# ---- block 1 ----
<file path="config.mk">
export PLATFORM = sky130hd
export DESIGN_NAME = usb_ls_tx
export DESIGN_NICKNAME = d
export VERILOG_FILES = /design/src/rtl/usb_ls_tx_pkg.sv /design/src/rtl/usb_ls_nrzi_stuff.sv /design/src/rtl/usb_ls_tx.sv
export SDC_FILE = /design/constraint.sdc
export NUM_CORES = 1
export LEC_CHECK = 0
export CELL_PAD_IN_SITES_DETAIL_PLACEMENT = 2
export CELL_PAD_IN_SITES_GLOBAL_PLACEMENT = 2
export CORE_ASPECT_RATIO = 1.2
export CORE_MARGIN = 2
export CORE_UTILIZATION = 30
export CTS_CLUSTER_DIAMETER = 60
export DETAILED_ROUTE_END_ITERATION = 8
export PLACE_DENSITY_LB_ADDON = 0.1
export SLEW_MARGIN = 30
export SYNTH_ARGS = -nofsm -noshare
export SYNTH_HDL_FRONTEND = slang
export SYNTH_SLANG_ARGS = --single-unit
</file>
<file path="constraint.sdc">
create_clock -name clk -period 6.51 [get_ports clk]
set_input_delay 0.9765 -clock clk [delete_from_list [all_inputs] [get_ports clk]]
set_output_delay 0.9765 -clock clk [all_outputs]
set_load 0.03 [all_outputs]
</file>
<file path="src/rtl/usb_ls_tx_pkg.sv">
// Shared types and line-state constants for the low-speed USB transmitter.
// Line levels are {dp, dm}; low-speed idle (J) has dm high.
package usb_ls_tx_pkg;

  typedef struct packed {
    logic dp;
    logic dm;
  } d_port_t;

  localparam d_port_t LINE_J   = d_port_t'(2'b01);
  localparam d_port_t LINE_K   = d_port_t'(2'b10);
  localparam d_port_t LINE_SE0 = d_port_t'(2'b00);

  localparam logic [7:0] SYNC_PATTERN = 8'h80;
  localparam logic [2:0] STUFF_RUN    = 3'd6;

  typedef enum logic [2:0] {
    IDLE,
    SYNC,
    DATA,
    EOP_SE0,
    EOP_J
  } tx_state_t;

endpackage

</file>
<file path="src/rtl/usb_ls_nrzi_stuff.sv">
// Bit stuffer plus NRZI encoder; level 0 = J, 1 = K.
// A strobe while stall is high emits a stuffed 0 and does not consume bit_in.
module usb_ls_nrzi_stuff
  import usb_ls_tx_pkg::*;
(
  input  logic clk,
  input  logic reset,
  input  logic start,
  input  logic strobe,
  input  logic bit_in,
  output logic stall,
  output logic level
);

  logic [2:0] ones;

  assign stall = (ones == STUFF_RUN);

  always_ff @(posedge clk) begin
    if (reset) begin
      level <= 1'b0;
      ones  <= '0;
    end else if (start) begin
      // first bit of a packet is encoded against J
      level <= ~bit_in;
      ones  <= bit_in ? 3'd1 : 3'd0;
    end else if (strobe) begin
      if (stall) begin
        level <= ~level;
        ones  <= '0;
      end else if (bit_in) begin
        ones  <= ones + 3'd1;
      end else begin
        level <= ~level;
        ones  <= '0;
      end
    end
  end

endmodule

</file>
<file path="src/rtl/usb_ls_tx.sv">
// Low-speed USB packet transmitter: SYNC, LSB-first data with
// bit stuffing and NRZI, then SE0 SE0 J end of packet.
module usb_ls_tx
  import usb_ls_tx_pkg::*;
#(
  parameter int CLK_DIV = 16
) (
  input  logic       clk,
  input  logic       reset,
  input  logic [7:0] tx_data,
  input  logic       tx_last,
  input  logic       tx_valid,
  output logic       tx_ready,
  output logic       tx_busy,
  output logic       tx_err,
  output logic [1:0] d_o,
  output logic       d_en
);

  localparam int CW = $clog2(CLK_DIV);

  tx_state_t  state, state_nx;
  logic [CW-1:0] cnt, cnt_nx;
  logic [2:0] bitn, bitn_nx, bitn_inc;
  logic [7:0] shift, shift_nx;
  logic [7:0] hold, hold_nx;
  logic       hold_full, hold_full_nx;
  logic       hold_last, hold_last_nx;
  logic       last_taken, last_taken_nx;
  logic       cur_last, cur_last_nx;
  logic       err, err_nx;
  logic       accept, bit_end, load;
  logic       start, emit, bit_nx;
  logic       stall, level;
  d_port_t    line;

  assign tx_ready = !hold_full && !last_taken
                 && state != EOP_SE0 && state != EOP_J;
  assign accept   = tx_valid && tx_ready;
  assign bit_end  = (cnt == CW'(CLK_DIV - 1));
  assign bitn_inc = bitn + 3'd1;

  always_ff @(posedge clk) begin
    if (reset) begin
      state      <= IDLE;
      cnt        <= '0;
      bitn       <= '0;
      shift      <= '0;
      hold       <= '0;
      hold_full  <= 1'b0;
      hold_last  <= 1'b0;
      last_taken <= 1'b0;
      cur_last   <= 1'b0;
      err        <= 1'b0;
    end else begin
      state      <= state_nx;
      cnt        <= cnt_nx;
      bitn       <= bitn_nx;
      shift      <= shift_nx;
      hold       <= hold_nx;
      hold_full  <= hold_full_nx;
      hold_last  <= hold_last_nx;
      last_taken <= last_taken_nx;
      cur_last   <= cur_last_nx;
      err        <= err_nx;
    end
  end

  always_comb begin
    state_nx      = state;
    cnt_nx        = (state == IDLE || bit_end) ? '0 : cnt + 1'b1;
    bitn_nx       = bitn;
    shift_nx      = shift;
    hold_nx       = hold;
    hold_full_nx  = hold_full;
    hold_last_nx  = hold_last;
    last_taken_nx = last_taken;
    cur_last_nx   = cur_last;
    err_nx        = err;
    load          = 1'b0;
    start         = 1'b0;
    emit          = 1'b0;
    bit_nx        = 1'b0;

    if (accept) begin
      hold_nx       = tx_data;
      hold_full_nx  = 1'b1;
      hold_last_nx  = tx_last;
      last_taken_nx = last_taken | tx_last;
    end

    unique case (state)
      IDLE: begin
        if (accept) begin
          state_nx = SYNC;
          start    = 1'b1;
          bit_nx   = SYNC_PATTERN[0];
          bitn_nx  = '0;
          err_nx   = 1'b0;
        end
      end
      SYNC: begin
        if (bit_end) begin
          if (bitn != 3'd7) begin
            emit    = 1'b1;
            bit_nx  = SYNC_PATTERN[bitn_inc];
            bitn_nx = bitn_inc;
          end else begin
            state_nx = DATA;
            load     = 1'b1;
          end
        end
      end
      DATA: begin
        // a pending stuff bit goes out before any byte-boundary decision
        if (bit_end) begin
          if (stall) begin
            emit = 1'b1;
          end else if (bitn != 3'd7) begin
            emit    = 1'b1;
            bit_nx  = shift[bitn_inc];
            bitn_nx = bitn_inc;
          end else if (cur_last) begin
            state_nx = EOP_SE0;
            bitn_nx  = '0;
          end else if (hold_full) begin
            load = 1'b1;
          end else begin
            state_nx = EOP_SE0;
            bitn_nx  = '0;
            err_nx   = 1'b1;
          end
        end
      end
      EOP_SE0: begin
        if (bit_end) begin
          if (bitn == 3'd1) state_nx = EOP_J;
          else              bitn_nx  = bitn_inc;
        end
      end
      EOP_J: begin
        if (bit_end) begin
          state_nx      = IDLE;
          last_taken_nx = 1'b0;
          cur_last_nx   = 1'b0;
        end
      end
      default: state_nx = IDLE;
    endcase

    if (load) begin
      emit         = 1'b1;
      shift_nx     = hold;
      bit_nx       = hold[0];
      bitn_nx      = '0;
      cur_last_nx  = hold_last;
      hold_full_nx = 1'b0;
    end
  end

  usb_ls_nrzi_stuff u_nrzi (
    .clk    (clk),
    .reset  (reset),
    .start  (start),
    .strobe (emit),
    .bit_in (bit_nx),
    .stall  (stall),
    .level  (level)
  );

  always_comb begin
    line = LINE_J;
    unique case (state)
      SYNC, DATA: line = level ? LINE_K : LINE_J;
      EOP_SE0:    line = LINE_SE0;
      default:    line = LINE_J;
    endcase
  end

  assign d_o     = line;
  assign d_en    = (state != IDLE);
  assign tx_busy = (state != IDLE);
  assign tx_err  = err;

endmodule
</file>
# ---- block 2 ----
`src/rtl/pipelined_addsub_pkg.sv`:
```
// Shared definitions for the pipelined add/subtract unit.
//   OP_ADD / OP_SUB : encoding of the in_sub operation select
//   cfg_legal()     : parameter legality check used at elaboration
package pipelined_addsub_pkg;

    localparam logic OP_ADD = 1'b0;
    localparam logic OP_SUB = 1'b1;

    function automatic logic cfg_legal(input int n, input int stages);
        return (n >= 2) && (stages >= 1) && (stages <= n) && ((n % stages) == 0);
    endfunction

endpackage

```
`src/rtl/pipelined_addsub_rca_chunk.sv`:
```
// rca_chunk: W-bit ripple-carry adder slice.
//   a, b      : chunk operands (b already inverted for subtract)
//   cin       : carry into bit 0
//   sum       : chunk sum
//   cout      : carry out of bit W-1
//   c_msb_in  : carry into bit W-1 (used for overflow on the top chunk)
module rca_chunk #(
    parameter int W = 4
) (
    input  logic [W-1:0] a,
    input  logic [W-1:0] b,
    input  logic         cin,
    output logic [W-1:0] sum,
    output logic         cout,
    output logic         c_msb_in
);

    logic carry;

    // Full-adder chain written as a loop over a running carry variable.
    always_comb begin
        sum      = '0;
        carry    = cin;
        c_msb_in = cin;
        for (int i = 0; i < W; i++) begin
            if (i == W - 1) begin
                c_msb_in = carry;
            end
            sum[i] = a[i] ^ b[i] ^ carry;
            carry  = (a[i] & b[i]) | (carry & (a[i] ^ b[i]));
        end
        cout = carry;
    end

endmodule

```
`src/rtl/pipelined_addsub.sv`:
```
// pipelined_addsub: N-bit add/subtract split into STAGES registered
// ripple-carry chunks with a valid/ready handshake on both sides.
//   clk, rst                    : clock, async active-high reset
//   in_valid/in_ready           : operand beat handshake
//   in_a, in_b, in_cin, in_sub  : operands, carry/borrow in, op select
//   out_valid/out_ready         : result beat handshake
//   out_sum, out_carry          : result and carry out (sub: 1 = no borrow)
//   out_ovf, out_zero           : signed overflow, result-is-zero
module pipelined_addsub
    import pipelined_addsub_pkg::*;
#(
    parameter int N      = 8,
    parameter int STAGES = 2
) (
    input  logic         clk,
    input  logic         rst,
    input  logic         in_valid,
    output logic         in_ready,
    input  logic [N-1:0] in_a,
    input  logic [N-1:0] in_b,
    input  logic         in_cin,
    input  logic         in_sub,
    output logic         out_valid,
    input  logic         out_ready,
    output logic [N-1:0] out_sum,
    output logic         out_carry,
    output logic         out_ovf,
    output logic         out_zero
);

    localparam int W    = N / STAGES;
    localparam int LAST = STAGES - 1;

    if (!cfg_legal(N, STAGES)) begin : g_bad_cfg
        $error("pipelined_addsub: need N >= 2, 1 <= STAGES <= N and N %% STAGES == 0");
    end

    // Subtract is a + ~b + ~cin; inversion happens once, here.
    logic [N-1:0] b_eff;
    logic         cin_eff;

    assign b_eff   = (in_sub == OP_ADD) ? in_b : ~in_b;
    assign cin_eff = (in_sub == OP_SUB) ? ~in_cin : in_cin;

    logic [STAGES-1:0] stage_valid;
    logic [STAGES-1:0] stage_adv;

    // A stage stalls only when it and every stage after it hold a beat and
    // the consumer is not taking one; written without a feedback chain.
    always_comb begin
        logic all_full;
        all_full  = !out_ready;
        stage_adv = '0;
        for (int k = LAST; k >= 0; k--) begin
            all_full     = all_full & stage_valid[k];
            stage_adv[k] = !all_full;
        end
    end

    assign in_ready = stage_adv[0];

    for (genvar k = 0; k < STAGES; k++) begin : g_stage
        localparam int SW = (k + 1) * W;   // finished sum bits held here
        localparam int RW = N - SW;        // operand bits still to be added

        logic [W-1:0]  a_chunk;
        logic [W-1:0]  b_chunk;
        logic [W-1:0]  chunk_sum;
        logic          c_in;
        logic          v_in;
        logic          chunk_cout;
        logic          chunk_cmsb;
        logic [SW-1:0] sum_d;

        logic          v_q;
        logic [SW-1:0] sum_q;
        logic          carry_q;

        if (k == 0) begin : g_src
            assign a_chunk = in_a[W-1:0];
            assign b_chunk = b_eff[W-1:0];
            assign c_in    = cin_eff;
            assign v_in    = in_valid;
            assign sum_d   = chunk_sum;
        end else begin : g_src
            assign a_chunk = g_stage[k-1].g_rem.a_rem_q[W-1:0];
            assign b_chunk = g_stage[k-1].g_rem.b_rem_q[W-1:0];
            assign c_in    = g_stage[k-1].carry_q;
            assign v_in    = g_stage[k-1].v_q;
            assign sum_d   = {chunk_sum, g_stage[k-1].sum_q};
        end

        rca_chunk #(.W(W)) u_rca (
            .a        (a_chunk),
            .b        (b_chunk),
            .cin      (c_in),
            .sum      (chunk_sum),
            .cout     (chunk_cout),
            .c_msb_in (chunk_cmsb)
        );

        always_ff @(posedge clk or posedge rst) begin
            if (rst) begin
                v_q     <= 1'b0;
                sum_q   <= '0;
                carry_q <= 1'b0;
            end else if (stage_adv[k]) begin
                v_q     <= v_in;
                sum_q   <= sum_d;
                carry_q <= chunk_cout;
            end
        end

        assign stage_valid[k] = v_q;

        // Operand chunks not yet consumed ride along, already inverted.
        if (k < LAST) begin : g_rem
            logic [RW-1:0] a_rem_d;
            logic [RW-1:0] b_rem_d;
            logic [RW-1:0] a_rem_q;
            logic [RW-1:0] b_rem_q;

            if (k == 0) begin : g_rem_src
                assign a_rem_d = in_a[N-1:W];
                assign b_rem_d = b_eff[N-1:W];
            end else begin : g_rem_src
                assign a_rem_d = g_stage[k-1].g_rem.a_rem_q[RW+W-1:W];
                assign b_rem_d = g_stage[k-1].g_rem.b_rem_q[RW+W-1:W];
            end

            always_ff @(posedge clk or posedge rst) begin
                if (rst) begin
                    a_rem_q <= '0;
                    b_rem_q <= '0;
                end else if (stage_adv[k]) begin
                    a_rem_q <= a_rem_d;
                    b_rem_q <= b_rem_d;
                end
            end
        end

        if (k == LAST) begin : g_out
            logic cmsb_q;
            logic zero_q;

            always_ff @(posedge clk or posedge rst) begin
                if (rst) begin
                    cmsb_q <= 1'b0;
                    zero_q <= 1'b0;
                end else if (stage_adv[k]) begin
                    cmsb_q <= chunk_cmsb;
                    zero_q <= (sum_d == '0);
                end
            end

            assign out_valid = v_q;
            assign out_sum   = sum_q;
            assign out_carry = carry_q;
            assign out_ovf   = cmsb_q ^ carry_q;
            assign out_zero  = zero_q;
        end else begin : g_mid
            // Carry into the chunk MSB only matters on the top chunk.
            logic unused_cmsb;
            assign unused_cmsb = chunk_cmsb;
        end
    end

endmodule

```
`config.mk`:
```
export PLATFORM = sky130hd
export DESIGN_NAME = pipelined_addsub
export DESIGN_NICKNAME = d
export VERILOG_FILES = /design/src/rtl/pipelined_addsub_pkg.sv /design/src/rtl/pipelined_addsub_rca_chunk.sv /design/src/rtl/pipelined_addsub.sv
export SDC_FILE = /design/constraint.sdc
export NUM_CORES = 1
export LEC_CHECK = 0
export CAP_MARGIN = 40
export CORE_ASPECT_RATIO = 0.9
export CORE_MARGIN = 2
export CORE_UTILIZATION = 54
export CTS_BUF_LIST = sky130_fd_sc_hd__clkbuf_4
export DETAILED_ROUTE_END_ITERATION = 12
export PLACE_DENSITY = 0.87
export REMOVE_ABC_BUFFERS = 1
export SLEW_MARGIN = 20
export SYNTH_ARGS = -nofsm -noshare
export SYNTH_HDL_FRONTEND = slang
export SYNTH_SLANG_ARGS = --single-unit
```
`constraint.sdc`:
```
create_clock -name clk -period 4.3 [get_ports clk]
set_input_delay 0.86 -clock clk [delete_from_list [all_inputs] [get_ports clk]]
set_output_delay 0.86 -clock clk [all_outputs]
set_load 0.01 [all_outputs]
```
# ---- block 3 ----
<file path="src/rtl/imem_load_ctrl.sv">
// imem_load_ctrl
// Sequencing controller for a single-port instruction memory. After reset it
// holds the pipeline and streams a program image from the loader into the
// memory. It then hands the memory address port to the IF stage for fetch.
// A reload can be requested from RUN with ld_start.
//
// Ports
//   clk, reset      clock, asynchronous active-low reset
//   ld_start        reload request pulse (honoured only in RUN)
//   ld_valid/ld_data/ld_last/ld_ready   loader valid/ready stream
//   if_addr/if_inst/if_valid            fetch port (live only in RUN)
//   pipe_stall      hold PC and pipeline registers
//   mem_we/mem_addr/mem_wdata/mem_rdata single-port memory interface
//   ld_done         one-cycle pulse on entry to RUN
//   ld_count/ld_checksum/ld_err         status of the current/last image
//
// state | meaning
// ------+-----------------------------------------------------------
// IDLE  | just out of reset, pipeline held
// LOAD  | accepting loader words, one registered write per handshake
// FLUSH | last registered write commits, loader blocked
// RUN   | memory address port owned by the fetch stage
module imem_load_ctrl #(
  parameter int ADDR_W = 8,
  parameter int DATA_W = 16,
  parameter int DEPTH  = 256
) (
  input  logic              clk,
  input  logic              reset,
  input  logic              ld_start,
  input  logic              ld_valid,
  input  logic [DATA_W-1:0] ld_data,
  input  logic              ld_last,
  output logic              ld_ready,
  input  logic [ADDR_W-1:0] if_addr,
  output logic [DATA_W-1:0] if_inst,
  output logic              if_valid,
  output logic              pipe_stall,
  output logic              mem_we,
  output logic [ADDR_W-1:0] mem_addr,
  output logic [DATA_W-1:0] mem_wdata,
  input  logic [DATA_W-1:0] mem_rdata,
  output logic              ld_done,
  output logic [ADDR_W:0]   ld_count,
  output logic [DATA_W-1:0] ld_checksum,
  output logic              ld_err
);

  typedef enum logic [1:0] {IDLE, LOAD, FLUSH, RUN} state_t;

  state_t            state, state_nxt;
  logic [ADDR_W-1:0] ptr;
  logic [ADDR_W-1:0] wr_addr;
  logic [DATA_W-1:0] wr_data;
  logic              wr_pend;
  logic              hs;
  logic              at_end;
  logic              reload;

  assign hs     = ld_valid & ld_ready;
  assign at_end = (ptr == ADDR_W'(DEPTH - 1));
  assign reload = (state == RUN) & ld_start;

  always_ff @(posedge clk or negedge reset) begin
    if (!reset) state <= IDLE;
    else        state <= state_nxt;
  end

  always_comb begin
    state_nxt  = state;
    ld_ready   = 1'b0;
    pipe_stall = 1'b1;
    if_valid   = 1'b0;
    case (state)
      IDLE:  state_nxt = LOAD;
      LOAD: begin
        ld_ready = 1'b1;
        // the write at DEPTH-1 always ends the load, last flag or not
        if (ld_valid && (ld_last || at_end)) state_nxt = FLUSH;
      end
      FLUSH: state_nxt = RUN;
      RUN: begin
        pipe_stall = 1'b0;
        if_valid   = 1'b1;
        if (ld_start) state_nxt = LOAD;
      end
      default: state_nxt = IDLE;
    endcase
  end

  // Memory port mux: the registered write owns the port until RUN.
  always_comb begin
    mem_we    = wr_pend & (state != RUN);
    mem_addr  = (state == RUN) ? if_addr : wr_addr;
    mem_wdata = wr_data;
    if_inst   = (state == RUN) ? mem_rdata : '0;
  end

  always_ff @(posedge clk or negedge reset) begin
    if (!reset) begin
      ptr         <= '0;
      wr_addr     <= '0;
      wr_data     <= '0;
      wr_pend     <= 1'b0;
      ld_count    <= '0;
      ld_checksum <= '0;
      ld_err      <= 1'b0;
      ld_done     <= 1'b0;
    end else begin
      wr_pend <= hs;
      ld_done <= (state == FLUSH);
      if (reload) begin
        ptr         <= '0;
        ld_count    <= '0;
        ld_checksum <= '0;
        ld_err      <= 1'b0;
      end else if (hs) begin
        wr_addr     <= ptr;
        wr_data     <= ld_data;
        ptr         <= ptr + ADDR_W'(1);
        ld_count    <= ld_count + (ADDR_W+1)'(1);
        ld_checksum <= ld_checksum + ld_data;
        if (at_end && !ld_last) ld_err <= 1'b1;
      end
    end
  end

endmodule

</file>
<file path="config.mk">
export PLATFORM = sky130hd
export DESIGN_NAME = imem_load_ctrl
export DESIGN_NICKNAME = d
export VERILOG_FILES = /design/src/rtl/imem_load_ctrl.sv
export SDC_FILE = /design/constraint.sdc
export NUM_CORES = 1
export LEC_CHECK = 0
export ABC_AREA = 1
export ABC_CLOCK_PERIOD_IN_PS = 3900
export CORE_MARGIN = 2
export CORE_UTILIZATION = 51
export DETAILED_ROUTE_END_ITERATION = 10
export GPL_TIMING_DRIVEN = 1
export PLACE_DENSITY = 0.86
export SLEW_MARGIN = 10
export SYNTH_ARGS = -nofsm -noshare
export SYNTH_HDL_FRONTEND = slang
export SYNTH_SLANG_ARGS = --single-unit
</file>
<file path="constraint.sdc">
create_clock -name clk -period 3.9 [get_ports clk]
set_clock_uncertainty 0.2 [all_clocks]
set_input_delay 0.39 -clock clk [delete_from_list [all_inputs] [get_ports clk]]
set_output_delay 0.39 -clock clk [all_outputs]
set_load 0.03 [all_outputs]
</file>
Fig. 1: block 1, the metal 2 layer
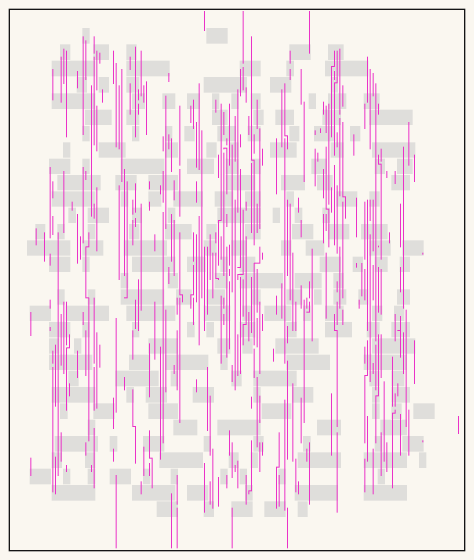
share of all routed wire: 53%
wire length on this layer: 2,680 um
longest straight run: 42.8 um
nets with wire on the layer: 230
main direction: vertical

Fig. 2: block 1, signal wires on met1
Bar = 20 um. Supply wires on this layer in grey.
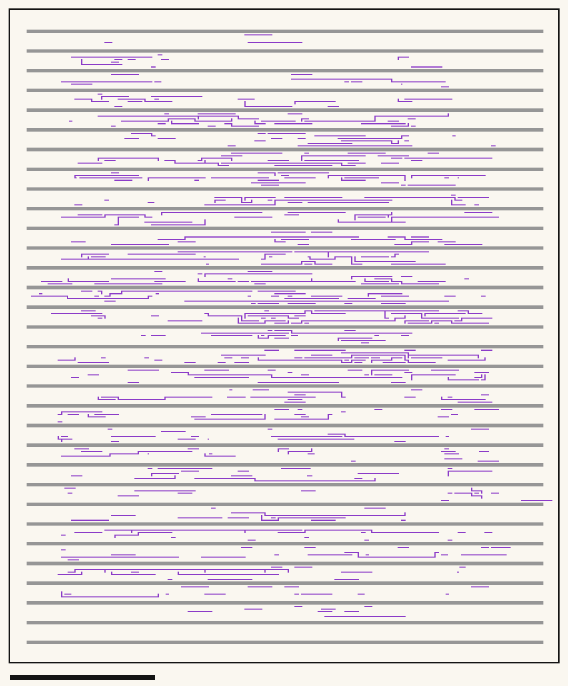
wire length on this layer: 2,200 um
longest straight run: 36.3 um
main direction: horizontal

==> flow_metrics.env, block 1 <==
# physical design summary
export IMPL_period_needed_ns=3.20
export IMPL_tightest_slew_ns=0.687
export IMPL_synth_cell_type_count=51
export IMPL_comb_area_um2=1030
export IMPL_internal_power_uw=333
export IMPL_place_worst_setup_slack_ns=3.40
export IMPL_syn_area_um2=1850
export IMPL_tool_warnings=29
export IMPL_cp_endpoint="tx_ready"
export IMPL_antenna_found_initial=0
export IMPL_clk_share=0.0445
export IMPL_r2r_slack_ns=4.03
export IMPL_clock_sinks=35
export IMPL_hold_path_end="cnt[0]"
export IMPL_ys_sh_adder=0.0528
export IMPL_final_layout_top_logic_cells="35 x dfxtp_1, 27 x nand2_1, 21 x a21oi_1"
export IMPL_synth_flops=35
export IMPL_finalClockPeriodUsage=0.491
export IMPL_yosysChipArea_um2=1850
export IMPL_ant_nets=0
export IMPL_logic_gates=157
export IMPL_simple_gate_share=0.252
export IMPL_synthFlopType="dfxtp_1"
export IMPL_tap_cells=82
export IMPL_status="complete, no violations"
export IMPL_drtPass1Iterations=4
export IMPL_io_pins=18
export IMPL_clkbuf_count=7
export IMPL_p_switching_uw=125
-- block 1: registers in the layout (all words and copies together), names as in the netlist --
signal and cells:
hold 8, shift 8, cnt 4, bitn 3, state 3, u_nrzi.ones 3
cur_last 1, hold_full 1, hold_last 1, last_taken 1, tx_err 1, u_nrzi.level 1
-- block 1: layer usage --
metal  GRT usage  up-vias  share of wire  wire (um)
met3      0.0280        5          0.021        104
met5           0        -              0          0
met1       0.199      777           0.44       2200
met2       0.286       15           0.53       2680
li1            -      772              -          -
met4      0.0351        0         0.0082         41
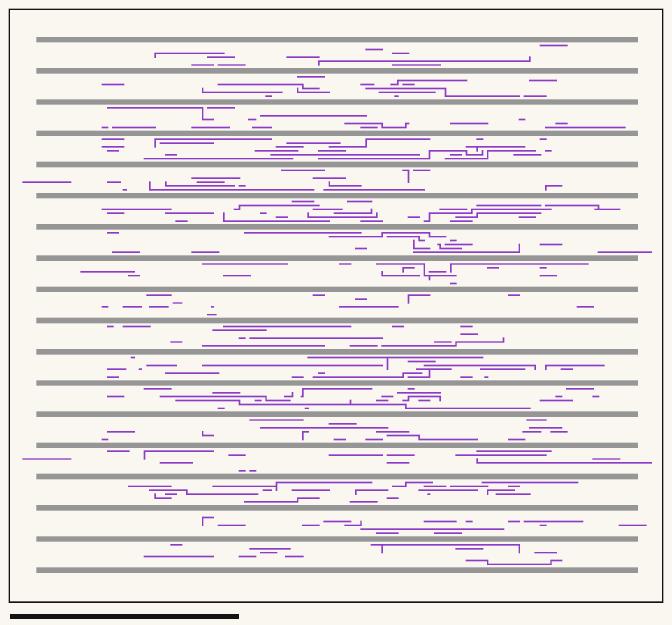
Fig. 3. Signal wires on met1 (block 2).
Bar = 20 um. Supply wires on this layer in grey.
share of all routed wire: 43%
main direction: horizontal
wire length on this layer: 995 um
nets with wire on the layer: 141

==> flow_metrics.env, block 2 <==
# physical design summary
export IMPL_hp_start="out_sum[5]"
export IMPL_routed_wl_um=2300
export IMPL_synthFlopType="dfrtp_1"
export IMPL_nonClockInverterCount=18
export IMPL_hold_path_depth=1
export IMPL_diodes=0
export IMPL_avgSynthCellArea_um2=14.1
export IMPL_clock_power_share=0.131
export IMPL_rows=17
export IMPL_grt_pass1_wl_um=3920
export IMPL_worst_path_max_fanout=9
export IMPL_status="complete, no violations"
export IMPL_hp_class="register to register"
export IMPL_fillers=179
export IMPL_startpoint="in_sub"
export IMPL_clk_pin_slew_ns=0.13
export IMPL_die_w_um=56.8
export IMPL_finalHoldViolations=0
-- block 2: critical path, stage by stage --
cell and delay [ns]:
clkdlybuf4s50_1 0.77, xnor2_1 0.17, fa_1 0.40, inv_1 0.07, fa_1 0.15, inv_1 0.05
fa_1 0.36, inv_1 0.09, fa_1 0.41, mux2_4 0.26
-- block 2: metrics by stage --
stage	utilization	hold WS, ns	instance area, um2
floorplan	-	0.481	1330
global placement	0.703	0.490	1700
detailed placement	0.714	0.495	1730
CTS	0.723	0.525	1750
global route	0.723	0.538	1750
finish	0.723	0.521	1750
Fig. 4: block 3, signal wires on met1
Bar = 20 um. Supply wires on this layer in grey.
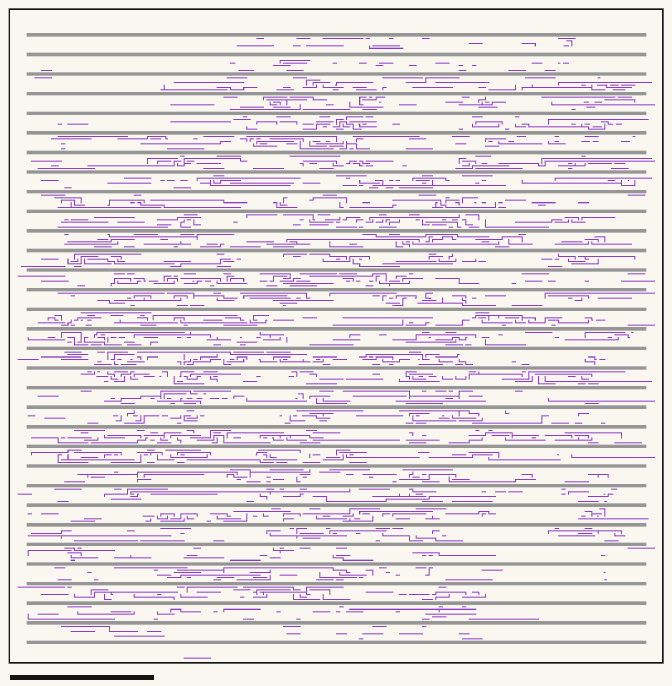
main direction: horizontal
nets with wire on the layer: 615
share of all routed wire: 42%

==> flow_metrics.env, block 3 <==
# physical design summary
export IMPL_clk_latency_ns=0.34
export IMPL_mux_share=0
export IMPL_synth_logic_top_family="simple AND/OR/NAND/NOR gates"
export IMPL_tool_warnings=29
export IMPL_status="complete, no violations"
export IMPL_post_cts_resized=0
export IMPL_place_worst_setup_slack_ns=1.08
export IMPL_dr_total_vias=3707
export IMPL_top_cell="nand2_1"
export IMPL_ff_latch_area_um2=1550
export IMPL_highest_layer="met4"
export IMPL_internal_power_uw=2120
export IMPL_hold_path_end="mem_wdata[15]"
export IMPL_startpoint="state[0]"
export IMPL_worst_path_max_fanout=19
export IMPL_finalSetupViolations=0
export IMPL_portBuffers=115
## block 3: worst max-delay path, delay by kind of cell, from the launching register on
family                   cells  cell delay [ns]
flip-flops                   1             0.43
adder cells (fa/ha/maj)      1             0.67
buffers and inverters        2             0.99
AND/OR/NAND/NOR              1             0.07
AND-OR/OR-AND                1             0.07
## block 3: cell type report
class,count,area share
clock inverters,4,0.0134
multi-input cells,376,0.361
flip-flops and latches,62,0.296
inverters,74,0.0545
well taps,99,0.0237
clock buffers,12,0.0277
repair buffers,118,0.224

# ---- block 4 ----
Fig. 5: block 4, the metal 2 layer
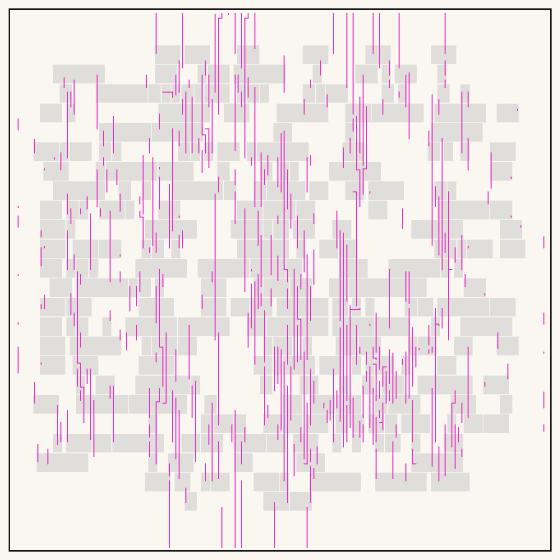

**config.mk**
```make
export PLATFORM = sky130hd
export DESIGN_NAME = prbs_frame_ctrl
export DESIGN_NICKNAME = d
export VERILOG_FILES = /design/src/rtl/prbs_frame_ctrl.sv
export SDC_FILE = /design/constraint.sdc
export NUM_CORES = 1
export LEC_CHECK = 0
export CORE_MARGIN = 3
export CORE_UTILIZATION = 33
export DETAILED_ROUTE_END_ITERATION = 16
export GPL_ROUTABILITY_DRIVEN = 0
export PLACE_DENSITY_LB_ADDON = 0.12
export RECOVER_POWER = 50
export SLEW_MARGIN = 10
export SYNTH_ARGS = -nofsm -noshare
export SYNTH_HDL_FRONTEND = slang
export SYNTH_SLANG_ARGS = --single-unit
```
**constraint.sdc**
```tcl
create_clock -name clk -period 1.6 [get_ports clk]
set_clock_uncertainty 0.15 [all_clocks]
set_input_delay 0.32 -clock clk [delete_from_list [all_inputs] [get_ports clk]]
set_output_delay 0.32 -clock clk [all_outputs]
set_load 0.01 [all_outputs]
```
**src/rtl/prbs_frame_ctrl.sv**
```systemverilog
// Frame sequencer for the 15-bit PRBS scrambler datapath.
// Feeds nibbles MSB first and returns scrambled nibbles over valid/ready.
module prbs_frame_ctrl #(
  parameter int FRAME_NIBBLES = 24,
  parameter int SEED_W        = 15,
  parameter int CNT_W         = 5
) (
  input  logic              clk,
  input  logic              reset,
  input  logic              start,
  input  logic              abort,
  input  logic [SEED_W-1:0] seed,
  input  logic              in_valid,
  output logic              in_ready,
  input  logic [3:0]        in_data,
  output logic              out_valid,
  input  logic              out_ready,
  output logic [3:0]        out_data,
  output logic              busy,
  output logic              frame_done,
  output logic              lfsr_en,
  output logic              lfsr_load,
  output logic [SEED_W-1:0] lfsr_seed,
  output logic              prbs_in,
  input  logic [3:0]        hex_in
);

  typedef enum logic [2:0] {
    S_IDLE,
    S_LOAD,
    S_WAIT,
    S_SHIFT,
    S_CAP,
    S_OUT
  } state_e;

  localparam logic [CNT_W-1:0] LAST = CNT_W'(FRAME_NIBBLES);

  state_e            state_q;
  logic [SEED_W-1:0] seed_q;
  logic [CNT_W-1:0]  nib_q;
  logic [1:0]        bit_q;
  logic [3:0]        dat_q;
  logic              in_ready_q;
  logic              out_valid_q;
  logic [3:0]        out_data_q;
  logic              busy_q;
  logic              done_q;

  always_ff @(posedge clk) begin
    if (reset) begin
      state_q     <= S_IDLE;
      seed_q      <= '0;
      nib_q       <= '0;
      bit_q       <= '0;
      dat_q       <= '0;
      in_ready_q  <= 1'b0;
      out_valid_q <= 1'b0;
      out_data_q  <= '0;
      busy_q      <= 1'b0;
      done_q      <= 1'b0;
    end else begin
      done_q <= 1'b0;
      if (abort && state_q != S_IDLE) begin
        state_q     <= S_IDLE;
        in_ready_q  <= 1'b0;
        out_valid_q <= 1'b0;
        busy_q      <= 1'b0;
      end else begin
        unique case (state_q)
          S_IDLE: begin
            if (start) begin
              seed_q  <= seed;
              nib_q   <= '0;
              busy_q  <= 1'b1;
              state_q <= S_LOAD;
            end
          end
          S_LOAD: begin
            in_ready_q <= 1'b1;
            state_q    <= S_WAIT;
          end
          S_WAIT: begin
            if (in_valid) begin
              dat_q      <= in_data;
              bit_q      <= '0;
              in_ready_q <= 1'b0;
              state_q    <= S_SHIFT;
            end
          end
          S_SHIFT: begin
            bit_q <= bit_q + 2'd1;
            if (bit_q == 2'd3) state_q <= S_CAP;
          end
          S_CAP: begin
            out_data_q  <= hex_in;
            out_valid_q <= 1'b1;
            nib_q       <= nib_q + 1'b1;
            state_q     <= S_OUT;
          end
          S_OUT: begin
            if (out_ready) begin
              out_valid_q <= 1'b0;
              if (nib_q == LAST) begin
                done_q  <= 1'b1;
                busy_q  <= 1'b0;
                state_q <= S_IDLE;
              end else begin
                in_ready_q <= 1'b1;
                state_q    <= S_WAIT;
              end
            end
          end
          default: state_q <= S_IDLE;
        endcase
      end
    end
  end

  // Datapath strobes decode straight from state so they align with SHIFT/LOAD.
  assign lfsr_load  = (state_q == S_LOAD);
  assign lfsr_en    = (state_q == S_SHIFT);
  assign prbs_in    = lfsr_en & dat_q[2'd3 - bit_q];
  assign lfsr_seed  = seed_q;
  assign in_ready   = in_ready_q;
  assign out_valid  = out_valid_q;
  assign out_data   = out_data_q;
  assign busy       = busy_q;
  assign frame_done = done_q;

endmodule

```
# ---- block 5 ----
<file path="src/rtl/reset_sequencer.sv">
`timescale 1ns/1ps
// reset_sequencer
//   Power-on / trigger reset sequencer. After reset (or a restart trigger)
//   every channel is held in reset for CYCLES clocks. The channels are then
//   released one at a time, STAGE_GAP clocks apart, bit 0 first. ready_o
//   rises together with the last release. A debounced button, a software
//   request or a watchdog timeout restarts the whole sequence and records
//   the cause.
//
// Ports
//   clk         system clock, rising edge
//   reset       asynchronous active-low reset
//   btn_i       asynchronous reset button, active high (synchronized here)
//   sw_req_i    synchronous software restart request
//   wdt_en_i    watchdog enable level
//   wdt_kick_i  watchdog refresh pulse
//   reset_o     per-channel active-high reset, bit 0 released first
//   ready_o     high only while all channels are released (RUN)
//   cause_o     last restart cause: 00 power-on, 01 button, 10 software,
//               11 watchdog
//
// state | meaning
// ------+---------------------------------------------------------------
// HOLD  | all channels in reset, hold counter running, triggers ignored
// STAGE | channels being released one per STAGE_GAP clocks
// RUN   | all channels released, ready_o high, watchdog may run
module reset_sequencer #(
  parameter int CYCLES     = 20,
  parameter int CHANNELS   = 2,
  parameter int STAGE_GAP  = 4,
  parameter int DEBOUNCE   = 16,
  parameter int WDT_CYCLES = 1048576
) (
  input  logic                clk,
  input  logic                reset,
  input  logic                btn_i,
  input  logic                sw_req_i,
  input  logic                wdt_en_i,
  input  logic                wdt_kick_i,
  output logic [CHANNELS-1:0] reset_o,
  output logic                ready_o,
  output logic [1:0]          cause_o
);

  if (CYCLES < 1) begin : g_bad_cycles
    $error("reset_sequencer: CYCLES must be >= 1");
  end
  if (CHANNELS < 1 || CHANNELS > 8) begin : g_bad_channels
    $error("reset_sequencer: CHANNELS must be in 1..8");
  end
  if (STAGE_GAP < 1) begin : g_bad_gap
    $error("reset_sequencer: STAGE_GAP must be >= 1");
  end
  if (DEBOUNCE < 1) begin : g_bad_debounce
    $error("reset_sequencer: DEBOUNCE must be >= 1");
  end
  if (WDT_CYCLES < 2) begin : g_bad_wdt
    $error("reset_sequencer: WDT_CYCLES must be >= 2");
  end

  localparam int HOLD_W = $clog2(CYCLES + 1);
  localparam int GAP_W  = $clog2(STAGE_GAP + 1);
  localparam int IDX_W  = (CHANNELS > 1) ? $clog2(CHANNELS) : 1;
  localparam int DEB_W  = $clog2(DEBOUNCE + 1);
  localparam int WDT_W  = $clog2(WDT_CYCLES);

  localparam logic [HOLD_W-1:0] HOLD_LAST = HOLD_W'(CYCLES);
  localparam logic [HOLD_W-1:0] HOLD_ONE  = HOLD_W'(1);
  localparam logic [GAP_W-1:0]  GAP_LAST  = GAP_W'(STAGE_GAP);
  localparam logic [GAP_W-1:0]  GAP_ONE   = GAP_W'(1);
  localparam logic [IDX_W-1:0]  IDX_LAST  = IDX_W'(CHANNELS - 1);
  localparam logic [IDX_W-1:0]  IDX_ONE   = IDX_W'(1);
  localparam logic [DEB_W-1:0]  DEB_FULL  = DEB_W'(DEBOUNCE);
  localparam logic [DEB_W-1:0]  DEB_LAST  = DEB_W'(DEBOUNCE - 1);
  localparam logic [DEB_W-1:0]  DEB_ONE   = DEB_W'(1);
  localparam logic [WDT_W-1:0]  WDT_LAST  = WDT_W'(WDT_CYCLES - 1);
  localparam logic [WDT_W-1:0]  WDT_ONE   = WDT_W'(1);

  typedef enum logic [1:0] {
    HOLD  = 2'd0,
    STAGE = 2'd1,
    RUN   = 2'd2
  } state_t;

  state_t              state, state_nxt;
  logic [HOLD_W-1:0]   hold_cnt, hold_nxt;
  logic [GAP_W-1:0]    gap_cnt, gap_nxt;
  logic [IDX_W-1:0]    stage_idx, idx_nxt;
  logic [CHANNELS-1:0] rst_nxt;
  logic                ready_nxt;
  logic [1:0]          cause_nxt;

  logic                btn_meta, btn_sync;
  logic [DEB_W-1:0]    deb_cnt;
  logic                btn_evt;
  logic [WDT_W-1:0]    wdt_cnt;
  logic                wdt_run;
  logic                wdt_exp;
  logic                trig;
  logic [1:0]          trig_cause;

  // Button synchronizer and debounce. The counter saturates at DEBOUNCE so
  // the event fires exactly once per high period, whatever the FSM state.
  always_ff @(posedge clk or negedge reset) begin
    if (!reset) begin
      btn_meta <= 1'b0;
      btn_sync <= 1'b0;
      deb_cnt  <= '0;
    end else begin
      btn_meta <= btn_i;
      btn_sync <= btn_meta;
      if (!btn_sync) begin
        deb_cnt <= '0;
      end else if (deb_cnt != DEB_FULL) begin
        deb_cnt <= deb_cnt + DEB_ONE;
      end
    end
  end

  // Fires on the cycle in which the synchronized level completes its
  // DEBOUNCE-th consecutive high cycle.
  assign btn_evt = btn_sync && (deb_cnt == DEB_LAST);

  // Watchdog: only ticks while running and enabled; anything else clears it.
  assign wdt_run = (state == RUN) && wdt_en_i;
  assign wdt_exp = wdt_run && !wdt_kick_i && (wdt_cnt == WDT_LAST);

  always_ff @(posedge clk or negedge reset) begin
    if (!reset) begin
      wdt_cnt <= '0;
    end else if (!wdt_run || wdt_kick_i) begin
      wdt_cnt <= '0;
    end else begin
      wdt_cnt <= wdt_cnt + WDT_ONE;
    end
  end

  assign trig = btn_evt || sw_req_i || wdt_exp;

  always_comb begin
    trig_cause = 2'b01;
    if (wdt_exp) begin
      trig_cause = 2'b11;
    end else if (sw_req_i) begin
      trig_cause = 2'b10;
    end
  end

  always_ff @(posedge clk or negedge reset) begin
    if (!reset) begin
      state     <= HOLD;
      hold_cnt  <= '0;
      gap_cnt   <= '0;
      stage_idx <= '0;
      reset_o   <= '1;
      ready_o   <= 1'b0;
      cause_o   <= 2'b00;
    end else begin
      state     <= state_nxt;
      hold_cnt  <= hold_nxt;
      gap_cnt   <= gap_nxt;
      stage_idx <= idx_nxt;
      reset_o   <= rst_nxt;
      ready_o   <= ready_nxt;
      cause_o   <= cause_nxt;
    end
  end

  always_comb begin
    state_nxt = state;
    hold_nxt  = hold_cnt;
    gap_nxt   = gap_cnt;
    idx_nxt   = stage_idx;
    rst_nxt   = reset_o;
    ready_nxt = ready_o;
    cause_nxt = cause_o;

    case (state)
      HOLD: begin
        if (hold_cnt == HOLD_LAST) begin
          rst_nxt[0] = 1'b0;
          gap_nxt    = GAP_ONE;
          idx_nxt    = IDX_ONE;
          if (CHANNELS == 1) begin
            state_nxt = RUN;
            ready_nxt = 1'b1;
          end else begin
            state_nxt = STAGE;
          end
        end else begin
          hold_nxt = hold_cnt + HOLD_ONE;
        end
      end
      STAGE: begin
        if (gap_cnt == GAP_LAST) begin
          rst_nxt[stage_idx] = 1'b0;
          gap_nxt            = GAP_ONE;
          idx_nxt            = stage_idx + IDX_ONE;
          if (stage_idx == IDX_LAST) begin
            state_nxt = RUN;
            ready_nxt = 1'b1;
          end
        end else begin
          gap_nxt = gap_cnt + GAP_ONE;
        end
      end
      RUN: begin
      end
      default: begin
        state_nxt = HOLD;
        hold_nxt  = '0;
        rst_nxt   = '1;
        ready_nxt = 1'b0;
      end
    endcase

    // Restart overrides normal progression. The entry edge itself counts as
    // the first held cycle, so the counter restarts at one; that keeps the
    // release CYCLES edges after entry, matching the power-on case where
    // the first edge out of reset is cycle 0.
    if (trig && (state == STAGE || state == RUN)) begin
      state_nxt = HOLD;
      hold_nxt  = HOLD_ONE;
      rst_nxt   = '1;
      ready_nxt = 1'b0;
      cause_nxt = trig_cause;
    end
  end

endmodule

</file>
<file path="config.mk">
export PLATFORM = sky130hd
export DESIGN_NAME = reset_sequencer
export DESIGN_NICKNAME = d
export VERILOG_FILES = /design/src/rtl/reset_sequencer.sv
export SDC_FILE = /design/constraint.sdc
export NUM_CORES = 1
export LEC_CHECK = 0
export ABC_AREA = 0
export CORE_MARGIN = 10
export CORE_UTILIZATION = 50
export DETAILED_ROUTE_END_ITERATION = 12
export PLACE_DENSITY_LB_ADDON = 0.08
export SLEW_MARGIN = 10
export SYNTH_ARGS = -nofsm -noshare
export SYNTH_HDL_FRONTEND = slang
export SYNTH_SLANG_ARGS = --single-unit
export TNS_END_PERCENT = 50
</file>
<file path="constraint.sdc">
create_clock -name clk -period 2.6 [get_ports clk]
set_input_delay 0.52 -clock clk [delete_from_list [all_inputs] [get_ports clk]]
set_output_delay 0.52 -clock clk [all_outputs]
set_load 0.02 [all_outputs]
</file>
# ---- block 6 ----
[src/rtl/memory_island_pkg.sv]
`default_nettype none
// +----------------------------------------------------------------------+
// | memory_island_pkg                                                    |
// | Shared types and helpers for memory-island port initiators.          |
// | Revision: 1.0                                                        |
// +----------------------------------------------------------------------+
package memory_island_pkg;

  // Command sequencer states of the stream initiator.
  typedef enum logic [1:0] {
    ST_IDLE  = 2'd0,
    ST_ISSUE = 2'd1,
    ST_DRAIN = 2'd2
  } msi_state_e;

  // Bits needed to count 0..depth inclusive (credit / occupancy counters).
  function automatic int unsigned credit_width(input int unsigned depth);
    return (depth < 1) ? 1 : $clog2(depth + 1);
  endfunction

endpackage
`default_nettype wire

[src/rtl/mem_rsp_fifo.sv]
`default_nettype none
// +----------------------------------------------------------------------+
// | mem_rsp_fifo                                                         |
// | Read-response FIFO; same-cycle push and pop allowed, even when full. |
// | Revision: 1.0                                                        |
// +----------------------------------------------------------------------+
module mem_rsp_fifo
  import memory_island_pkg::*;
#(
  parameter int unsigned DataWidth = 64,
  parameter int unsigned FifoDepth = 4
) (
  input  logic                                 clk_i,
  input  logic                                 rst_i,
  input  logic                                 push_i,
  input  logic [DataWidth-1:0]                 data_i,
  input  logic                                 pop_i,
  output logic [DataWidth-1:0]                 data_o,
  output logic                                 full_o,
  output logic                                 empty_o,
  output logic [credit_width(FifoDepth)-1:0]   count_o
);

  localparam int unsigned PtrWidth = (FifoDepth > 1) ? $clog2(FifoDepth) : 1;
  localparam int unsigned CntWidth = credit_width(FifoDepth);

  logic [DataWidth-1:0] storage [FifoDepth];
  logic [PtrWidth-1:0]  wr_ptr;
  logic [PtrWidth-1:0]  rd_ptr;
  logic [CntWidth-1:0]  count;

  function automatic logic [PtrWidth-1:0] ptr_next(input logic [PtrWidth-1:0] p);
    return (p == PtrWidth'(FifoDepth - 1)) ? '0 : p + PtrWidth'(1);
  endfunction

  // Pointer and occupancy bookkeeping.
  always_ff @(posedge clk_i or posedge rst_i) begin
    if (rst_i) begin
      wr_ptr <= '0;
      rd_ptr <= '0;
      count  <= '0;
    end else begin
      if (push_i) wr_ptr <= ptr_next(wr_ptr);
      if (pop_i)  rd_ptr <= ptr_next(rd_ptr);
      case ({push_i, pop_i})
        2'b10:   count <= count + CntWidth'(1);
        2'b01:   count <= count - CntWidth'(1);
        default: count <= count;
      endcase
    end
  end

  // Data storage; no reset needed since reads are gated by occupancy.
  always_ff @(posedge clk_i) begin
    if (push_i) storage[wr_ptr] <= data_i;
  end

  assign data_o  = storage[rd_ptr];
  assign empty_o = (count == '0);
  assign full_o  = (count == CntWidth'(FifoDepth));
  assign count_o = count;

endmodule
`default_nettype wire

[src/rtl/mem_stream_initiator.sv]
`default_nettype none
// +----------------------------------------------------------------------+
// | mem_stream_initiator                                                 |
// | Turns {addr, len, stride, write} commands into single-word requests  |
// | on a memory-island port; reads return through a credit-sized FIFO.   |
// | Revision: 1.0                                                        |
// +----------------------------------------------------------------------+
module mem_stream_initiator
  import memory_island_pkg::*;
#(
  parameter int unsigned AddrWidth = 32,
  parameter int unsigned DataWidth = 64,
  parameter int unsigned LenWidth  = 16,
  parameter int unsigned FifoDepth = 4
) (
  input  logic                   clk_i,
  input  logic                   rst_i,
  input  logic                   cmd_valid_i,
  output logic                   cmd_ready_o,
  input  logic [AddrWidth-1:0]   cmd_addr_i,
  input  logic [LenWidth-1:0]    cmd_len_i,
  input  logic [AddrWidth-1:0]   cmd_stride_i,
  input  logic                   cmd_write_i,
  input  logic                   wdata_valid_i,
  output logic                   wdata_ready_o,
  input  logic [DataWidth-1:0]   wdata_i,
  input  logic [DataWidth/8-1:0] wstrb_i,
  output logic                   rdata_valid_o,
  input  logic                   rdata_ready_i,
  output logic [DataWidth-1:0]   rdata_o,
  output logic                   mem_q_valid_o,
  input  logic                   mem_q_ready_i,
  output logic [AddrWidth-1:0]   mem_q_addr_o,
  output logic                   mem_q_write_o,
  output logic [DataWidth-1:0]   mem_q_data_o,
  output logic [DataWidth/8-1:0] mem_q_strb_o,
  input  logic                   mem_p_valid_i,
  input  logic [DataWidth-1:0]   mem_p_data_i,
  output logic                   busy_o,
  output logic                   done_o
);

  localparam int unsigned StrbWidth = DataWidth / 8;
  localparam int unsigned CntWidth  = credit_width(FifoDepth);
  // Shared read/write in-flight counter: reads are credit-bounded, writes
  // are bounded only by the command length.
  localparam int unsigned OutWidth  = (CntWidth > LenWidth + 1) ? CntWidth : LenWidth + 1;
  localparam int unsigned SumWidth  = OutWidth + 1;
  localparam logic [AddrWidth-1:0] AlignMask = ~AddrWidth'(StrbWidth - 1);

  msi_state_e            state_q, state_d;
  logic [AddrWidth-1:0]  addr_q;
  logic [AddrWidth-1:0]  stride_q;
  logic [LenWidth-1:0]   remaining_q;
  logic                  write_q;
  logic [OutWidth-1:0]   outstanding_q;
  logic                  zero_done_q;

  logic                  cmd_hs;
  logic                  q_hs;
  logic                  issue_valid;
  logic                  credit_ok;
  logic                  rsp_accept;
  logic                  drain_done;

  logic                  fifo_push;
  logic                  fifo_pop;
  logic                  fifo_full;
  logic                  fifo_empty;
  logic [CntWidth-1:0]   fifo_count;
  logic [DataWidth-1:0]  fifo_data;

  assign cmd_hs     = cmd_valid_i & cmd_ready_o;
  // Responses with nothing in flight are stale (e.g. from before a reset).
  assign rsp_accept = mem_p_valid_i & (outstanding_q != '0);
  // Credit only shrinks through our own issue, so once valid it stays valid.
  assign credit_ok  = (SumWidth'(outstanding_q) + SumWidth'(fifo_count)) < SumWidth'(FifoDepth);
  assign issue_valid = (state_q == ST_ISSUE) & (write_q ? wdata_valid_i : credit_ok);
  assign q_hs       = issue_valid & mem_q_ready_i;

  // State register.
  always_ff @(posedge clk_i or posedge rst_i) begin
    if (rst_i) state_q <= ST_IDLE;
    else       state_q <= state_d;
  end

  // Next-state and port-side outputs.
  always_comb begin
    state_d       = state_q;
    cmd_ready_o   = 1'b0;
    busy_o        = 1'b0;
    wdata_ready_o = 1'b0;
    mem_q_addr_o  = '0;
    mem_q_write_o = 1'b0;
    mem_q_data_o  = '0;
    mem_q_strb_o  = '0;
    drain_done    = 1'b0;
    case (state_q)
      ST_IDLE: begin
        cmd_ready_o = 1'b1;
        if (cmd_hs && (cmd_len_i != '0)) state_d = ST_ISSUE;
      end
      ST_ISSUE: begin
        busy_o        = 1'b1;
        mem_q_addr_o  = addr_q & AlignMask;
        mem_q_write_o = write_q;
        if (write_q) begin
          wdata_ready_o = mem_q_ready_i;
          mem_q_data_o  = wdata_i;
          mem_q_strb_o  = wstrb_i;
        end
        if (q_hs && (remaining_q == LenWidth'(1))) state_d = ST_DRAIN;
      end
      ST_DRAIN: begin
        busy_o = 1'b1;
        if ((outstanding_q == '0) && (write_q || fifo_empty)) begin
          drain_done = 1'b1;
          state_d    = ST_IDLE;
        end
      end
      default: state_d = ST_IDLE;
    endcase
  end

  assign mem_q_valid_o = issue_valid;
  assign done_o        = zero_done_q | drain_done;

  // Command latch and address/remaining walk.
  always_ff @(posedge clk_i or posedge rst_i) begin
    if (rst_i) begin
      addr_q      <= '0;
      stride_q    <= '0;
      remaining_q <= '0;
      write_q     <= 1'b0;
      zero_done_q <= 1'b0;
    end else begin
      zero_done_q <= cmd_hs & (cmd_len_i == '0);
      if (cmd_hs) begin
        addr_q      <= cmd_addr_i;
        stride_q    <= cmd_stride_i;
        remaining_q <= cmd_len_i;
        write_q     <= cmd_write_i;
      end else if (q_hs) begin
        addr_q      <= addr_q + stride_q;
        remaining_q <= remaining_q - LenWidth'(1);
      end
    end
  end

  // In-flight request counter.
  always_ff @(posedge clk_i or posedge rst_i) begin
    if (rst_i) begin
      outstanding_q <= '0;
    end else begin
      case ({q_hs, rsp_accept})
        2'b10:   outstanding_q <= outstanding_q + OutWidth'(1);
        2'b01:   outstanding_q <= outstanding_q - OutWidth'(1);
        default: outstanding_q <= outstanding_q;
      endcase
    end
  end

  assign fifo_push     = rsp_accept & ~write_q;
  assign fifo_pop      = rdata_valid_o & rdata_ready_i;
  assign rdata_valid_o = ~fifo_empty;
  assign rdata_o       = fifo_empty ? '0 : fifo_data;

  mem_rsp_fifo #(
    .DataWidth (DataWidth),
    .FifoDepth (FifoDepth)
  ) u_rsp_fifo (
    .clk_i   (clk_i),
    .rst_i   (rst_i),
    .push_i  (fifo_push),
    .data_i  (mem_p_data_i),
    .pop_i   (fifo_pop),
    .data_o  (fifo_data),
    .full_o  (fifo_full),
    .empty_o (fifo_empty),
    .count_o (fifo_count)
  );

`ifndef SYNTHESIS
  // A stalled request must keep its valid and fields until accepted.
  a_q_stable: assert property (@(posedge clk_i) disable iff (rst_i)
    (mem_q_valid_o && !mem_q_ready_i) |=>
      (mem_q_valid_o && $stable(mem_q_addr_o) && $stable(mem_q_write_o)));

  // Credit accounting keeps the response FIFO from overflowing.
  a_no_overflow: assert property (@(posedge clk_i) disable iff (rst_i)
    (fifo_push && fifo_full) |-> fifo_pop);

  // Flag responses arriving with nothing in flight; they are dropped.
  always @(posedge clk_i) begin
    if (!rst_i && mem_p_valid_i && (outstanding_q == '0))
      $warning("mem_stream_initiator: response with no request in flight ignored");
  end
`endif

endmodule
`default_nettype wire

[config.mk]
export PLATFORM = sky130hd
export DESIGN_NAME = mem_stream_initiator
export DESIGN_NICKNAME = d
export VERILOG_FILES = /design/src/rtl/memory_island_pkg.sv /design/src/rtl/mem_rsp_fifo.sv /design/src/rtl/mem_stream_initiator.sv
export SDC_FILE = /design/constraint.sdc
export NUM_CORES = 1
export LEC_CHECK = 0
export CAP_MARGIN = 15
export CELL_PAD_IN_SITES_DETAIL_PLACEMENT = 1
export CELL_PAD_IN_SITES_GLOBAL_PLACEMENT = 1
export CORE_UTILIZATION = 30
export CTS_BUF_LIST = sky130_fd_sc_hd__clkbuf_8
export DETAILED_ROUTE_END_ITERATION = 16
export HOLD_SLACK_MARGIN = 0.05
export PLACE_DENSITY = 0.69
export SKIP_LAST_GASP = 1
export SLEW_MARGIN = 25
export SYNTH_ARGS = -nofsm -noshare
export SYNTH_HDL_FRONTEND = slang
export SYNTH_SLANG_ARGS = --single-unit
[constraint.sdc]
create_clock -name clk_i -period 8.4 [get_ports clk_i]
set_input_delay 2.1 -clock clk_i [delete_from_list [all_inputs] [get_ports clk_i]]
set_output_delay 2.1 -clock clk_i [all_outputs]
set_load 0.01 [all_outputs]
Fig. 6: block 6, the metal 2 layer
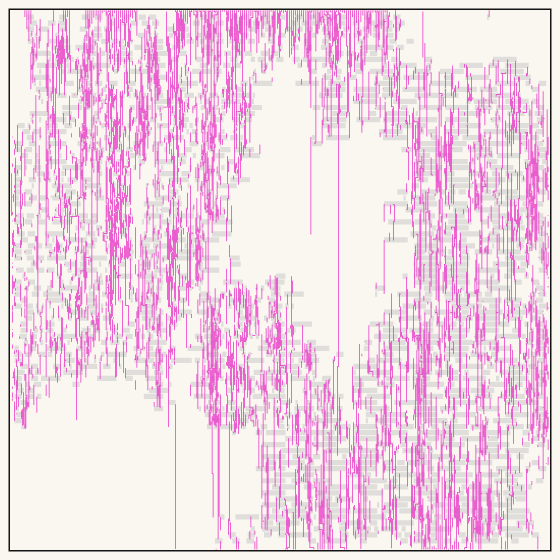
share of all routed wire: 48%
nets with wire on the layer: 1,858
main direction: vertical
wire length on this layer: 24.5 mm
longest straight run: 128 um

Fig. 7: block 6, routing congestion map
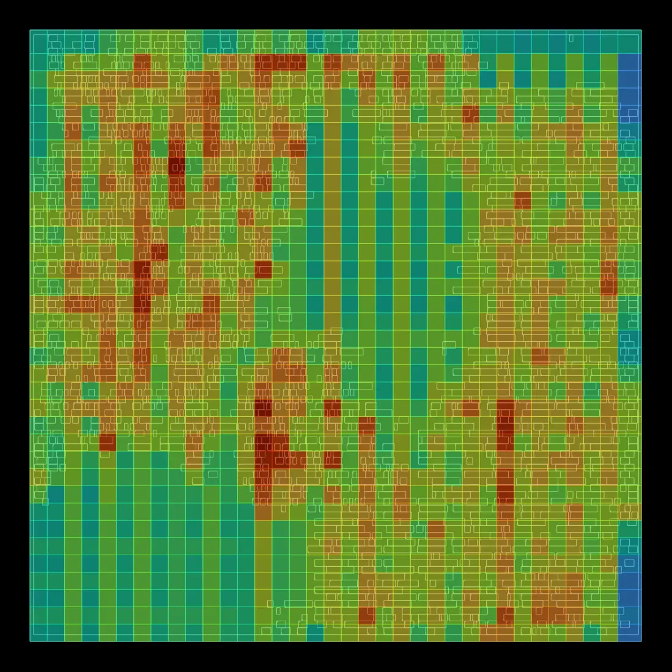
WL per Instance: 19.3 um
GRT busiest layer: met2
grt met3 use: 0.0426
GR Layer Usage met2: 0.279

==> flow_metrics.env, block 6 <==
# physical design summary
export IMPL_worst_path_stages=16
export IMPL_final_layout_top_logic_cells="395 x clkdlybuf4s50_1, 256 x edfxtp_1, 196 x nand2_1"
export IMPL_wl_met1_um=22000
export IMPL_top_cell="edfxtp_1"
export IMPL_drtPass1Iterations=4
export IMPL_finalSetupViolations=0
export IMPL_worstPathCellList="clkdlybuf4s50_1 > nand2_1 > o31ai_2 > and2_4 > inv_2 > ha_1 > ha_1 > a21o_1 > a21oi_1 > o21ai_0 > o41ai_1 > o31a_1 > a21oi_1 > a21oi_1 > xor2_1 > o21ai_0"
export IMPL_syn_area_um2=17600
export IMPL_reg2reg_to="outstanding_q[15]"
export IMPL_worst_ep_required_time_ns=8.86
export IMPL_largest_register="u_rsp_fifo.storage"
export IMPL_largest_reg_flops=256
export IMPL_status="complete, no violations"
export IMPL_synthTopCellsByCount="256 x edfxtp_1, 197 x nand2_1, 108 x dfrtp_1, 101 x and2_1, 80 x o21ai_0"
export IMPL_crit_path_start_kind="input pin"
export IMPL_rr_worst_depth=18
export IMPL_fillers=6164
export IMPL_initCoreUtil=0.304
export IMPL_ys_cells=1399
export IMPL_finalClockPeriodUsage=0.774
export IMPL_path_delay_family="AND-OR/OR-AND gates"
export IMPL_grt_pass1_vias=13600
export IMPL_r2r_slack_ns=2.42
export IMPL_internal_power_uw=5340
export IMPL_worst_path_max_fanout=53
export IMPL_cp_slowest_stage_delay_ns=0.76
export IMPL_finalMaxSlewViolations=0
==> block 6: logic make-up after synthesis <==
group | share of synthesized area
AND/OR/NAND/NOR | 0.143
flip-flops | 0.592
AND-OR/OR-AND | 0.0754
buffers and inverters | 0.0244
multiplexers | 0.0880
adder cells (fa/ha/maj) | 0.0462
XOR/XNOR | 0.0309
other | 0.000214
Fig. 8: block 5, signal wires on met1
Bar = 20 um. Supply wires on this layer in grey.
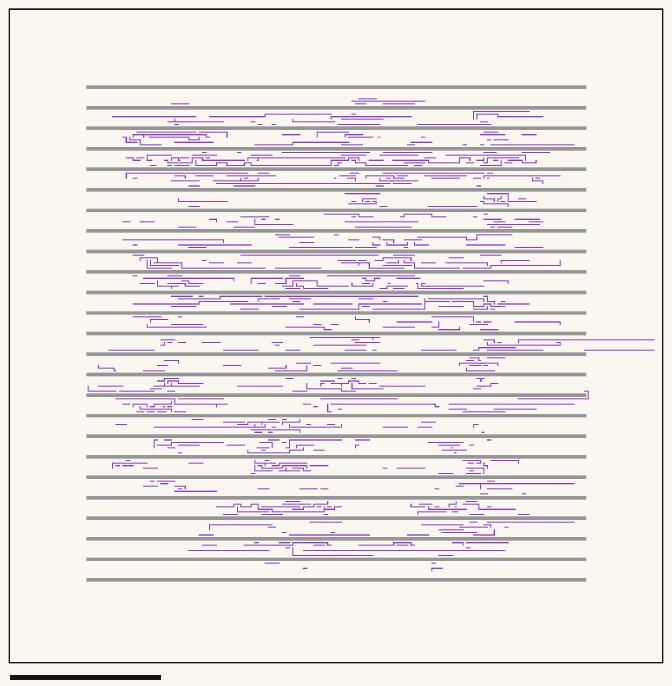
nets with wire on the layer: 222
share of all routed wire: 45%
main direction: horizontal

==> flow_metrics.env, block 5 <==
# physical design summary
export IMPL_status="complete, no violations"
export IMPL_root_buffer="clkbuf_8"
export IMPL_post_cts_resized=0
export IMPL_syn2layout_area_growth_pct=12.9
export IMPL_p_leak_uw=0.00111
export IMPL_fmax_mhz=480
export IMPL_clk_share=0.0533
export IMPL_hp_class="input pin to asynchronous set/reset pin"
export IMPL_internal_power_uw=1430
export IMPL_grt_pass1_vias=1636
export IMPL_clock_sinks=43
export IMPL_antenna_found_initial=0
export IMPL_synth_edff_count=0
export IMPL_io_pins=11
export IMPL_clk_latency_ns=0.29
export IMPL_cp_endpoint="state[0]"
export IMPL_final_common_cell="dfrtp_1"
export IMPL_design_area_um2=2490
export IMPL_largest_cell_class="registers"
export IMPL_clockBufferDepth=2
export IMPL_final_layout_top_logic_cells="41 x dfrtp_1, 24 x nand2_1, 24 x nor2_1"
export IMPL_worst_path_stages=8
export IMPL_r2r_slack_ns=0.52
export IMPL_finalSetupViolations=0
export IMPL_fp_nets=236
export IMPL_postSynth_asyncResetShare=1.00
export IMPL_critPathBufInv=0
export IMPL_ant_nets=0
export IMPL_maxPowerGroup="registers"
export IMPL_die_w_um=86.4
export IMPL_largest_area_cell="dfrtp_1"
export IMPL_top_cell="dfrtp_1"
export IMPL_pwr_share_comb=0.315
export IMPL_p_sw_frac=0.327
export IMPL_synth_cell_type_count=43
export IMPL_worstPathCellList="ha_1 > and3_1 > ha_1 > a21oi_1 > nor2b_1 > a31o_2 > a21oi_1 > mux2i_1"
export IMPL_avgSynthCellArea_um2=10.1
export IMPL_postSynthSeqShare=0.489
export IMPL_initCoreUtil=0.510
## block 5: routing by layer
layer | track usage | vias to the layer above | routed length, um | part of all wire
met5 | 0 | - | 0 | 0
met4 | 0.0486 | 0 | 63 | 0.015
met3 | 0.0338 | 7 | 140 | 0.033
met2 | 0.201 | 21 | 2100 | 0.50
met1 | 0.147 | 798 | 1900 | 0.45
li1 | - | 779 | - | -
## block 5: kinds of logic after synthesis
family	count (synthesis)	synth area share
fa+ha+maj	11	0.0625
simple gates	90	0.228
mux	1	0.00454
xor+xnor	20	0.0795
buf+inv	18	0.0324
compound gates	36	0.104
flops	43	0.489
Fig. 9: block 4, signal wires on met1
Bar = 20 um. Supply wires on this layer in grey.
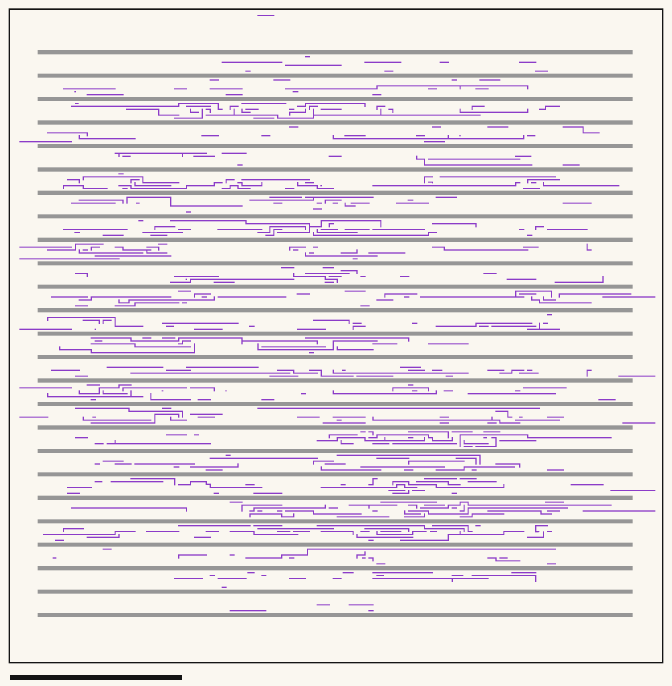
nets with wire on the layer: 266
longest straight run: 32.7 um

Fig. 10: block 4, cell classes on the final placement
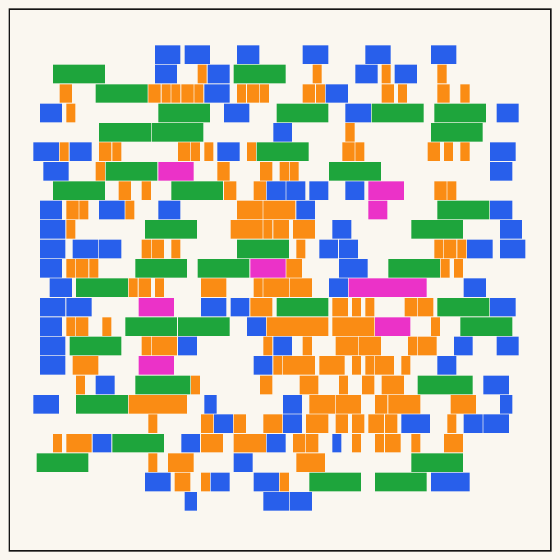
legend:
  magenta:
    class: clock drivers and dummy loads
    cells: 8
    share_of_their_area: 4.9%
  blue:
    class: remaining buffers and delay cells
    cells: 85
    share_of_their_area: 31%
  green:
    class: registers
    cells: 37
    share_of_their_area: 31%
  orange:
    class: remaining logic cells
    cells: 142
    share_of_their_area: 34%

Notes on Fig. 5 above:
nets with wire on the layer: 243
main direction: vertical
share of all routed wire: 42%

==> flow_metrics.env, block 4 <==
# physical design summary
export IMPL_timing_final_ws_setup_ns=-0.256
export IMPL_avgSynthCellArea_um2=8.51
export IMPL_syn2layout_area_growth_pct=55.9
export IMPL_cp_end_kind="output port"
export IMPL_p_sw_frac=0.261
export IMPL_root_buffer="clkbuf_8"
export IMPL_max_slew_margin=0.776
export IMPL_place_worst_setup_slack_ns=-0.325
export IMPL_die_y_um=75.6
export IMPL_largest_area_cell="dfxtp_1"
export IMPL_worst_ep_required_time_ns=1.13
export IMPL_violations="negative setup slack"
export IMPL_critical_path_class="register to output port"
export IMPL_dp_hpwl_um=2840
export IMPL_p_seq_uw=1000
export IMPL_seq_power_share=0.426
export IMPL_synthFlopType="dfxtp_1"
export IMPL_cts_tree="done"
export IMPL_syn_area_um2=1600
export IMPL_drtPass1Iterations=4
export IMPL_finalSetupViolations=1
export IMPL_cts_buffers_inserted=5
export IMPL_status="finished, violations left"
export IMPL_yosysChipArea_um2=1600
export IMPL_aoi_share=0.127
export IMPL_design_area_um2=2490
export IMPL_internal_power_uw=1740
export IMPL_cts_setup_buffers=4
export IMPL_period_needed_ns=1.86
export IMPL_synthTopCellsByCount="47 x nand2_1, 37 x dfxtp_1, 26 x a21oi_1, 13 x nor2_1, 8 x inv_1"
export IMPL_clock_sinks=37
export IMPL_maxPowerGroup="registers"
export IMPL_rows=24
export IMPL_vias_per_cell=4.75
export IMPL_grt_most_used_layer="met2"
block 4: cell type report:
class | instances | area [um2]
fillers | 438 | 2010
flip-flops and latches | 37 | 743
well taps | 52 | 65.1
multi-input cells | 134 | 793
clock inverters | 2 | 37.5
inverters | 8 | 30.0
repair buffers | 85 | 742
clock buffers | 6 | 82.6
block 4: final timing paths:
kind                start            to  slack [ns]  cells past startpoint
min reg2reg  lfsr_seed[4]  lfsr_seed[4]        0.30                      2
max reg2reg    state_q[0]    state_q[1]        0.05                      6
min          lfsr_seed[4]  lfsr_seed[4]        0.30                      2
max              bit_q[1]       prbs_in       -0.26                      3

==> gallery <==
The metal 3 layer.
Plate I
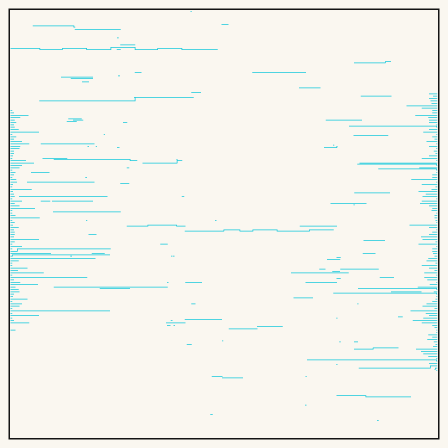
Plate II
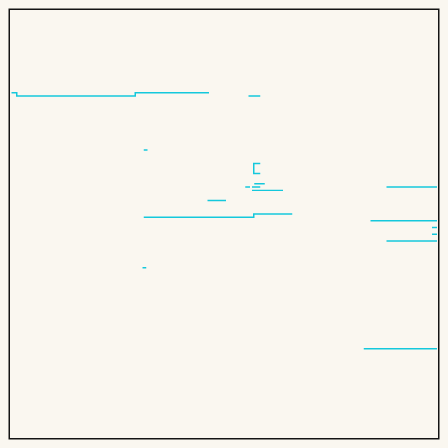
Plate III
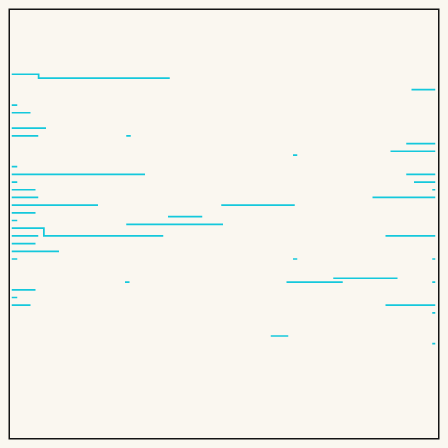
| from | picture |
|---|---|
| block 6 | Plate I |
| block 4 | Plate III |
| block 5 | Plate II |

Key to Plate I:
longest straight run: 73.6 um
main direction: horizontal
nets with wire on the layer: 247


# ---- block 7 ----
Fig. 11: block 7, cell classes on the final placement
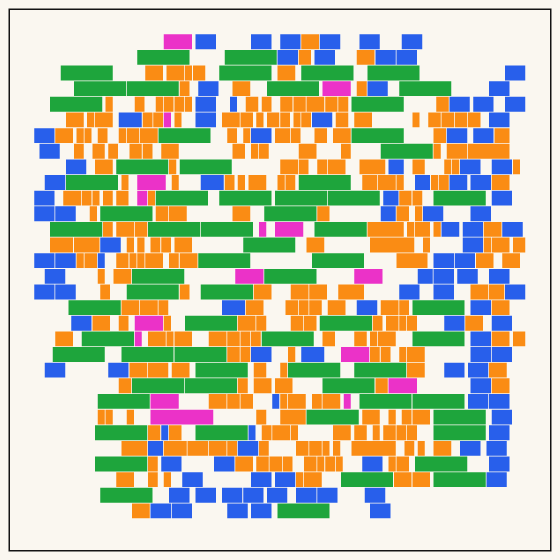

--- config.mk ---
export PLATFORM = sky130hd
export DESIGN_NAME = hazard_stall_unit
export DESIGN_NICKNAME = d
export VERILOG_FILES = /design/src/rtl/hazard_stall_unit.sv
export SDC_FILE = /design/constraint.sdc
export NUM_CORES = 1
export LEC_CHECK = 0
export ABC_AREA = 0
export ABC_CLOCK_PERIOD_IN_PS = 2900
export CORE_MARGIN = 4
export CORE_UTILIZATION = 48
export DETAILED_ROUTE_END_ITERATION = 7
export GPL_ROUTABILITY_DRIVEN = 0
export GPL_TIMING_DRIVEN = 0
export PLACE_DENSITY = 0.8
export SYNTH_ARGS = -nofsm -noshare
export SYNTH_HDL_FRONTEND = slang
export SYNTH_SLANG_ARGS = --single-unit
--- constraint.sdc ---
create_clock -name CLK -period 2.9 [get_ports CLK]
set_input_delay 0.435 -clock CLK [delete_from_list [all_inputs] [get_ports CLK]]
set_output_delay 0.435 -clock CLK [all_outputs]
set_load 0.01 [all_outputs]
--- src/rtl/hazard_stall_unit.sv ---
// Hazard and stall controller for the 5-stage pipeline: drives every latch
// enable/flush and the PC enable, tracks the D-mem freeze and halt, and keeps
// saturating perf counters for stall and flush cycles.
module hazard_stall_unit #(
    parameter int unsigned CNT_W = 32
) (
    input  logic             CLK,
    input  logic             RST,
    input  logic             ihit,
    input  logic             dhit,
    input  logic [4:0]       id_rs,
    input  logic [4:0]       id_rt,
    input  logic             id_use_rs,
    input  logic             id_use_rt,
    input  logic             ex_MemRead,
    input  logic [4:0]       ex_WrDest,
    input  logic             ex_pc_redir,
    input  logic             mem_dREN,
    input  logic             mem_dWEN,
    input  logic             wb_halt,
    output logic             pc_en,
    output logic             ifid_en,
    output logic             idex_en,
    output logic             exmem_en,
    output logic             memwb_en,
    output logic             ifid_flush,
    output logic             idex_flush,
    output logic             memwb_flush,
    output logic             halted,
    output logic [CNT_W-1:0] stall_cnt,
    output logic [CNT_W-1:0] flush_cnt
);

    localparam int unsigned REG_W = 5;

    typedef enum logic [1:0] {
        RUN     = 2'd0,
        MEMWAIT = 2'd1,
        HALT    = 2'd2
    } state_t;

    state_t state;
    state_t state_next;

    logic memreq;
    logic memstall;
    logic loaduse;
    logic rs_hit;
    logic rt_hit;

    // Hazard conditions seen by the current cycle
    always_comb begin
        memreq   = mem_dREN | mem_dWEN;
        memstall = memreq & ~dhit;
        rs_hit   = id_use_rs & (ex_WrDest == id_rs);
        rt_hit   = id_use_rt & (ex_WrDest == id_rt);
        loaduse  = ex_MemRead & (ex_WrDest != REG_W'(0)) & (rs_hit | rt_hit);
    end

    // State register
    always_ff @(posedge CLK or posedge RST) begin
        if (RST) begin
            state <= RUN;
        end else begin
            state <= state_next;
        end
    end

    // Next state and prioritised latch control; everything idles under reset
    always_comb begin
        state_next  = state;
        pc_en       = 1'b0;
        ifid_en     = 1'b0;
        idex_en     = 1'b0;
        exmem_en    = 1'b0;
        memwb_en    = 1'b0;
        ifid_flush  = 1'b0;
        idex_flush  = 1'b0;
        memwb_flush = 1'b0;
        case (state)
            HALT: begin
                state_next = HALT;
            end
            default: begin
                if (wb_halt) begin
                    // Halt retiring: freeze everything and park
                    state_next = HALT;
                end else if (memstall) begin
                    // Freeze front of pipe, drain a bubble into WB
                    state_next  = MEMWAIT;
                    memwb_en    = 1'b1;
                    memwb_flush = 1'b1;
                end else begin
                    state_next = RUN;
                    exmem_en   = 1'b1;
                    memwb_en   = 1'b1;
                    idex_en    = 1'b1;
                    if (ex_pc_redir) begin
                        pc_en      = 1'b1;
                        ifid_en    = 1'b1;
                        ifid_flush = 1'b1;
                        idex_flush = 1'b1;
                    end else if (loaduse) begin
                        idex_flush = 1'b1;
                    end else if (!ihit) begin
                        ifid_en    = 1'b1;
                        ifid_flush = 1'b1;
                    end else begin
                        pc_en   = 1'b1;
                        ifid_en = 1'b1;
                    end
                end
            end
        endcase
        if (RST) begin
            pc_en       = 1'b0;
            ifid_en     = 1'b0;
            idex_en     = 1'b0;
            exmem_en    = 1'b0;
            memwb_en    = 1'b0;
            ifid_flush  = 1'b0;
            idex_flush  = 1'b0;
            memwb_flush = 1'b0;
        end
    end

    // Halt flag, set on entry to HALT and held until reset
    always_ff @(posedge CLK or posedge RST) begin
        if (RST) begin
            halted <= 1'b0;
        end else begin
            halted <= (state_next == HALT);
        end
    end

    // Saturating stall/flush perf counters, frozen once halted
    always_ff @(posedge CLK or posedge RST) begin
        if (RST) begin
            stall_cnt <= '0;
            flush_cnt <= '0;
        end else if (state != HALT) begin
            if (!pc_en && (stall_cnt != {CNT_W{1'b1}})) begin
                stall_cnt <= stall_cnt + CNT_W'(1);
            end
            if ((ifid_flush || idex_flush) && (flush_cnt != {CNT_W{1'b1}})) begin
                flush_cnt <= flush_cnt + CNT_W'(1);
            end
        end
    end

endmodule

# ---- block 8 ----
### src/rtl/jts16_ana_accum_pkg.sv
// Shared types and defaults for the analogue/digital position accumulator.
// Holds the scan FSM encoding and the default step-shaping constants.
package jts16_ana_accum_pkg;

    typedef enum logic {
        ST_IDLE = 1'b0,
        ST_SCAN = 1'b1
    } state_t;

    localparam int DEF_DEAD     = 8;
    localparam int DEF_SHIFT    = 4;
    localparam int DEF_DIG_STEP = 2;

    // Magnitude of a signed byte; -128 maps to 128, which fits unsigned 8 bits
    function automatic logic [7:0] abs8(input logic [7:0] v);
        return v[7] ? 8'(~v + 8'd1) : v;
    endfunction

endpackage

### src/rtl/jts16_ana_step.sv
// Per-channel step: digital direction wins, otherwise deadzoned and scaled
// analogue deflection. Purely combinational.
module jts16_ana_step
    import jts16_ana_accum_pkg::*;
#(
    parameter int W        = 12,
    parameter int DEAD     = DEF_DEAD,
    parameter int SHIFT    = DEF_SHIFT,
    parameter int DIG_STEP = DEF_DIG_STEP
) (
    input  logic [7:0]   ana,
    input  logic         up,
    input  logic         dn,
    output logic [W-1:0] step
);

    logic [7:0]   mag;
    logic [8:0]   over;
    logic [8:0]   rate;
    logic [W-1:0] rate_w;
    logic         in_dead;

    always_comb begin
        mag     = abs8(ana);
        in_dead = ({1'b0, mag} <= 9'(DEAD));
        over    = {1'b0, mag} - 9'(DEAD);
        rate    = over >> SHIFT;
        // Any deflection past the deadzone moves at least one count
        if (rate == 9'd0) rate = 9'd1;
        rate_w  = W'(rate);

        if (up && !dn)      step = W'(DIG_STEP);
        else if (dn && !up) step = W'(-DIG_STEP);
        else if (in_dead)   step = '0;
        else if (ana[7])    step = -rate_w;
        else                step = rate_w;
    end

endmodule

### src/rtl/jts16_ana_accum.sv
// Line-rate position counters fed by analogue sticks and digital directions,
// scanned one channel per clock, with a coherent snapshot for CPU reads.
module jts16_ana_accum
    import jts16_ana_accum_pkg::*;
#(
    parameter int CH       = 8,
    parameter int W        = 12,
    parameter int DEAD     = DEF_DEAD,
    parameter int SHIFT    = DEF_SHIFT,
    parameter int DIG_STEP = DEF_DIG_STEP,
    parameter int LINES    = 4
) (
    input  logic            clk,
    input  logic            rst_n,
    input  logic            LHBL,
    input  logic [CH*8-1:0] ana,
    input  logic [CH-1:0]   dig_up,
    input  logic [CH-1:0]   dig_dn,
    input  logic            clear,
    input  logic            latch,
    output logic [CH*W-1:0] cnt,
    output logic [CH*W-1:0] snap,
    output logic            busy
);

    localparam int LW = (LINES > 1) ? $clog2(LINES) : 1;
    localparam int IW = (CH > 1) ? $clog2(CH) : 1;

    logic          lhbl_l;
    logic [LW-1:0] line_cnt;
    logic          fall;
    logic          tick;

    state_t        st;
    logic [IW-1:0] idx;
    logic          pending;

    logic [W-1:0]  cnt_q  [CH];
    logic [W-1:0]  snap_q [CH];

    logic [7:0]    ana_sel;
    logic          up_sel;
    logic          dn_sel;
    logic [W-1:0]  step;

    // Line-rate tick from LHBL falling edges
    assign fall = lhbl_l & ~LHBL;
    assign tick = fall && (line_cnt == LW'(LINES - 1));

    always_ff @(posedge clk or negedge rst_n) begin
        if (!rst_n) begin
            lhbl_l   <= 1'b1;
            line_cnt <= '0;
        end else begin
            lhbl_l <= LHBL;
            if (fall) line_cnt <= tick ? '0 : line_cnt + LW'(1);
        end
    end

    // Scan FSM; a tick landing mid-scan is queued once in pending
    always_ff @(posedge clk or negedge rst_n) begin
        if (!rst_n) begin
            st      <= ST_IDLE;
            idx     <= '0;
            pending <= 1'b0;
            busy    <= 1'b0;
        end else begin
            busy <= (st == ST_SCAN);
            case (st)
                ST_IDLE: begin
                    if (tick || pending) begin
                        st      <= ST_SCAN;
                        idx     <= '0;
                        pending <= 1'b0;
                    end
                end
                ST_SCAN: begin
                    if (tick) pending <= 1'b1;
                    idx <= idx + IW'(1);
                    if (idx == IW'(CH - 1)) st <= ST_IDLE;
                end
                default: st <= ST_IDLE;
            endcase
        end
    end

    always_comb begin
        ana_sel = '0;
        up_sel  = 1'b0;
        dn_sel  = 1'b0;
        for (int k = 0; k < CH; k++) begin
            if (idx == IW'(k)) begin
                ana_sel = ana[k*8 +: 8];
                up_sel  = dig_up[k];
                dn_sel  = dig_dn[k];
            end
        end
    end

    jts16_ana_step #(
        .W        (W),
        .DEAD     (DEAD),
        .SHIFT    (SHIFT),
        .DIG_STEP (DIG_STEP)
    ) u_step (
        .ana  (ana_sel),
        .up   (up_sel),
        .dn   (dn_sel),
        .step (step)
    );

    // clear wins over a same-cycle channel update
    always_ff @(posedge clk or negedge rst_n) begin
        if (!rst_n) begin
            for (int k = 0; k < CH; k++) cnt_q[k] <= '0;
        end else if (clear) begin
            for (int k = 0; k < CH; k++) cnt_q[k] <= '0;
        end else if (st == ST_SCAN) begin
            for (int k = 0; k < CH; k++) begin
                if (idx == IW'(k)) cnt_q[k] <= cnt_q[k] + step;
            end
        end
    end

    // Snapshot takes the pre-edge counter values
    always_ff @(posedge clk or negedge rst_n) begin
        if (!rst_n) begin
            for (int k = 0; k < CH; k++) snap_q[k] <= '0;
        end else if (latch) begin
            for (int k = 0; k < CH; k++) snap_q[k] <= cnt_q[k];
        end
    end

    for (genvar k = 0; k < CH; k++) begin : g_out
        assign cnt[k*W +: W]  = cnt_q[k];
        assign snap[k*W +: W] = snap_q[k];
    end

endmodule
### config.mk
export PLATFORM = sky130hd
export DESIGN_NAME = jts16_ana_accum
export DESIGN_NICKNAME = d
export VERILOG_FILES = /design/src/rtl/jts16_ana_accum_pkg.sv /design/src/rtl/jts16_ana_step.sv /design/src/rtl/jts16_ana_accum.sv
export SDC_FILE = /design/constraint.sdc
export NUM_CORES = 1
export LEC_CHECK = 0
export CAP_MARGIN = 25
export CORE_UTILIZATION = 50
export DETAILED_ROUTE_END_ITERATION = 6
export GPL_TIMING_DRIVEN = 0
export PLACE_DENSITY = 0.89
export SYNTH_ARGS = -nofsm -noshare
export SYNTH_HDL_FRONTEND = slang
export SYNTH_HIERARCHICAL = 1
export SYNTH_SLANG_ARGS = --single-unit
### constraint.sdc
create_clock -name clk -period 8.6 [get_ports clk]
set_input_delay 1.29 -clock clk [delete_from_list [all_inputs] [get_ports clk]]
set_output_delay 1.29 -clock clk [all_outputs]
set_load 0.05 [all_outputs]
# ---- block 9 ----
File: config.mk
export PLATFORM = sky130hd
export DESIGN_NAME = parking_gate_arbiter
export DESIGN_NICKNAME = d
export VERILOG_FILES = /design/src/rtl/parking_gate_arbiter.sv
export SDC_FILE = /design/constraint.sdc
export NUM_CORES = 1
export LEC_CHECK = 0
export CORE_MARGIN = 2
export CORE_UTILIZATION = 53
export CTS_CLUSTER_DIAMETER = 30
export DETAILED_ROUTE_END_ITERATION = 8
export PLACE_DENSITY = 0.72
export SKIP_LAST_GASP = 1
export SYNTH_ARGS = -nofsm -noshare
export SYNTH_HDL_FRONTEND = slang
export SYNTH_SLANG_ARGS = --single-unit
File: constraint.sdc
create_clock -name clk -period 2.3 [get_ports clk]
set_input_delay 0.69 -clock clk [delete_from_list [all_inputs] [get_ports clk]]
set_output_delay 0.69 -clock clk [all_outputs]
set_load 0.005 [all_outputs]
File: src/rtl/parking_gate_arbiter.sv
// Parking gate sequencing controller.
// Synchronises the entry and exit sensors and keeps one pending request per side.
// Requests are arbitrated only while the gate is idle. On an entry the car gets the
// lowest free slot, and on an exit the selected slot is freed. The controller times
// the door-open and lot-full lights and owns the 4-bit slot occupancy register.
module parking_gate_arbiter #(
    parameter int DOOR_CYCLES = 80000000,
    parameter int FULL_CYCLES = 40000000,
    parameter int CNT_W       = 27
) (
    input  logic       clk,
    input  logic       rst_n,
    input  logic       entry_sensor,
    input  logic       exit_sensor,
    input  logic [1:0] exit_slot,
    output logic [3:0] parking_slots,
    output logic       door_open_light,
    output logic       full_light,
    output logic       err_light,
    output logic       busy,
    output logic [1:0] assigned_slot
);

    // Gate sequencing states
    localparam logic [1:0] IDLE       = 2'd0;
    localparam logic [1:0] ENTRY_OPEN = 2'd1;
    localparam logic [1:0] EXIT_OPEN  = 2'd2;
    localparam logic [1:0] DENY_FULL  = 2'd3;

    // Timer reload values: a light stays on for load+1 cycles
    localparam logic [CNT_W-1:0] DOOR_LOAD = CNT_W'(DOOR_CYCLES - 1);
    localparam logic [CNT_W-1:0] FULL_LOAD = CNT_W'(FULL_CYCLES - 1);

    logic [1:0]       state;
    logic [CNT_W-1:0] timer;
    logic [1:0]       exit_latched;
    logic             prio_exit;      // 0: entry wins the next tie, 1: exit wins

    logic             entry_meta, entry_sync, entry_prev;
    logic             exit_meta,  exit_sync,  exit_prev;
    logic             entry_rise, exit_rise;
    logic             pend_entry, pend_exit;

    logic             serve_entry, serve_exit, tie;
    logic             lot_full;
    logic [1:0]       free_slot;
    logic             timer_done;

    // Two-flop synchronisers plus an edge-history flop for both sensor pins.
    // NOTE: these flops are deliberately left out of reset. They keep tracking the
    // pins through a reset, so a sensor that is still held high when reset releases
    // is not mistaken for a fresh rising edge.
    always_ff @(posedge clk) begin
        entry_meta <= entry_sensor;
        entry_sync <= entry_meta;
        entry_prev <= entry_sync;
        exit_meta  <= exit_sensor;
        exit_sync  <= exit_meta;
        exit_prev  <= exit_sync;
    end

    assign entry_rise = entry_sync & ~entry_prev;
    assign exit_rise  = exit_sync  & ~exit_prev;

    // One-deep request flags: a flag is set on a rising edge and cleared when its
    // request is served. Edges that arrive while the flag is already set are dropped.
    always_ff @(posedge clk) begin
        if (!rst_n) begin
            pend_entry <= 1'b0;
            pend_exit  <= 1'b0;
        end else begin
            // NOTE: state registers use non-blocking assignments. Every flop then
            // samples the values from before this edge, whatever the block order.
            pend_entry <= serve_entry ? 1'b0 : (pend_entry | entry_rise);
            pend_exit  <= serve_exit  ? 1'b0 : (pend_exit  | exit_rise);
        end
    end

    // Lowest-index free slot. Its value is ignored when the lot is full.
    always_comb begin
        // NOTE: this default comes before the loop, so free_slot is assigned on
        // every path and no latch is inferred.
        free_slot = 2'd0;
        for (int i = 3; i >= 0; i--) begin
            if (!parking_slots[i]) begin
                free_slot = 2'(i);
            end
        end
    end

    assign lot_full   = &parking_slots;
    assign timer_done = (timer == '0);

    // Arbitration happens only in IDLE. A tie goes to the side named by the pointer.
    always_comb begin
        serve_entry = 1'b0;
        serve_exit  = 1'b0;
        tie         = 1'b0;
        if (state == IDLE) begin
            if (pend_entry && pend_exit) begin
                tie = 1'b1;
                if (prio_exit) begin
                    serve_exit = 1'b1;
                end else begin
                    serve_entry = 1'b1;
                end
            end else if (pend_entry) begin
                serve_entry = 1'b1;
            end else if (pend_exit) begin
                serve_exit = 1'b1;
            end
        end
    end

    // Tie-break pointer: it flips only when both sides were waiting.
    always_ff @(posedge clk) begin
        if (!rst_n) begin
            prio_exit <= 1'b0;
        end else if (tie) begin
            prio_exit <= ~prio_exit;
        end
    end

    // Gate FSM: grants and denials, light timing, and occupancy commits on close.
    always_ff @(posedge clk) begin
        if (!rst_n) begin
            state           <= IDLE;
            timer           <= '0;
            exit_latched    <= 2'd0;
            assigned_slot   <= 2'd0;
            parking_slots   <= 4'b0000;
            door_open_light <= 1'b0;
            full_light      <= 1'b0;
            err_light       <= 1'b0;
        end else begin
            err_light <= 1'b0;
            case (state)
                IDLE: begin
                    if (serve_entry) begin
                        if (lot_full) begin
                            state      <= DENY_FULL;
                            full_light <= 1'b1;
                            timer      <= FULL_LOAD;
                        end else begin
                            state           <= ENTRY_OPEN;
                            assigned_slot   <= free_slot;
                            door_open_light <= 1'b1;
                            timer           <= DOOR_LOAD;
                        end
                    end else if (serve_exit) begin
                        if (parking_slots[exit_slot]) begin
                            state           <= EXIT_OPEN;
                            exit_latched    <= exit_slot;
                            door_open_light <= 1'b1;
                            timer           <= DOOR_LOAD;
                        end else begin
                            // The selected slot is empty: refuse with a one-cycle pulse
                            err_light <= 1'b1;
                        end
                    end
                end

                ENTRY_OPEN: begin
                    if (timer_done) begin
                        state                        <= IDLE;
                        door_open_light              <= 1'b0;
                        parking_slots[assigned_slot] <= 1'b1;
                    end else begin
                        timer <= timer - CNT_W'(1);
                    end
                end

                EXIT_OPEN: begin
                    if (timer_done) begin
                        state                       <= IDLE;
                        door_open_light             <= 1'b0;
                        parking_slots[exit_latched] <= 1'b0;
                    end else begin
                        timer <= timer - CNT_W'(1);
                    end
                end

                DENY_FULL: begin
                    if (timer_done) begin
                        state      <= IDLE;
                        full_light <= 1'b0;
                    end else begin
                        timer <= timer - CNT_W'(1);
                    end
                end

                default: begin
                    state <= IDLE;
                end
            endcase
        end
    end

    assign busy = (state != IDLE);

endmodule

Fig. 12: block 7, signal wires on met1
Bar = 20 um. Supply wires on this layer in grey.
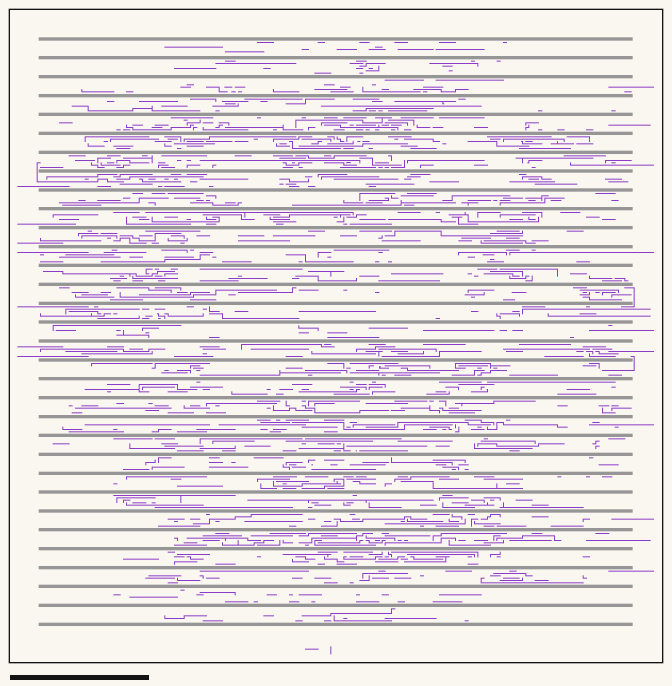
longest straight run: 29.9 um
main direction: horizontal

## Picture notes: Fig. 11
legend:
  green:
    class: registers
    cells: 67
    share_of_their_area: 35%
  magenta:
    class: clock drivers and dummy loads
    cells: 16
    share_of_their_area: 4.0%
  orange:
    class: remaining logic cells
    cells: 272
    share_of_their_area: 38%
  blue:
    class: remaining buffers and delay cells
    cells: 113
    share_of_their_area: 23%

==> flow_metrics.env, block 7 <==
# physical design summary
export IMPL_status="complete, no violations"
export IMPL_place_worst_setup_slack_ns=-0.135
export IMPL_dr_total_vias=3037
export IMPL_worst_path_stages=6
export IMPL_post_cts_resized=3
export IMPL_wl_per_cell_um=15.9
export IMPL_design_area_um2=4870
export IMPL_simple_gate_share=0.268
export IMPL_yosysChipArea_um2=3540
export IMPL_mux_share=0.00318
export IMPL_synth_flops=67
export IMPL_core_um2=7210
export IMPL_cp_slowest_stage_delay_ns=0.54
export IMPL_tightest_slew_ns=0.837
export IMPL_rr_startpoint="stall_cnt[8]"
export IMPL_top_cell="dfrtp_1"
export IMPL_cts_buffers_inserted=9
export IMPL_finalSetupViolations=0
export IMPL_aoi_share=0.0403
export IMPL_drtIter0Drc=217
export IMPL_synth_xor_xnor_area_share=0.178
## block 7: final cells by class
cell class	count	area [um2]
Buffer	11	78.8
Clock buffer	14	153
Clock inverter	2	35.0
Fill cell	571	2350
Inverter	8	32.5
Multi-Input combinational cell	264	1760
Sequential cell	67	1680
Tap cell	99	124
Timing Repair Buffer	102	1010
## block 7: routing by layer
layer / vias up / global-route usage / wire length (um)
li1: 1462 / - / -
met2: 104 / 0.344 / 4290
met4: 0 / 0.0614 / 95
met3: 12 / 0.0657 / 712
met1: 1459 / 0.262 / 3900
met5: - / 0 / 0
Fig. 13: block 9, the metal 2 layer
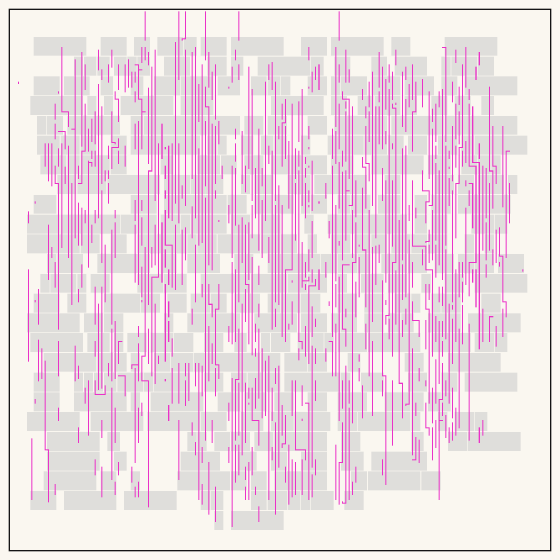
main direction: vertical
longest straight run: 33.3 um
nets with wire on the layer: 307
wire length on this layer: 3,550 um

==> flow_metrics.env, block 9 <==
# physical design summary
export IMPL_die_y_um=74.4
export IMPL_fp_nets=312
export IMPL_fillers=410
export IMPL_logic_gates=230
export IMPL_buffer_area_frac=0.148
export IMPL_use_met2=0.467
export IMPL_wl_met3_um=467
export IMPL_place_area_um2=3090
export IMPL_clk_pin_slew_ns=0.10
export IMPL_top_cell_area_share=0.374
export IMPL_antenna_found_initial=0
export IMPL_top_regs="timer: 27 flops, parking_slots: 4 flops"
export IMPL_use_met3=0.0569
export IMPL_root_buffer="clkbuf_8"
export IMPL_status="complete, no violations"
export IMPL_worst_path_max_fanout=5
export IMPL_ff_latch_area_um2=988
export IMPL_clk_share=0.0349
export IMPL_clock_sinks=49
export IMPL_simple_gate_share=0.273
export IMPL_grt_most_used_layer="met2"
export IMPL_initCoreUtil=0.552
export IMPL_io_pins=16
export IMPL_postSynthSeqShare=0.374
export IMPL_synth_cell_type_count=67
export IMPL_drtIter0Drc=147
export IMPL_final_cells=423
export IMPL_r2r_slack_ns=0.10
export IMPL_crit_path_start_kind="register"
export IMPL_grt_pass1_wl_um=11900
export IMPL_routabilityCongestion=0.927
export IMPL_ys_sh_adder=0.0286
export IMPL_grt_overflow=0
export IMPL_highest_layer="met4"
export IMPL_hold_path_depth=0
export IMPL_cp_slowest_cell="clkdlybuf4s50_1"
-- block 9: metrics by stage --
stage	worst slack, ns	hold slack (ns)
floorplan	0.118	0.310
detailed placement	-0.541	0.315
global route	-0.00700	0.354
global placement	-0.439	0.314
CTS	0.0100	0.343
finish	0.0606	0.337
-- block 9: repair_timing --
action	CTS	global route
buffers inserted	3	3
endpoints found under the setup margin	28	23
gates resized	11	10
pin swaps	2	1
Fig. 14: block 8, metal 4
Bar = 50 um. Supply wires on this layer in grey.
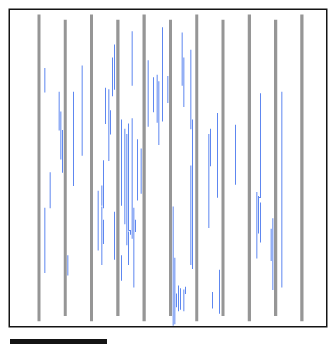
longest straight run: 101 um
wire length on this layer: 1,890 um
nets with wire on the layer: 41
share of all routed wire: 4.6%
main direction: vertical

==> flow_metrics.env, block 8 <==
# physical design summary
export IMPL_ff_latch_area_um2=5030
export IMPL_hp_start="st"
export IMPL_top_cell="dfrtp_1"
export IMPL_status="complete, no violations"
export IMPL_clk_pin_slew_ns=0.06
export IMPL_finalMaxSlewViolations=0
export IMPL_fillers=1922
export IMPL_drc=0
export IMPL_drtIter0Drc=816
export IMPL_grt_max_degree=103
export IMPL_reg2reg_to="cnt[82]"
export IMPL_hp_class="register to register"
export IMPL_htree_levels=1
export IMPL_clkbuf_count=29
export IMPL_core_um2=25300
export IMPL_wl_per_cell_um=20.4
export IMPL_synth_edff_count=0
export IMPL_synthFlopType="dfrtp_1"
export IMPL_dr_total_vias=12200
export IMPL_clock_sinks=201
export IMPL_grt_most_used_layer="met2"
export IMPL_synthTopCellsByCount="200 x dfrtp_1, 139 x nand2_1, 101 x mux2_2, 100 x a21oi_1, 99 x ha_1"
export IMPL_worst_ep_required_time_ns=9.07
export IMPL_mux_share=0.0908
export IMPL_design_area_um2=17100
export IMPL_cp_endpoint="cnt[82]"
export IMPL_die_area_um2=26600
export IMPL_rows=58
export IMPL_largest_area_cell="dfrtp_1"
export IMPL_postSynthSeqShare=0.388
export IMPL_antenna_found_initial=1
export IMPL_holdWs_ns=0.437
## block 8: sequential cells by signal, indices dropped and copies added (netlist names)
name,cells
busy,1
cnt,96
idx,3
lhbl_l,1
line_cnt,2
pending,1
snap,96
st,1
## block 8: worst max-delay path, delay by kind of cell (launching register included)
kind / cells / cell delay [ns]
flops: 1 / 0.41
fa+ha+maj: 5 / 1.82
simple gates: 4 / 0.56
compound gates: 12 / 2.90
xor+xnor: 3 / 0.62
buf+inv: 6 / 1.66

# ---- block 10 ----
Fig. 15: block 10, signal wires on met1
Bar = 20 um. Supply wires on this layer in grey.
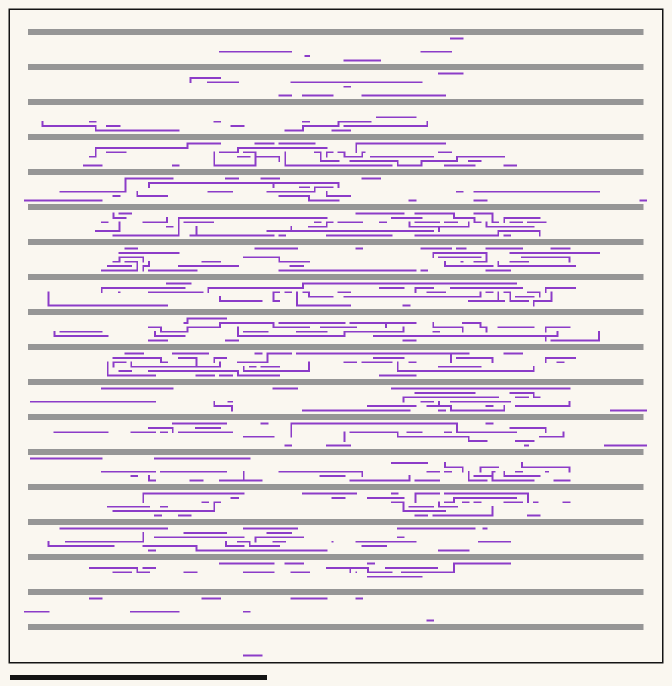

==> config.mk <==
export PLATFORM = sky130hd
export DESIGN_NAME = control_sequencer_flat
export DESIGN_NICKNAME = d
export VERILOG_FILES = /design/src/rtl/control_sequencer_if.sv /design/src/rtl/control_sequencer.sv /design/src/flat_wrapper.sv
export SDC_FILE = /design/constraint.sdc
export NUM_CORES = 1
export LEC_CHECK = 0
export CAP_MARGIN = 40
export CORE_UTILIZATION = 45
export DETAILED_ROUTE_END_ITERATION = 8
export PLACE_DENSITY = 0.81
export SYNTH_ARGS = -nofsm -noshare
export SYNTH_HDL_FRONTEND = slang
export SYNTH_SLANG_ARGS = --single-unit
==> constraint.sdc <==
create_clock -name clk -period 3.9 [get_ports clk]
set_input_delay 0.78 -clock clk [delete_from_list [all_inputs] [get_ports clk]]
set_output_delay 0.78 -clock clk [all_outputs]
set_load 0.01 [all_outputs]
==> src/rtl/control_sequencer_if.sv <==
// Sequencer pin bundle: pacing/step inputs, bus and flag inputs,
// advance strobe and control word outputs.
interface control_sequencer_if #(
  parameter int DATA_WIDTH   = 8,
  parameter int OPCODE_WIDTH = 4,
  parameter int STEP_WIDTH   = 3
);
  logic                                 tick;
  logic                                 run_mode;
  logic                                 step_req;
  logic [DATA_WIDTH-1:0]                bus_in;
  logic                                 carry_in;
  logic                                 zero_in;
  logic                                 adv;
  logic [15:0]                          ctrl;
  logic [DATA_WIDTH-OPCODE_WIDTH-1:0]   ir_operand;
  logic [STEP_WIDTH-1:0]                step;
  logic                                 halted;

  modport slave (
    input  tick, run_mode, step_req,
    input  bus_in, carry_in, zero_in,
    output adv, ctrl, ir_operand,
    output step, halted
  );

  modport master (
    output tick, run_mode, step_req,
    output bus_in, carry_in, zero_in,
    input  adv, ctrl, ir_operand,
    input  step, halted
  );
endinterface

==> src/rtl/control_sequencer.sv <==
// Microcoded control-word sequencer with IR, flags and step counter.
// Optional early end of empty microsteps: CONTROL_SEQUENCER_EARLY_END_EN.
module control_sequencer #(
  parameter int DATA_WIDTH   = 8,
  parameter int OPCODE_WIDTH = 4,
  parameter int STEP_COUNT   = 5,
  parameter int STEP_WIDTH   = 3
) (
  input  logic                 clk,
  input  logic                 rst,
  control_sequencer_if.slave   cs
);

  localparam int ARGW = DATA_WIDTH - OPCODE_WIDTH;

  localparam logic [15:0] HLT = 16'h8000;
  localparam logic [15:0] MI  = 16'h4000;
  localparam logic [15:0] RI  = 16'h2000;
  localparam logic [15:0] RO  = 16'h1000;
  localparam logic [15:0] IO  = 16'h0800;
  localparam logic [15:0] II  = 16'h0400;
  localparam logic [15:0] AI  = 16'h0200;
  localparam logic [15:0] AO  = 16'h0100;
  localparam logic [15:0] EO  = 16'h0080;
  localparam logic [15:0] SU  = 16'h0040;
  localparam logic [15:0] BI  = 16'h0020;
  localparam logic [15:0] OI  = 16'h0010;
  localparam logic [15:0] CE  = 16'h0008;
  localparam logic [15:0] CO  = 16'h0004;
  localparam logic [15:0] J   = 16'h0002;
  localparam logic [15:0] FI  = 16'h0001;

  localparam logic [OPCODE_WIDTH-1:0] OP_LDA = OPCODE_WIDTH'(1);
  localparam logic [OPCODE_WIDTH-1:0] OP_ADD = OPCODE_WIDTH'(2);
  localparam logic [OPCODE_WIDTH-1:0] OP_SUB = OPCODE_WIDTH'(3);
  localparam logic [OPCODE_WIDTH-1:0] OP_STA = OPCODE_WIDTH'(4);
  localparam logic [OPCODE_WIDTH-1:0] OP_LDI = OPCODE_WIDTH'(5);
  localparam logic [OPCODE_WIDTH-1:0] OP_JMP = OPCODE_WIDTH'(6);
  localparam logic [OPCODE_WIDTH-1:0] OP_JC  = OPCODE_WIDTH'(7);
  localparam logic [OPCODE_WIDTH-1:0] OP_JZ  = OPCODE_WIDTH'(8);
  localparam logic [OPCODE_WIDTH-1:0] OP_OUT = OPCODE_WIDTH'(14);
  localparam logic [OPCODE_WIDTH-1:0] OP_HLT = OPCODE_WIDTH'(15);

  localparam logic [STEP_WIDTH-1:0] LAST =
    STEP_WIDTH'(STEP_COUNT - 1);

  logic [DATA_WIDTH-1:0]   ir;
  logic [STEP_WIDTH-1:0]   step;
  logic [STEP_WIDTH-1:0]   step_next;
  logic [OPCODE_WIDTH-1:0] opcode;
  logic                    c_flag;
  logic                    z_flag;
  logic                    halted;
  logic                    step_pending;
  logic                    adv;
  logic [15:0]             ctrl;
  logic [15:0]             s2;
  logic [15:0]             s3;
  logic [15:0]             s4;

  assign opcode = ir[DATA_WIDTH-1 -: OPCODE_WIDTH];
  assign adv    = cs.tick & ~halted
                & (cs.run_mode | step_pending);

  // Execute-phase microcode; anything not listed is a NOP
  always_comb begin
    s2 = '0;
    s3 = '0;
    s4 = '0;
    unique case (1'b1)
      opcode == OP_LDA: begin
        s2 = IO | MI;
        s3 = RO | AI;
      end
      opcode == OP_ADD: begin
        s2 = IO | MI;
        s3 = RO | BI;
        s4 = EO | AI | FI;
      end
      opcode == OP_SUB: begin
        s2 = IO | MI;
        s3 = RO | BI;
        s4 = EO | AI | SU | FI;
      end
      opcode == OP_STA: begin
        s2 = IO | MI;
        s3 = AO | RI;
      end
      opcode == OP_LDI: s2 = IO | AI;
      opcode == OP_JMP: s2 = IO | J;
      opcode == OP_JC:  s2 = c_flag ? (IO | J) : '0;
      opcode == OP_JZ:  s2 = z_flag ? (IO | J) : '0;
      opcode == OP_OUT: s2 = AO | OI;
      opcode == OP_HLT: s2 = HLT;
      default: ;
    endcase
  end

  always_comb begin
    ctrl = '0;
    if (halted)
      ctrl = HLT;
    else if (step == STEP_WIDTH'(0))
      ctrl = CO | MI;
    else if (step == STEP_WIDTH'(1))
      ctrl = RO | II | CE;
    else if (step == STEP_WIDTH'(2))
      ctrl = s2;
    else if (step == STEP_WIDTH'(3))
      ctrl = s3;
    else if (step == STEP_WIDTH'(4))
      ctrl = s4;
  end

  always_comb begin
    step_next = (step == LAST) ? '0
              : step + STEP_WIDTH'(1);
`ifdef CONTROL_SEQUENCER_EARLY_END_EN
    // Fetch steps always produce a nonzero word, so never skipped
    if (step >= STEP_WIDTH'(2) && ctrl == '0)
      step_next = '0;
`endif
  end

  always_ff @(posedge clk) begin
    if (rst) begin
      step         <= '0;
      ir           <= '0;
      c_flag       <= 1'b0;
      z_flag       <= 1'b0;
      halted       <= 1'b0;
      step_pending <= 1'b0;
    end else begin
      // A request landing on an advance is consumed by it
      if (adv)
        step_pending <= 1'b0;
      else if (cs.step_req)
        step_pending <= 1'b1;
      if (adv) begin
        step <= step_next;
        if (ctrl[10])
          ir <= cs.bus_in;
        if (ctrl[0]) begin
          c_flag <= cs.carry_in;
          z_flag <= cs.zero_in;
        end
        if (ctrl[15])
          halted <= 1'b1;
      end
    end
  end

  assign cs.adv        = adv;
  assign cs.ctrl       = ctrl;
  assign cs.ir_operand = ir[ARGW-1:0];
  assign cs.step       = step;
  assign cs.halted     = halted;

endmodule

==> src/flat_wrapper.sv <==
// flat-port wrapper written by rule: the top's interface ports become plain ports
module control_sequencer_flat 
#(
  parameter int DATA_WIDTH   = 8,
  parameter int OPCODE_WIDTH = 4,
  parameter int STEP_COUNT   = 5,
  parameter int STEP_WIDTH   = 3
)
  (clk, rst, cs_tick, cs_run_mode, cs_step_req, cs_bus_in, cs_carry_in, cs_zero_in, cs_adv, cs_ctrl, cs_ir_operand, cs_step, cs_halted);
  control_sequencer_if #(.DATA_WIDTH(DATA_WIDTH), .OPCODE_WIDTH(OPCODE_WIDTH), .STEP_WIDTH(STEP_WIDTH)) cs_i ();
  input  logic clk;
  input  logic rst;
  input wire logic [$bits(cs_i.tick)-1:0] cs_tick;
  input wire logic [$bits(cs_i.run_mode)-1:0] cs_run_mode;
  input wire logic [$bits(cs_i.step_req)-1:0] cs_step_req;
  input wire logic [$bits(cs_i.bus_in)-1:0] cs_bus_in;
  input wire logic [$bits(cs_i.carry_in)-1:0] cs_carry_in;
  input wire logic [$bits(cs_i.zero_in)-1:0] cs_zero_in;
  output wire logic [$bits(cs_i.adv)-1:0] cs_adv;
  output wire logic [$bits(cs_i.ctrl)-1:0] cs_ctrl;
  output wire logic [$bits(cs_i.ir_operand)-1:0] cs_ir_operand;
  output wire logic [$bits(cs_i.step)-1:0] cs_step;
  output wire logic [$bits(cs_i.halted)-1:0] cs_halted;
  assign cs_i.tick = cs_tick;
  assign cs_i.run_mode = cs_run_mode;
  assign cs_i.step_req = cs_step_req;
  assign cs_i.bus_in = cs_bus_in;
  assign cs_i.carry_in = cs_carry_in;
  assign cs_i.zero_in = cs_zero_in;
  assign cs_adv = cs_i.adv;
  assign cs_ctrl = cs_i.ctrl;
  assign cs_ir_operand = cs_i.ir_operand;
  assign cs_step = cs_i.step;
  assign cs_halted = cs_i.halted;
  control_sequencer #(.DATA_WIDTH(DATA_WIDTH), .OPCODE_WIDTH(OPCODE_WIDTH), .STEP_COUNT(STEP_COUNT), .STEP_WIDTH(STEP_WIDTH)) u_core (.clk(clk), .rst(rst), .cs(cs_i));
endmodule
# ---- block 11 ----
$ cat src/rtl/rps_match_if.sv
// rps_match_if: player move and round-judge handshakes
// master = match controller, slave = players/judge side
interface rps_match_if;
  logic       p1_valid;
  logic [1:0] p1_move;
  logic       p1_ready;
  logic       p2_valid;
  logic [1:0] p2_move;
  logic       p2_ready;
  logic       eval_req;
  logic [1:0] eval_p1;
  logic [1:0] eval_p2;
  logic       eval_ack;
  logic [1:0] eval_winner;

  modport master (
    input  p1_valid, p1_move,
    output p1_ready,
    input  p2_valid, p2_move,
    output p2_ready,
    output eval_req, eval_p1, eval_p2,
    input  eval_ack, eval_winner
  );

  modport slave (
    output p1_valid, p1_move,
    input  p1_ready,
    output p2_valid, p2_move,
    input  p2_ready,
    input  eval_req, eval_p1, eval_p2,
    output eval_ack, eval_winner
  );
endinterface

$ cat src/rtl/rps_match_controller.sv
// rps_match_controller: multi-round stone/paper/scissors sequencer
// collects moves, drives the judge, keeps score, declares the winner
module rps_match_controller #(
  parameter int ROUNDS_TO_WIN  = 2,
  parameter int MAX_ROUNDS     = 9,
  parameter int TIMEOUT_CYCLES = 255
) (
  input  logic        clk,
  input  logic        reset,
  input  logic        match_start,
  rps_match_if.master bus,
  output logic [3:0]  p1_score,
  output logic [3:0]  p2_score,
  output logic [3:0]  round_cnt,
  output logic        match_done,
  output logic [1:0]  match_winner,
  output logic [2:0]  state_dbg
);

  typedef enum logic [2:0] {
    IDLE    = 3'b000,
    COLLECT = 3'b001,
    EVAL    = 3'b010,
    UPDATE  = 3'b011,
    DONE    = 3'b100
  } state_t;

  localparam logic [3:0]  WIN_N    = 4'(ROUNDS_TO_WIN);
  localparam logic [3:0]  MAX_N    = 4'(MAX_ROUNDS);
  localparam logic [15:0] TMO_LAST = 16'(TIMEOUT_CYCLES - 1);
  localparam logic        TMO_EN   = (TIMEOUT_CYCLES != 0);

  state_t      state;
  logic        p1_have;
  logic        p2_have;
  logic [1:0]  mv1;
  logic [1:0]  mv2;
  logic [15:0] tmo_cnt;
  logic [1:0]  result;

  logic        p1_acc;
  logic        p2_acc;
  logic        h1_nxt;
  logic        h2_nxt;
  logic        tmo_hit;
  logic [1:0]  tmo_res;
  logic [3:0]  s1_nxt;
  logic [3:0]  s2_nxt;
  logic [3:0]  rnd_nxt;
  logic [1:0]  cap_win;

  assign bus.p1_ready = (state == COLLECT) && !p1_have;
  assign bus.p2_ready = (state == COLLECT) && !p2_have;
  assign bus.eval_req = (state == EVAL);
  assign bus.eval_p1  = mv1;
  assign bus.eval_p2  = mv2;
  assign state_dbg    = state;

  assign p1_acc  = bus.p1_valid && bus.p1_ready && (bus.p1_move != 2'b11);
  assign p2_acc  = bus.p2_valid && bus.p2_ready && (bus.p2_move != 2'b11);
  assign h1_nxt  = p1_have || p1_acc;
  assign h2_nxt  = p2_have || p2_acc;
  assign tmo_hit = TMO_EN && (tmo_cnt == TMO_LAST);

  // timed-out round goes to whoever managed to submit, else a tie
  always_comb begin
    tmo_res = 2'b00;
    unique case (1'b1)
      (h1_nxt && !h2_nxt): tmo_res = 2'b01;
      (h2_nxt && !h1_nxt): tmo_res = 2'b10;
      default:             tmo_res = 2'b00;
    endcase
  end

  // post-round scores; 00 and 11 results both count as a tie
  always_comb begin
    s1_nxt  = p1_score;
    s2_nxt  = p2_score;
    rnd_nxt = round_cnt + 4'd1;
    if (result == 2'b01) s1_nxt = p1_score + 4'd1;
    if (result == 2'b10) s2_nxt = p2_score + 4'd1;
    cap_win = 2'b00;
    if (s1_nxt > s2_nxt) cap_win = 2'b01;
    if (s2_nxt > s1_nxt) cap_win = 2'b10;
  end

  // match sequencer with score and status registers
  always_ff @(posedge clk or posedge reset) begin
    if (reset) begin
      state        <= IDLE;
      p1_have      <= 1'b0;
      p2_have      <= 1'b0;
      mv1          <= 2'b00;
      mv2          <= 2'b00;
      tmo_cnt      <= '0;
      result       <= 2'b00;
      p1_score     <= 4'd0;
      p2_score     <= 4'd0;
      round_cnt    <= 4'd0;
      match_done   <= 1'b0;
      match_winner <= 2'b00;
    end else begin
      unique case (state)
        IDLE: begin
          if (match_start) begin
            state        <= COLLECT;
            p1_score     <= 4'd0;
            p2_score     <= 4'd0;
            round_cnt    <= 4'd0;
            match_done   <= 1'b0;
            match_winner <= 2'b00;
            p1_have      <= 1'b0;
            p2_have      <= 1'b0;
            tmo_cnt      <= '0;
          end
        end
        COLLECT: begin
          tmo_cnt <= tmo_cnt + 16'd1;
          if (p1_acc) begin
            mv1     <= bus.p1_move;
            p1_have <= 1'b1;
          end
          if (p2_acc) begin
            mv2     <= bus.p2_move;
            p2_have <= 1'b1;
          end
          if (h1_nxt && h2_nxt) begin
            state <= EVAL;
          end else if (tmo_hit) begin
            result <= tmo_res;
            state  <= UPDATE;
          end
        end
        EVAL: begin
          if (bus.eval_ack) begin
            result <= bus.eval_winner;
            state  <= UPDATE;
          end
        end
        UPDATE: begin
          round_cnt <= rnd_nxt;
          p1_score  <= s1_nxt;
          p2_score  <= s2_nxt;
          p1_have   <= 1'b0;
          p2_have   <= 1'b0;
          tmo_cnt   <= '0;
          if (s1_nxt == WIN_N) begin
            state        <= DONE;
            match_done   <= 1'b1;
            match_winner <= 2'b01;
          end else if (s2_nxt == WIN_N) begin
            state        <= DONE;
            match_done   <= 1'b1;
            match_winner <= 2'b10;
          end else if (rnd_nxt == MAX_N) begin
            state        <= DONE;
            match_done   <= 1'b1;
            match_winner <= cap_win;
          end else begin
            state <= COLLECT;
          end
        end
        DONE: begin
          if (!match_start) begin
            state      <= IDLE;
            match_done <= 1'b0;
          end
        end
        default: state <= IDLE;
      endcase
    end
  end

endmodule

$ cat src/flat_wrapper.sv
// flat-port wrapper written by rule: the top's interface ports become plain ports
module rps_match_controller_flat 
#(
  parameter int ROUNDS_TO_WIN  = 2,
  parameter int MAX_ROUNDS     = 9,
  parameter int TIMEOUT_CYCLES = 255
)
  (clk, reset, match_start, p1_score, p2_score, round_cnt, match_done, match_winner, state_dbg, bus_p1_valid, bus_p1_move, bus_p1_ready, bus_p2_valid, bus_p2_move, bus_p2_ready, bus_eval_req, bus_eval_p1, bus_eval_p2, bus_eval_ack, bus_eval_winner);
  rps_match_if bus_i ();
  input  logic clk;
  input  logic reset;
  input  logic match_start;
  output logic [3:0] p1_score;
  output logic [3:0] p2_score;
  output logic [3:0] round_cnt;
  output logic match_done;
  output logic [1:0] match_winner;
  output logic [2:0] state_dbg;
  input wire logic [$bits(bus_i.p1_valid)-1:0] bus_p1_valid;
  input wire logic [$bits(bus_i.p1_move)-1:0] bus_p1_move;
  output wire logic [$bits(bus_i.p1_ready)-1:0] bus_p1_ready;
  input wire logic [$bits(bus_i.p2_valid)-1:0] bus_p2_valid;
  input wire logic [$bits(bus_i.p2_move)-1:0] bus_p2_move;
  output wire logic [$bits(bus_i.p2_ready)-1:0] bus_p2_ready;
  output wire logic [$bits(bus_i.eval_req)-1:0] bus_eval_req;
  output wire logic [$bits(bus_i.eval_p1)-1:0] bus_eval_p1;
  output wire logic [$bits(bus_i.eval_p2)-1:0] bus_eval_p2;
  input wire logic [$bits(bus_i.eval_ack)-1:0] bus_eval_ack;
  input wire logic [$bits(bus_i.eval_winner)-1:0] bus_eval_winner;
  assign bus_i.p1_valid = bus_p1_valid;
  assign bus_i.p1_move = bus_p1_move;
  assign bus_p1_ready = bus_i.p1_ready;
  assign bus_i.p2_valid = bus_p2_valid;
  assign bus_i.p2_move = bus_p2_move;
  assign bus_p2_ready = bus_i.p2_ready;
  assign bus_eval_req = bus_i.eval_req;
  assign bus_eval_p1 = bus_i.eval_p1;
  assign bus_eval_p2 = bus_i.eval_p2;
  assign bus_i.eval_ack = bus_eval_ack;
  assign bus_i.eval_winner = bus_eval_winner;
  rps_match_controller #(.ROUNDS_TO_WIN(ROUNDS_TO_WIN), .MAX_ROUNDS(MAX_ROUNDS), .TIMEOUT_CYCLES(TIMEOUT_CYCLES)) u_core (.clk(clk), .reset(reset), .match_start(match_start), .bus(bus_i), .p1_score(p1_score), .p2_score(p2_score), .round_cnt(round_cnt), .match_done(match_done), .match_winner(match_winner), .state_dbg(state_dbg));
endmodule
$ cat config.mk
export PLATFORM = sky130hd
export DESIGN_NAME = rps_match_controller_flat
export DESIGN_NICKNAME = d
export VERILOG_FILES = /design/src/rtl/rps_match_if.sv /design/src/rtl/rps_match_controller.sv /design/src/flat_wrapper.sv
export SDC_FILE = /design/constraint.sdc
export NUM_CORES = 1
export LEC_CHECK = 0
export CAP_MARGIN = 10
export CORE_UTILIZATION = 50
export CTS_CLUSTER_SIZE = 30
export DETAILED_ROUTE_END_ITERATION = 10
export GPL_TIMING_DRIVEN = 1
export PLACE_DENSITY = 0.87
export SLEW_MARGIN = 10
export SYNTH_ARGS = -nofsm -noshare
export SYNTH_HDL_FRONTEND = slang
export SYNTH_SLANG_ARGS = --single-unit
$ cat constraint.sdc
create_clock -name clk -period 2.6 [get_ports clk]
set_input_delay 0.52 -clock clk [delete_from_list [all_inputs] [get_ports clk]]
set_output_delay 0.52 -clock clk [all_outputs]
set_load 0.01 [all_outputs]
Fig. 16: block 10, cell classes on the final placement
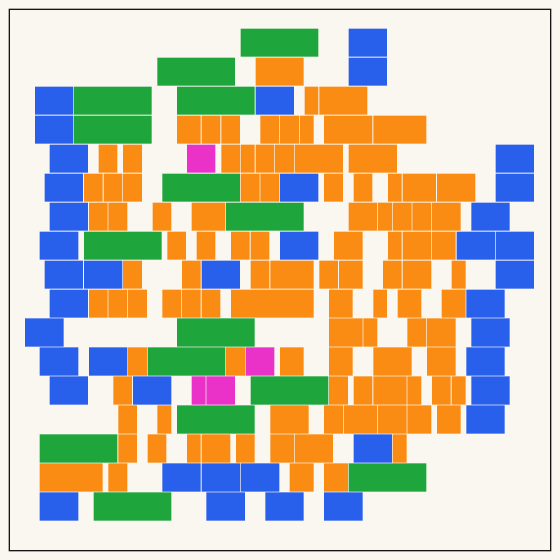
legend:
  blue:
    class: remaining buffers and delay cells
    cells: 39
    share_of_their_area: 28%
  orange:
    class: remaining logic cells
    cells: 103
    share_of_their_area: 48%
  green:
    class: registers
    cells: 15
    share_of_their_area: 22%
  magenta:
    class: clock drivers and dummy loads
    cells: 4
    share_of_their_area: 1.9%

Fig. 17: block 10, the metal 2 layer
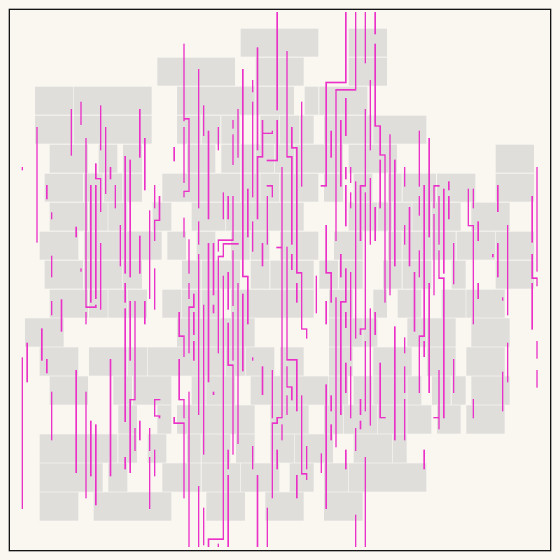
share of all routed wire: 50%
wire length on this layer: 1,260 um
nets with wire on the layer: 151
longest straight run: 24.7 um
main direction: vertical

Notes on Fig. 15 above:
share of all routed wire: 44%
wire length on this layer: 1,110 um

==> flow_metrics.env, block 10 <==
# physical design summary
export IMPL_portBuffers=39
export IMPL_p_sw_frac=0.261
export IMPL_syn_inst=136
export IMPL_placedCellCount=185
export IMPL_largest_reg_flops=8
export IMPL_pwr_share_comb=0.198
export IMPL_post_cts_resized=0
export IMPL_rsz0062_at_grt="no"
export IMPL_maxCapViolCount=0
export IMPL_status="complete, no violations"
export IMPL_worst_path_max_fanout=12
export IMPL_postSynth_asyncResetShare=0
export IMPL_maxPowerGroup="registers"
export IMPL_clockBufferDepth=2
export IMPL_cts_tree="done"
export IMPL_antenna_found_initial=0
export IMPL_worst_ep_required_time_ns=3.12
export IMPL_total_power_uw=310
==> block 10: how the worst max path moves through the flow <==
stage | slack (ns) | cells after the start | to
global route | 0.38 | 6 | cs_ctrl[9]
global placement | 0.66 | 4 | cs_adv
CTS | 0.60 | 6 | cs_ctrl[9]
detailed placement | 0.61 | 4 | cs_adv
floorplan | 1.49 | 7 | cs_ctrl[10]
finish | 0.59 | 6 | cs_ctrl[9]
==> block 10: metal layers <==
layer / global-route usage / wire [um]
met5: 0 / 0
met4: 0.111 / 47
met3: 0.0394 / 108
met2: 0.371 / 1260
met1: 0.270 / 1110
Fig. 18: block 11, signal wires on met1
Bar = 20 um. Supply wires on this layer in grey.
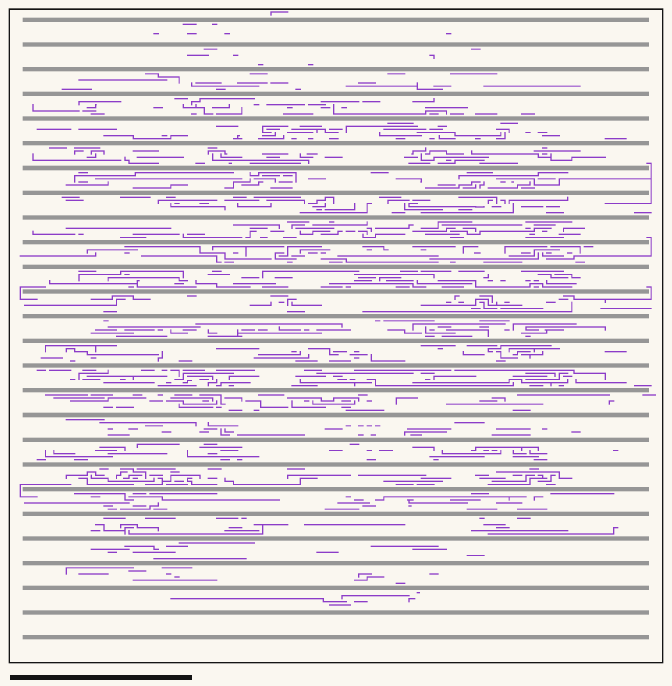
main direction: horizontal
wire length on this layer: 2,330 um
longest straight run: 23.0 um

==> flow_metrics.env, block 11 <==
# physical design summary
export IMPL_status="complete, no violations"
export IMPL_worst_path_max_fanout=9
export IMPL_sh_seq_area=0.356
export IMPL_rows=25
export IMPL_clock_sinks=42
export IMPL_drc=0
export IMPL_rsz0062_at_grt="no"
export IMPL_netlist_top_cells_area="dfrtp_1 43%, ha_1 4.6%, nand2_1 4.0%"
export IMPL_grt_pass1_vias=1982
export IMPL_n_sequential_cell=42
export IMPL_synth_logic_top_family="simple AND/OR/NAND/NOR gates"
export IMPL_finalSetupViolations=0
export IMPL_aoi_share=0.180
export IMPL_finalHoldViolations=0
export IMPL_mux_share=0.0169
export IMPL_diodes=0
export IMPL_wl_met3_um=224
export IMPL_hp_start="u_core.match_done"
export IMPL_period_needed_ns=2.45
export IMPL_portBuffers=36
export IMPL_synthTopCellsByCount="42 x dfrtp_1, 26 x nand2_1, 23 x nor2_1, 15 x a21oi_1, 13 x o21ai_1"
export IMPL_p_sw_frac=0.396
export IMPL_r2r_slack_ns=0.38
export IMPL_yosys_warnings=0
export IMPL_clk_latency_ns=0.30
export IMPL_reg2reg_to="u_core.match_winner[1]"
export IMPL_ff_latch_area_um2=1050
export IMPL_dr_total_vias=2048
export IMPL_final_common_cell="dfrtp_1"
export IMPL_worst_ep_required_time_ns=2.08
export IMPL_ys_cells=257
export IMPL_drtIter0Drc=119
export IMPL_timing_final_ws_setup_ns=0.152
export IMPL_synthFlopType="dfrtp_1"
export IMPL_io_pins=37
export IMPL_cts_setup_buffers=0
[block 11: registers in the layout, indices dropped and copies added, names as in the netlist, 2 cells and up]
signal	flops
u_core.bus.eval_p2	2
u_core.tmo_cnt	16
u_core.bus.eval_p1	2
u_core.match_winner	2
u_core.p2_score	4
u_core.state_dbg	3
u_core.round_cnt	4
u_core.result	2
u_core.p1_score	4
[block 11: critical path: cells and delay by family, from the launching register on]
| kind | cells | cell delay [ns] |
|---|---|---|
| buffers and inverters | 1 | 0.56 |
| DFF | 1 | 0.48 |
| and+or+nand+nor | 3 | 0.59 |


==> screenshots <==
Routing congestion map.
image #1
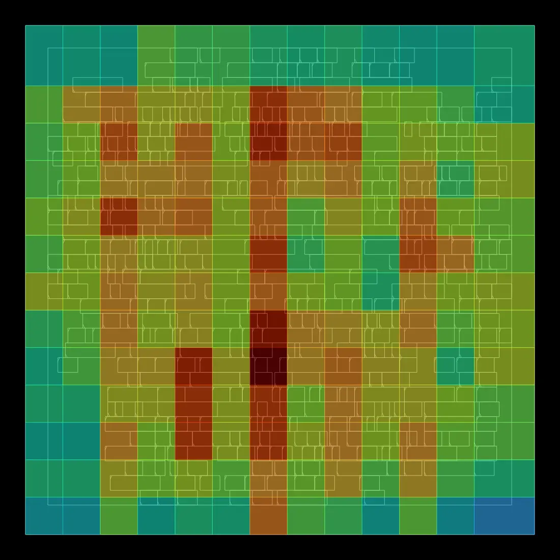
image #2
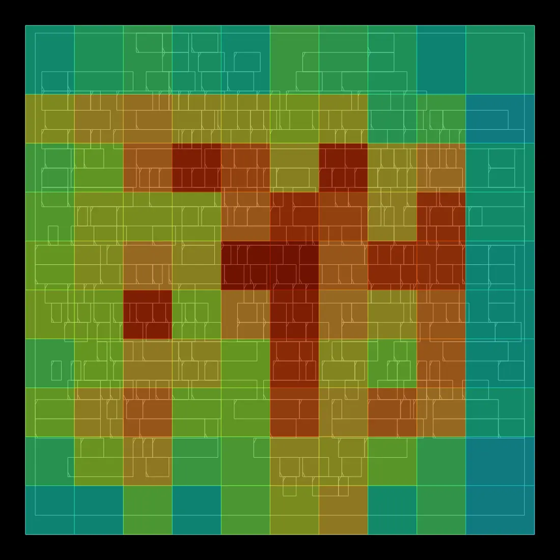
image #3
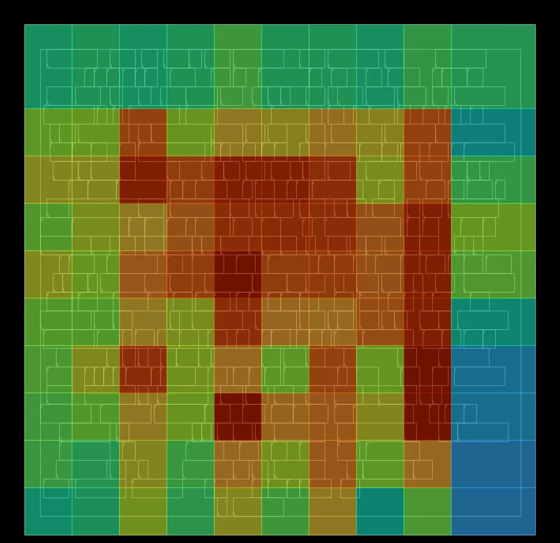
image #4
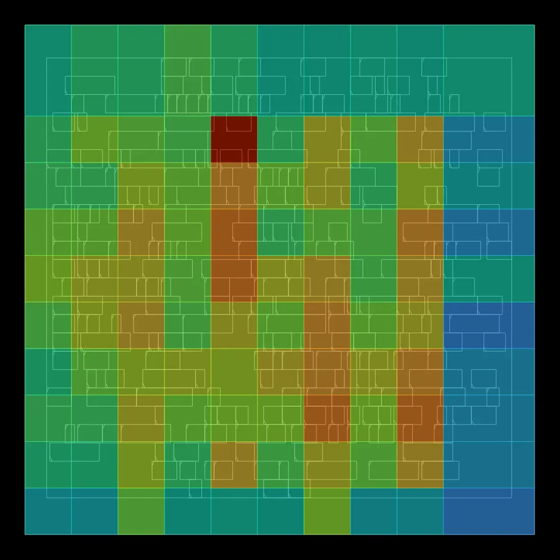
image #5
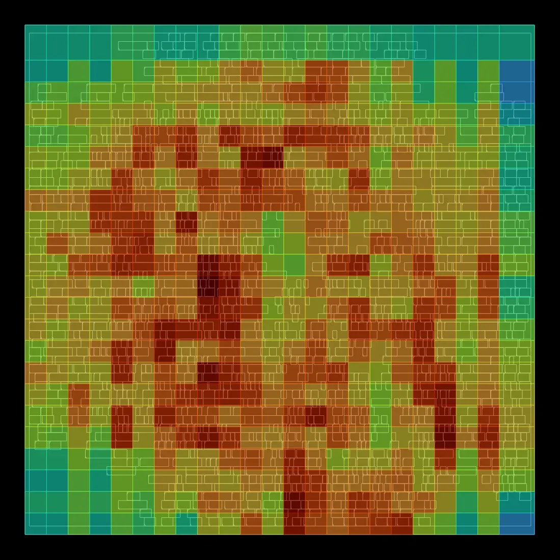
image #6
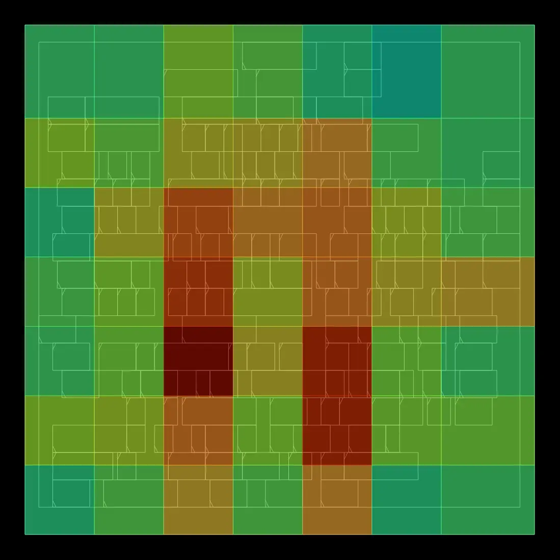
| from | picture |
|---|---|
| block 4 | image #4 |
| block 11 | image #2 |
| block 9 | image #3 |
| block 7 | image #1 |
| block 10 | image #6 |
| block 8 | image #5 |
The one with the lowest track usage is image #4.
The one with the most wire per cell is image #5.


==> notes/layouts.md <==
Pictures saved along the way, in no particular order.

Cell classes on the final placement.
picture 1
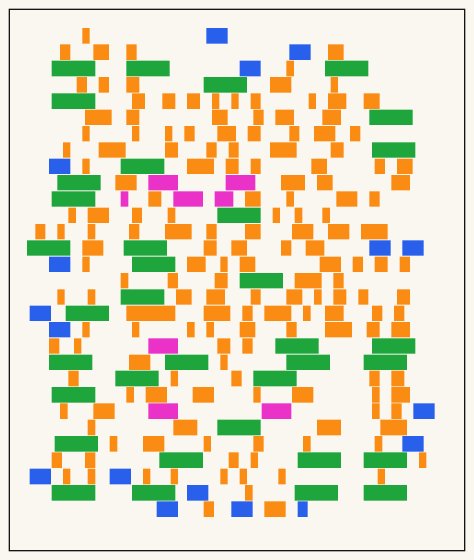
picture 2
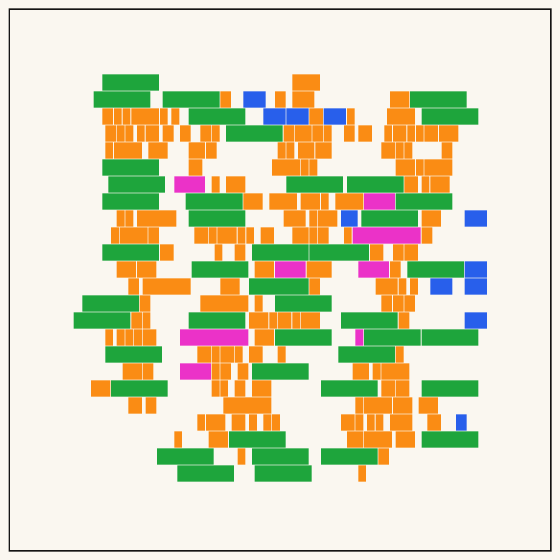
picture 3
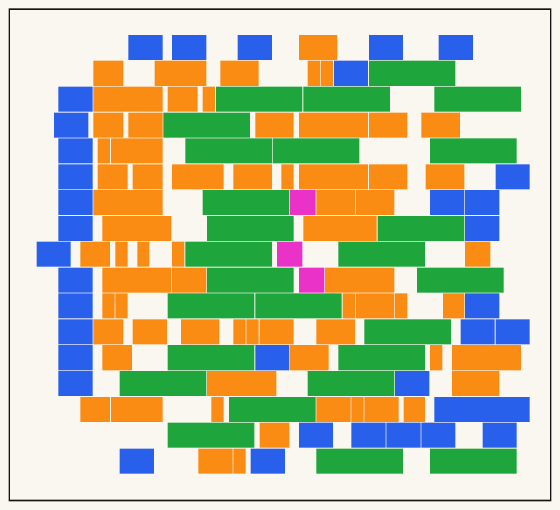
block 1: picture 1
block 5: picture 2
block 2: picture 3
Of these, fewest cells: picture 3
Of these, most sequential cells: picture 2

Key to picture 2:
legend:
  green:
    class: registers
    cells: 43
    share_of_their_area: 45%
  orange:
    class: remaining logic cells
    cells: 173
    share_of_their_area: 46%
  blue:
    class: remaining buffers and delay cells
    cells: 11
    share_of_their_area: 4.2%
  magenta:
    class: clock drivers and dummy loads
    cells: 8
    share_of_their_area: 5.5%

Power is estimated from default activity; no workload was simulated.
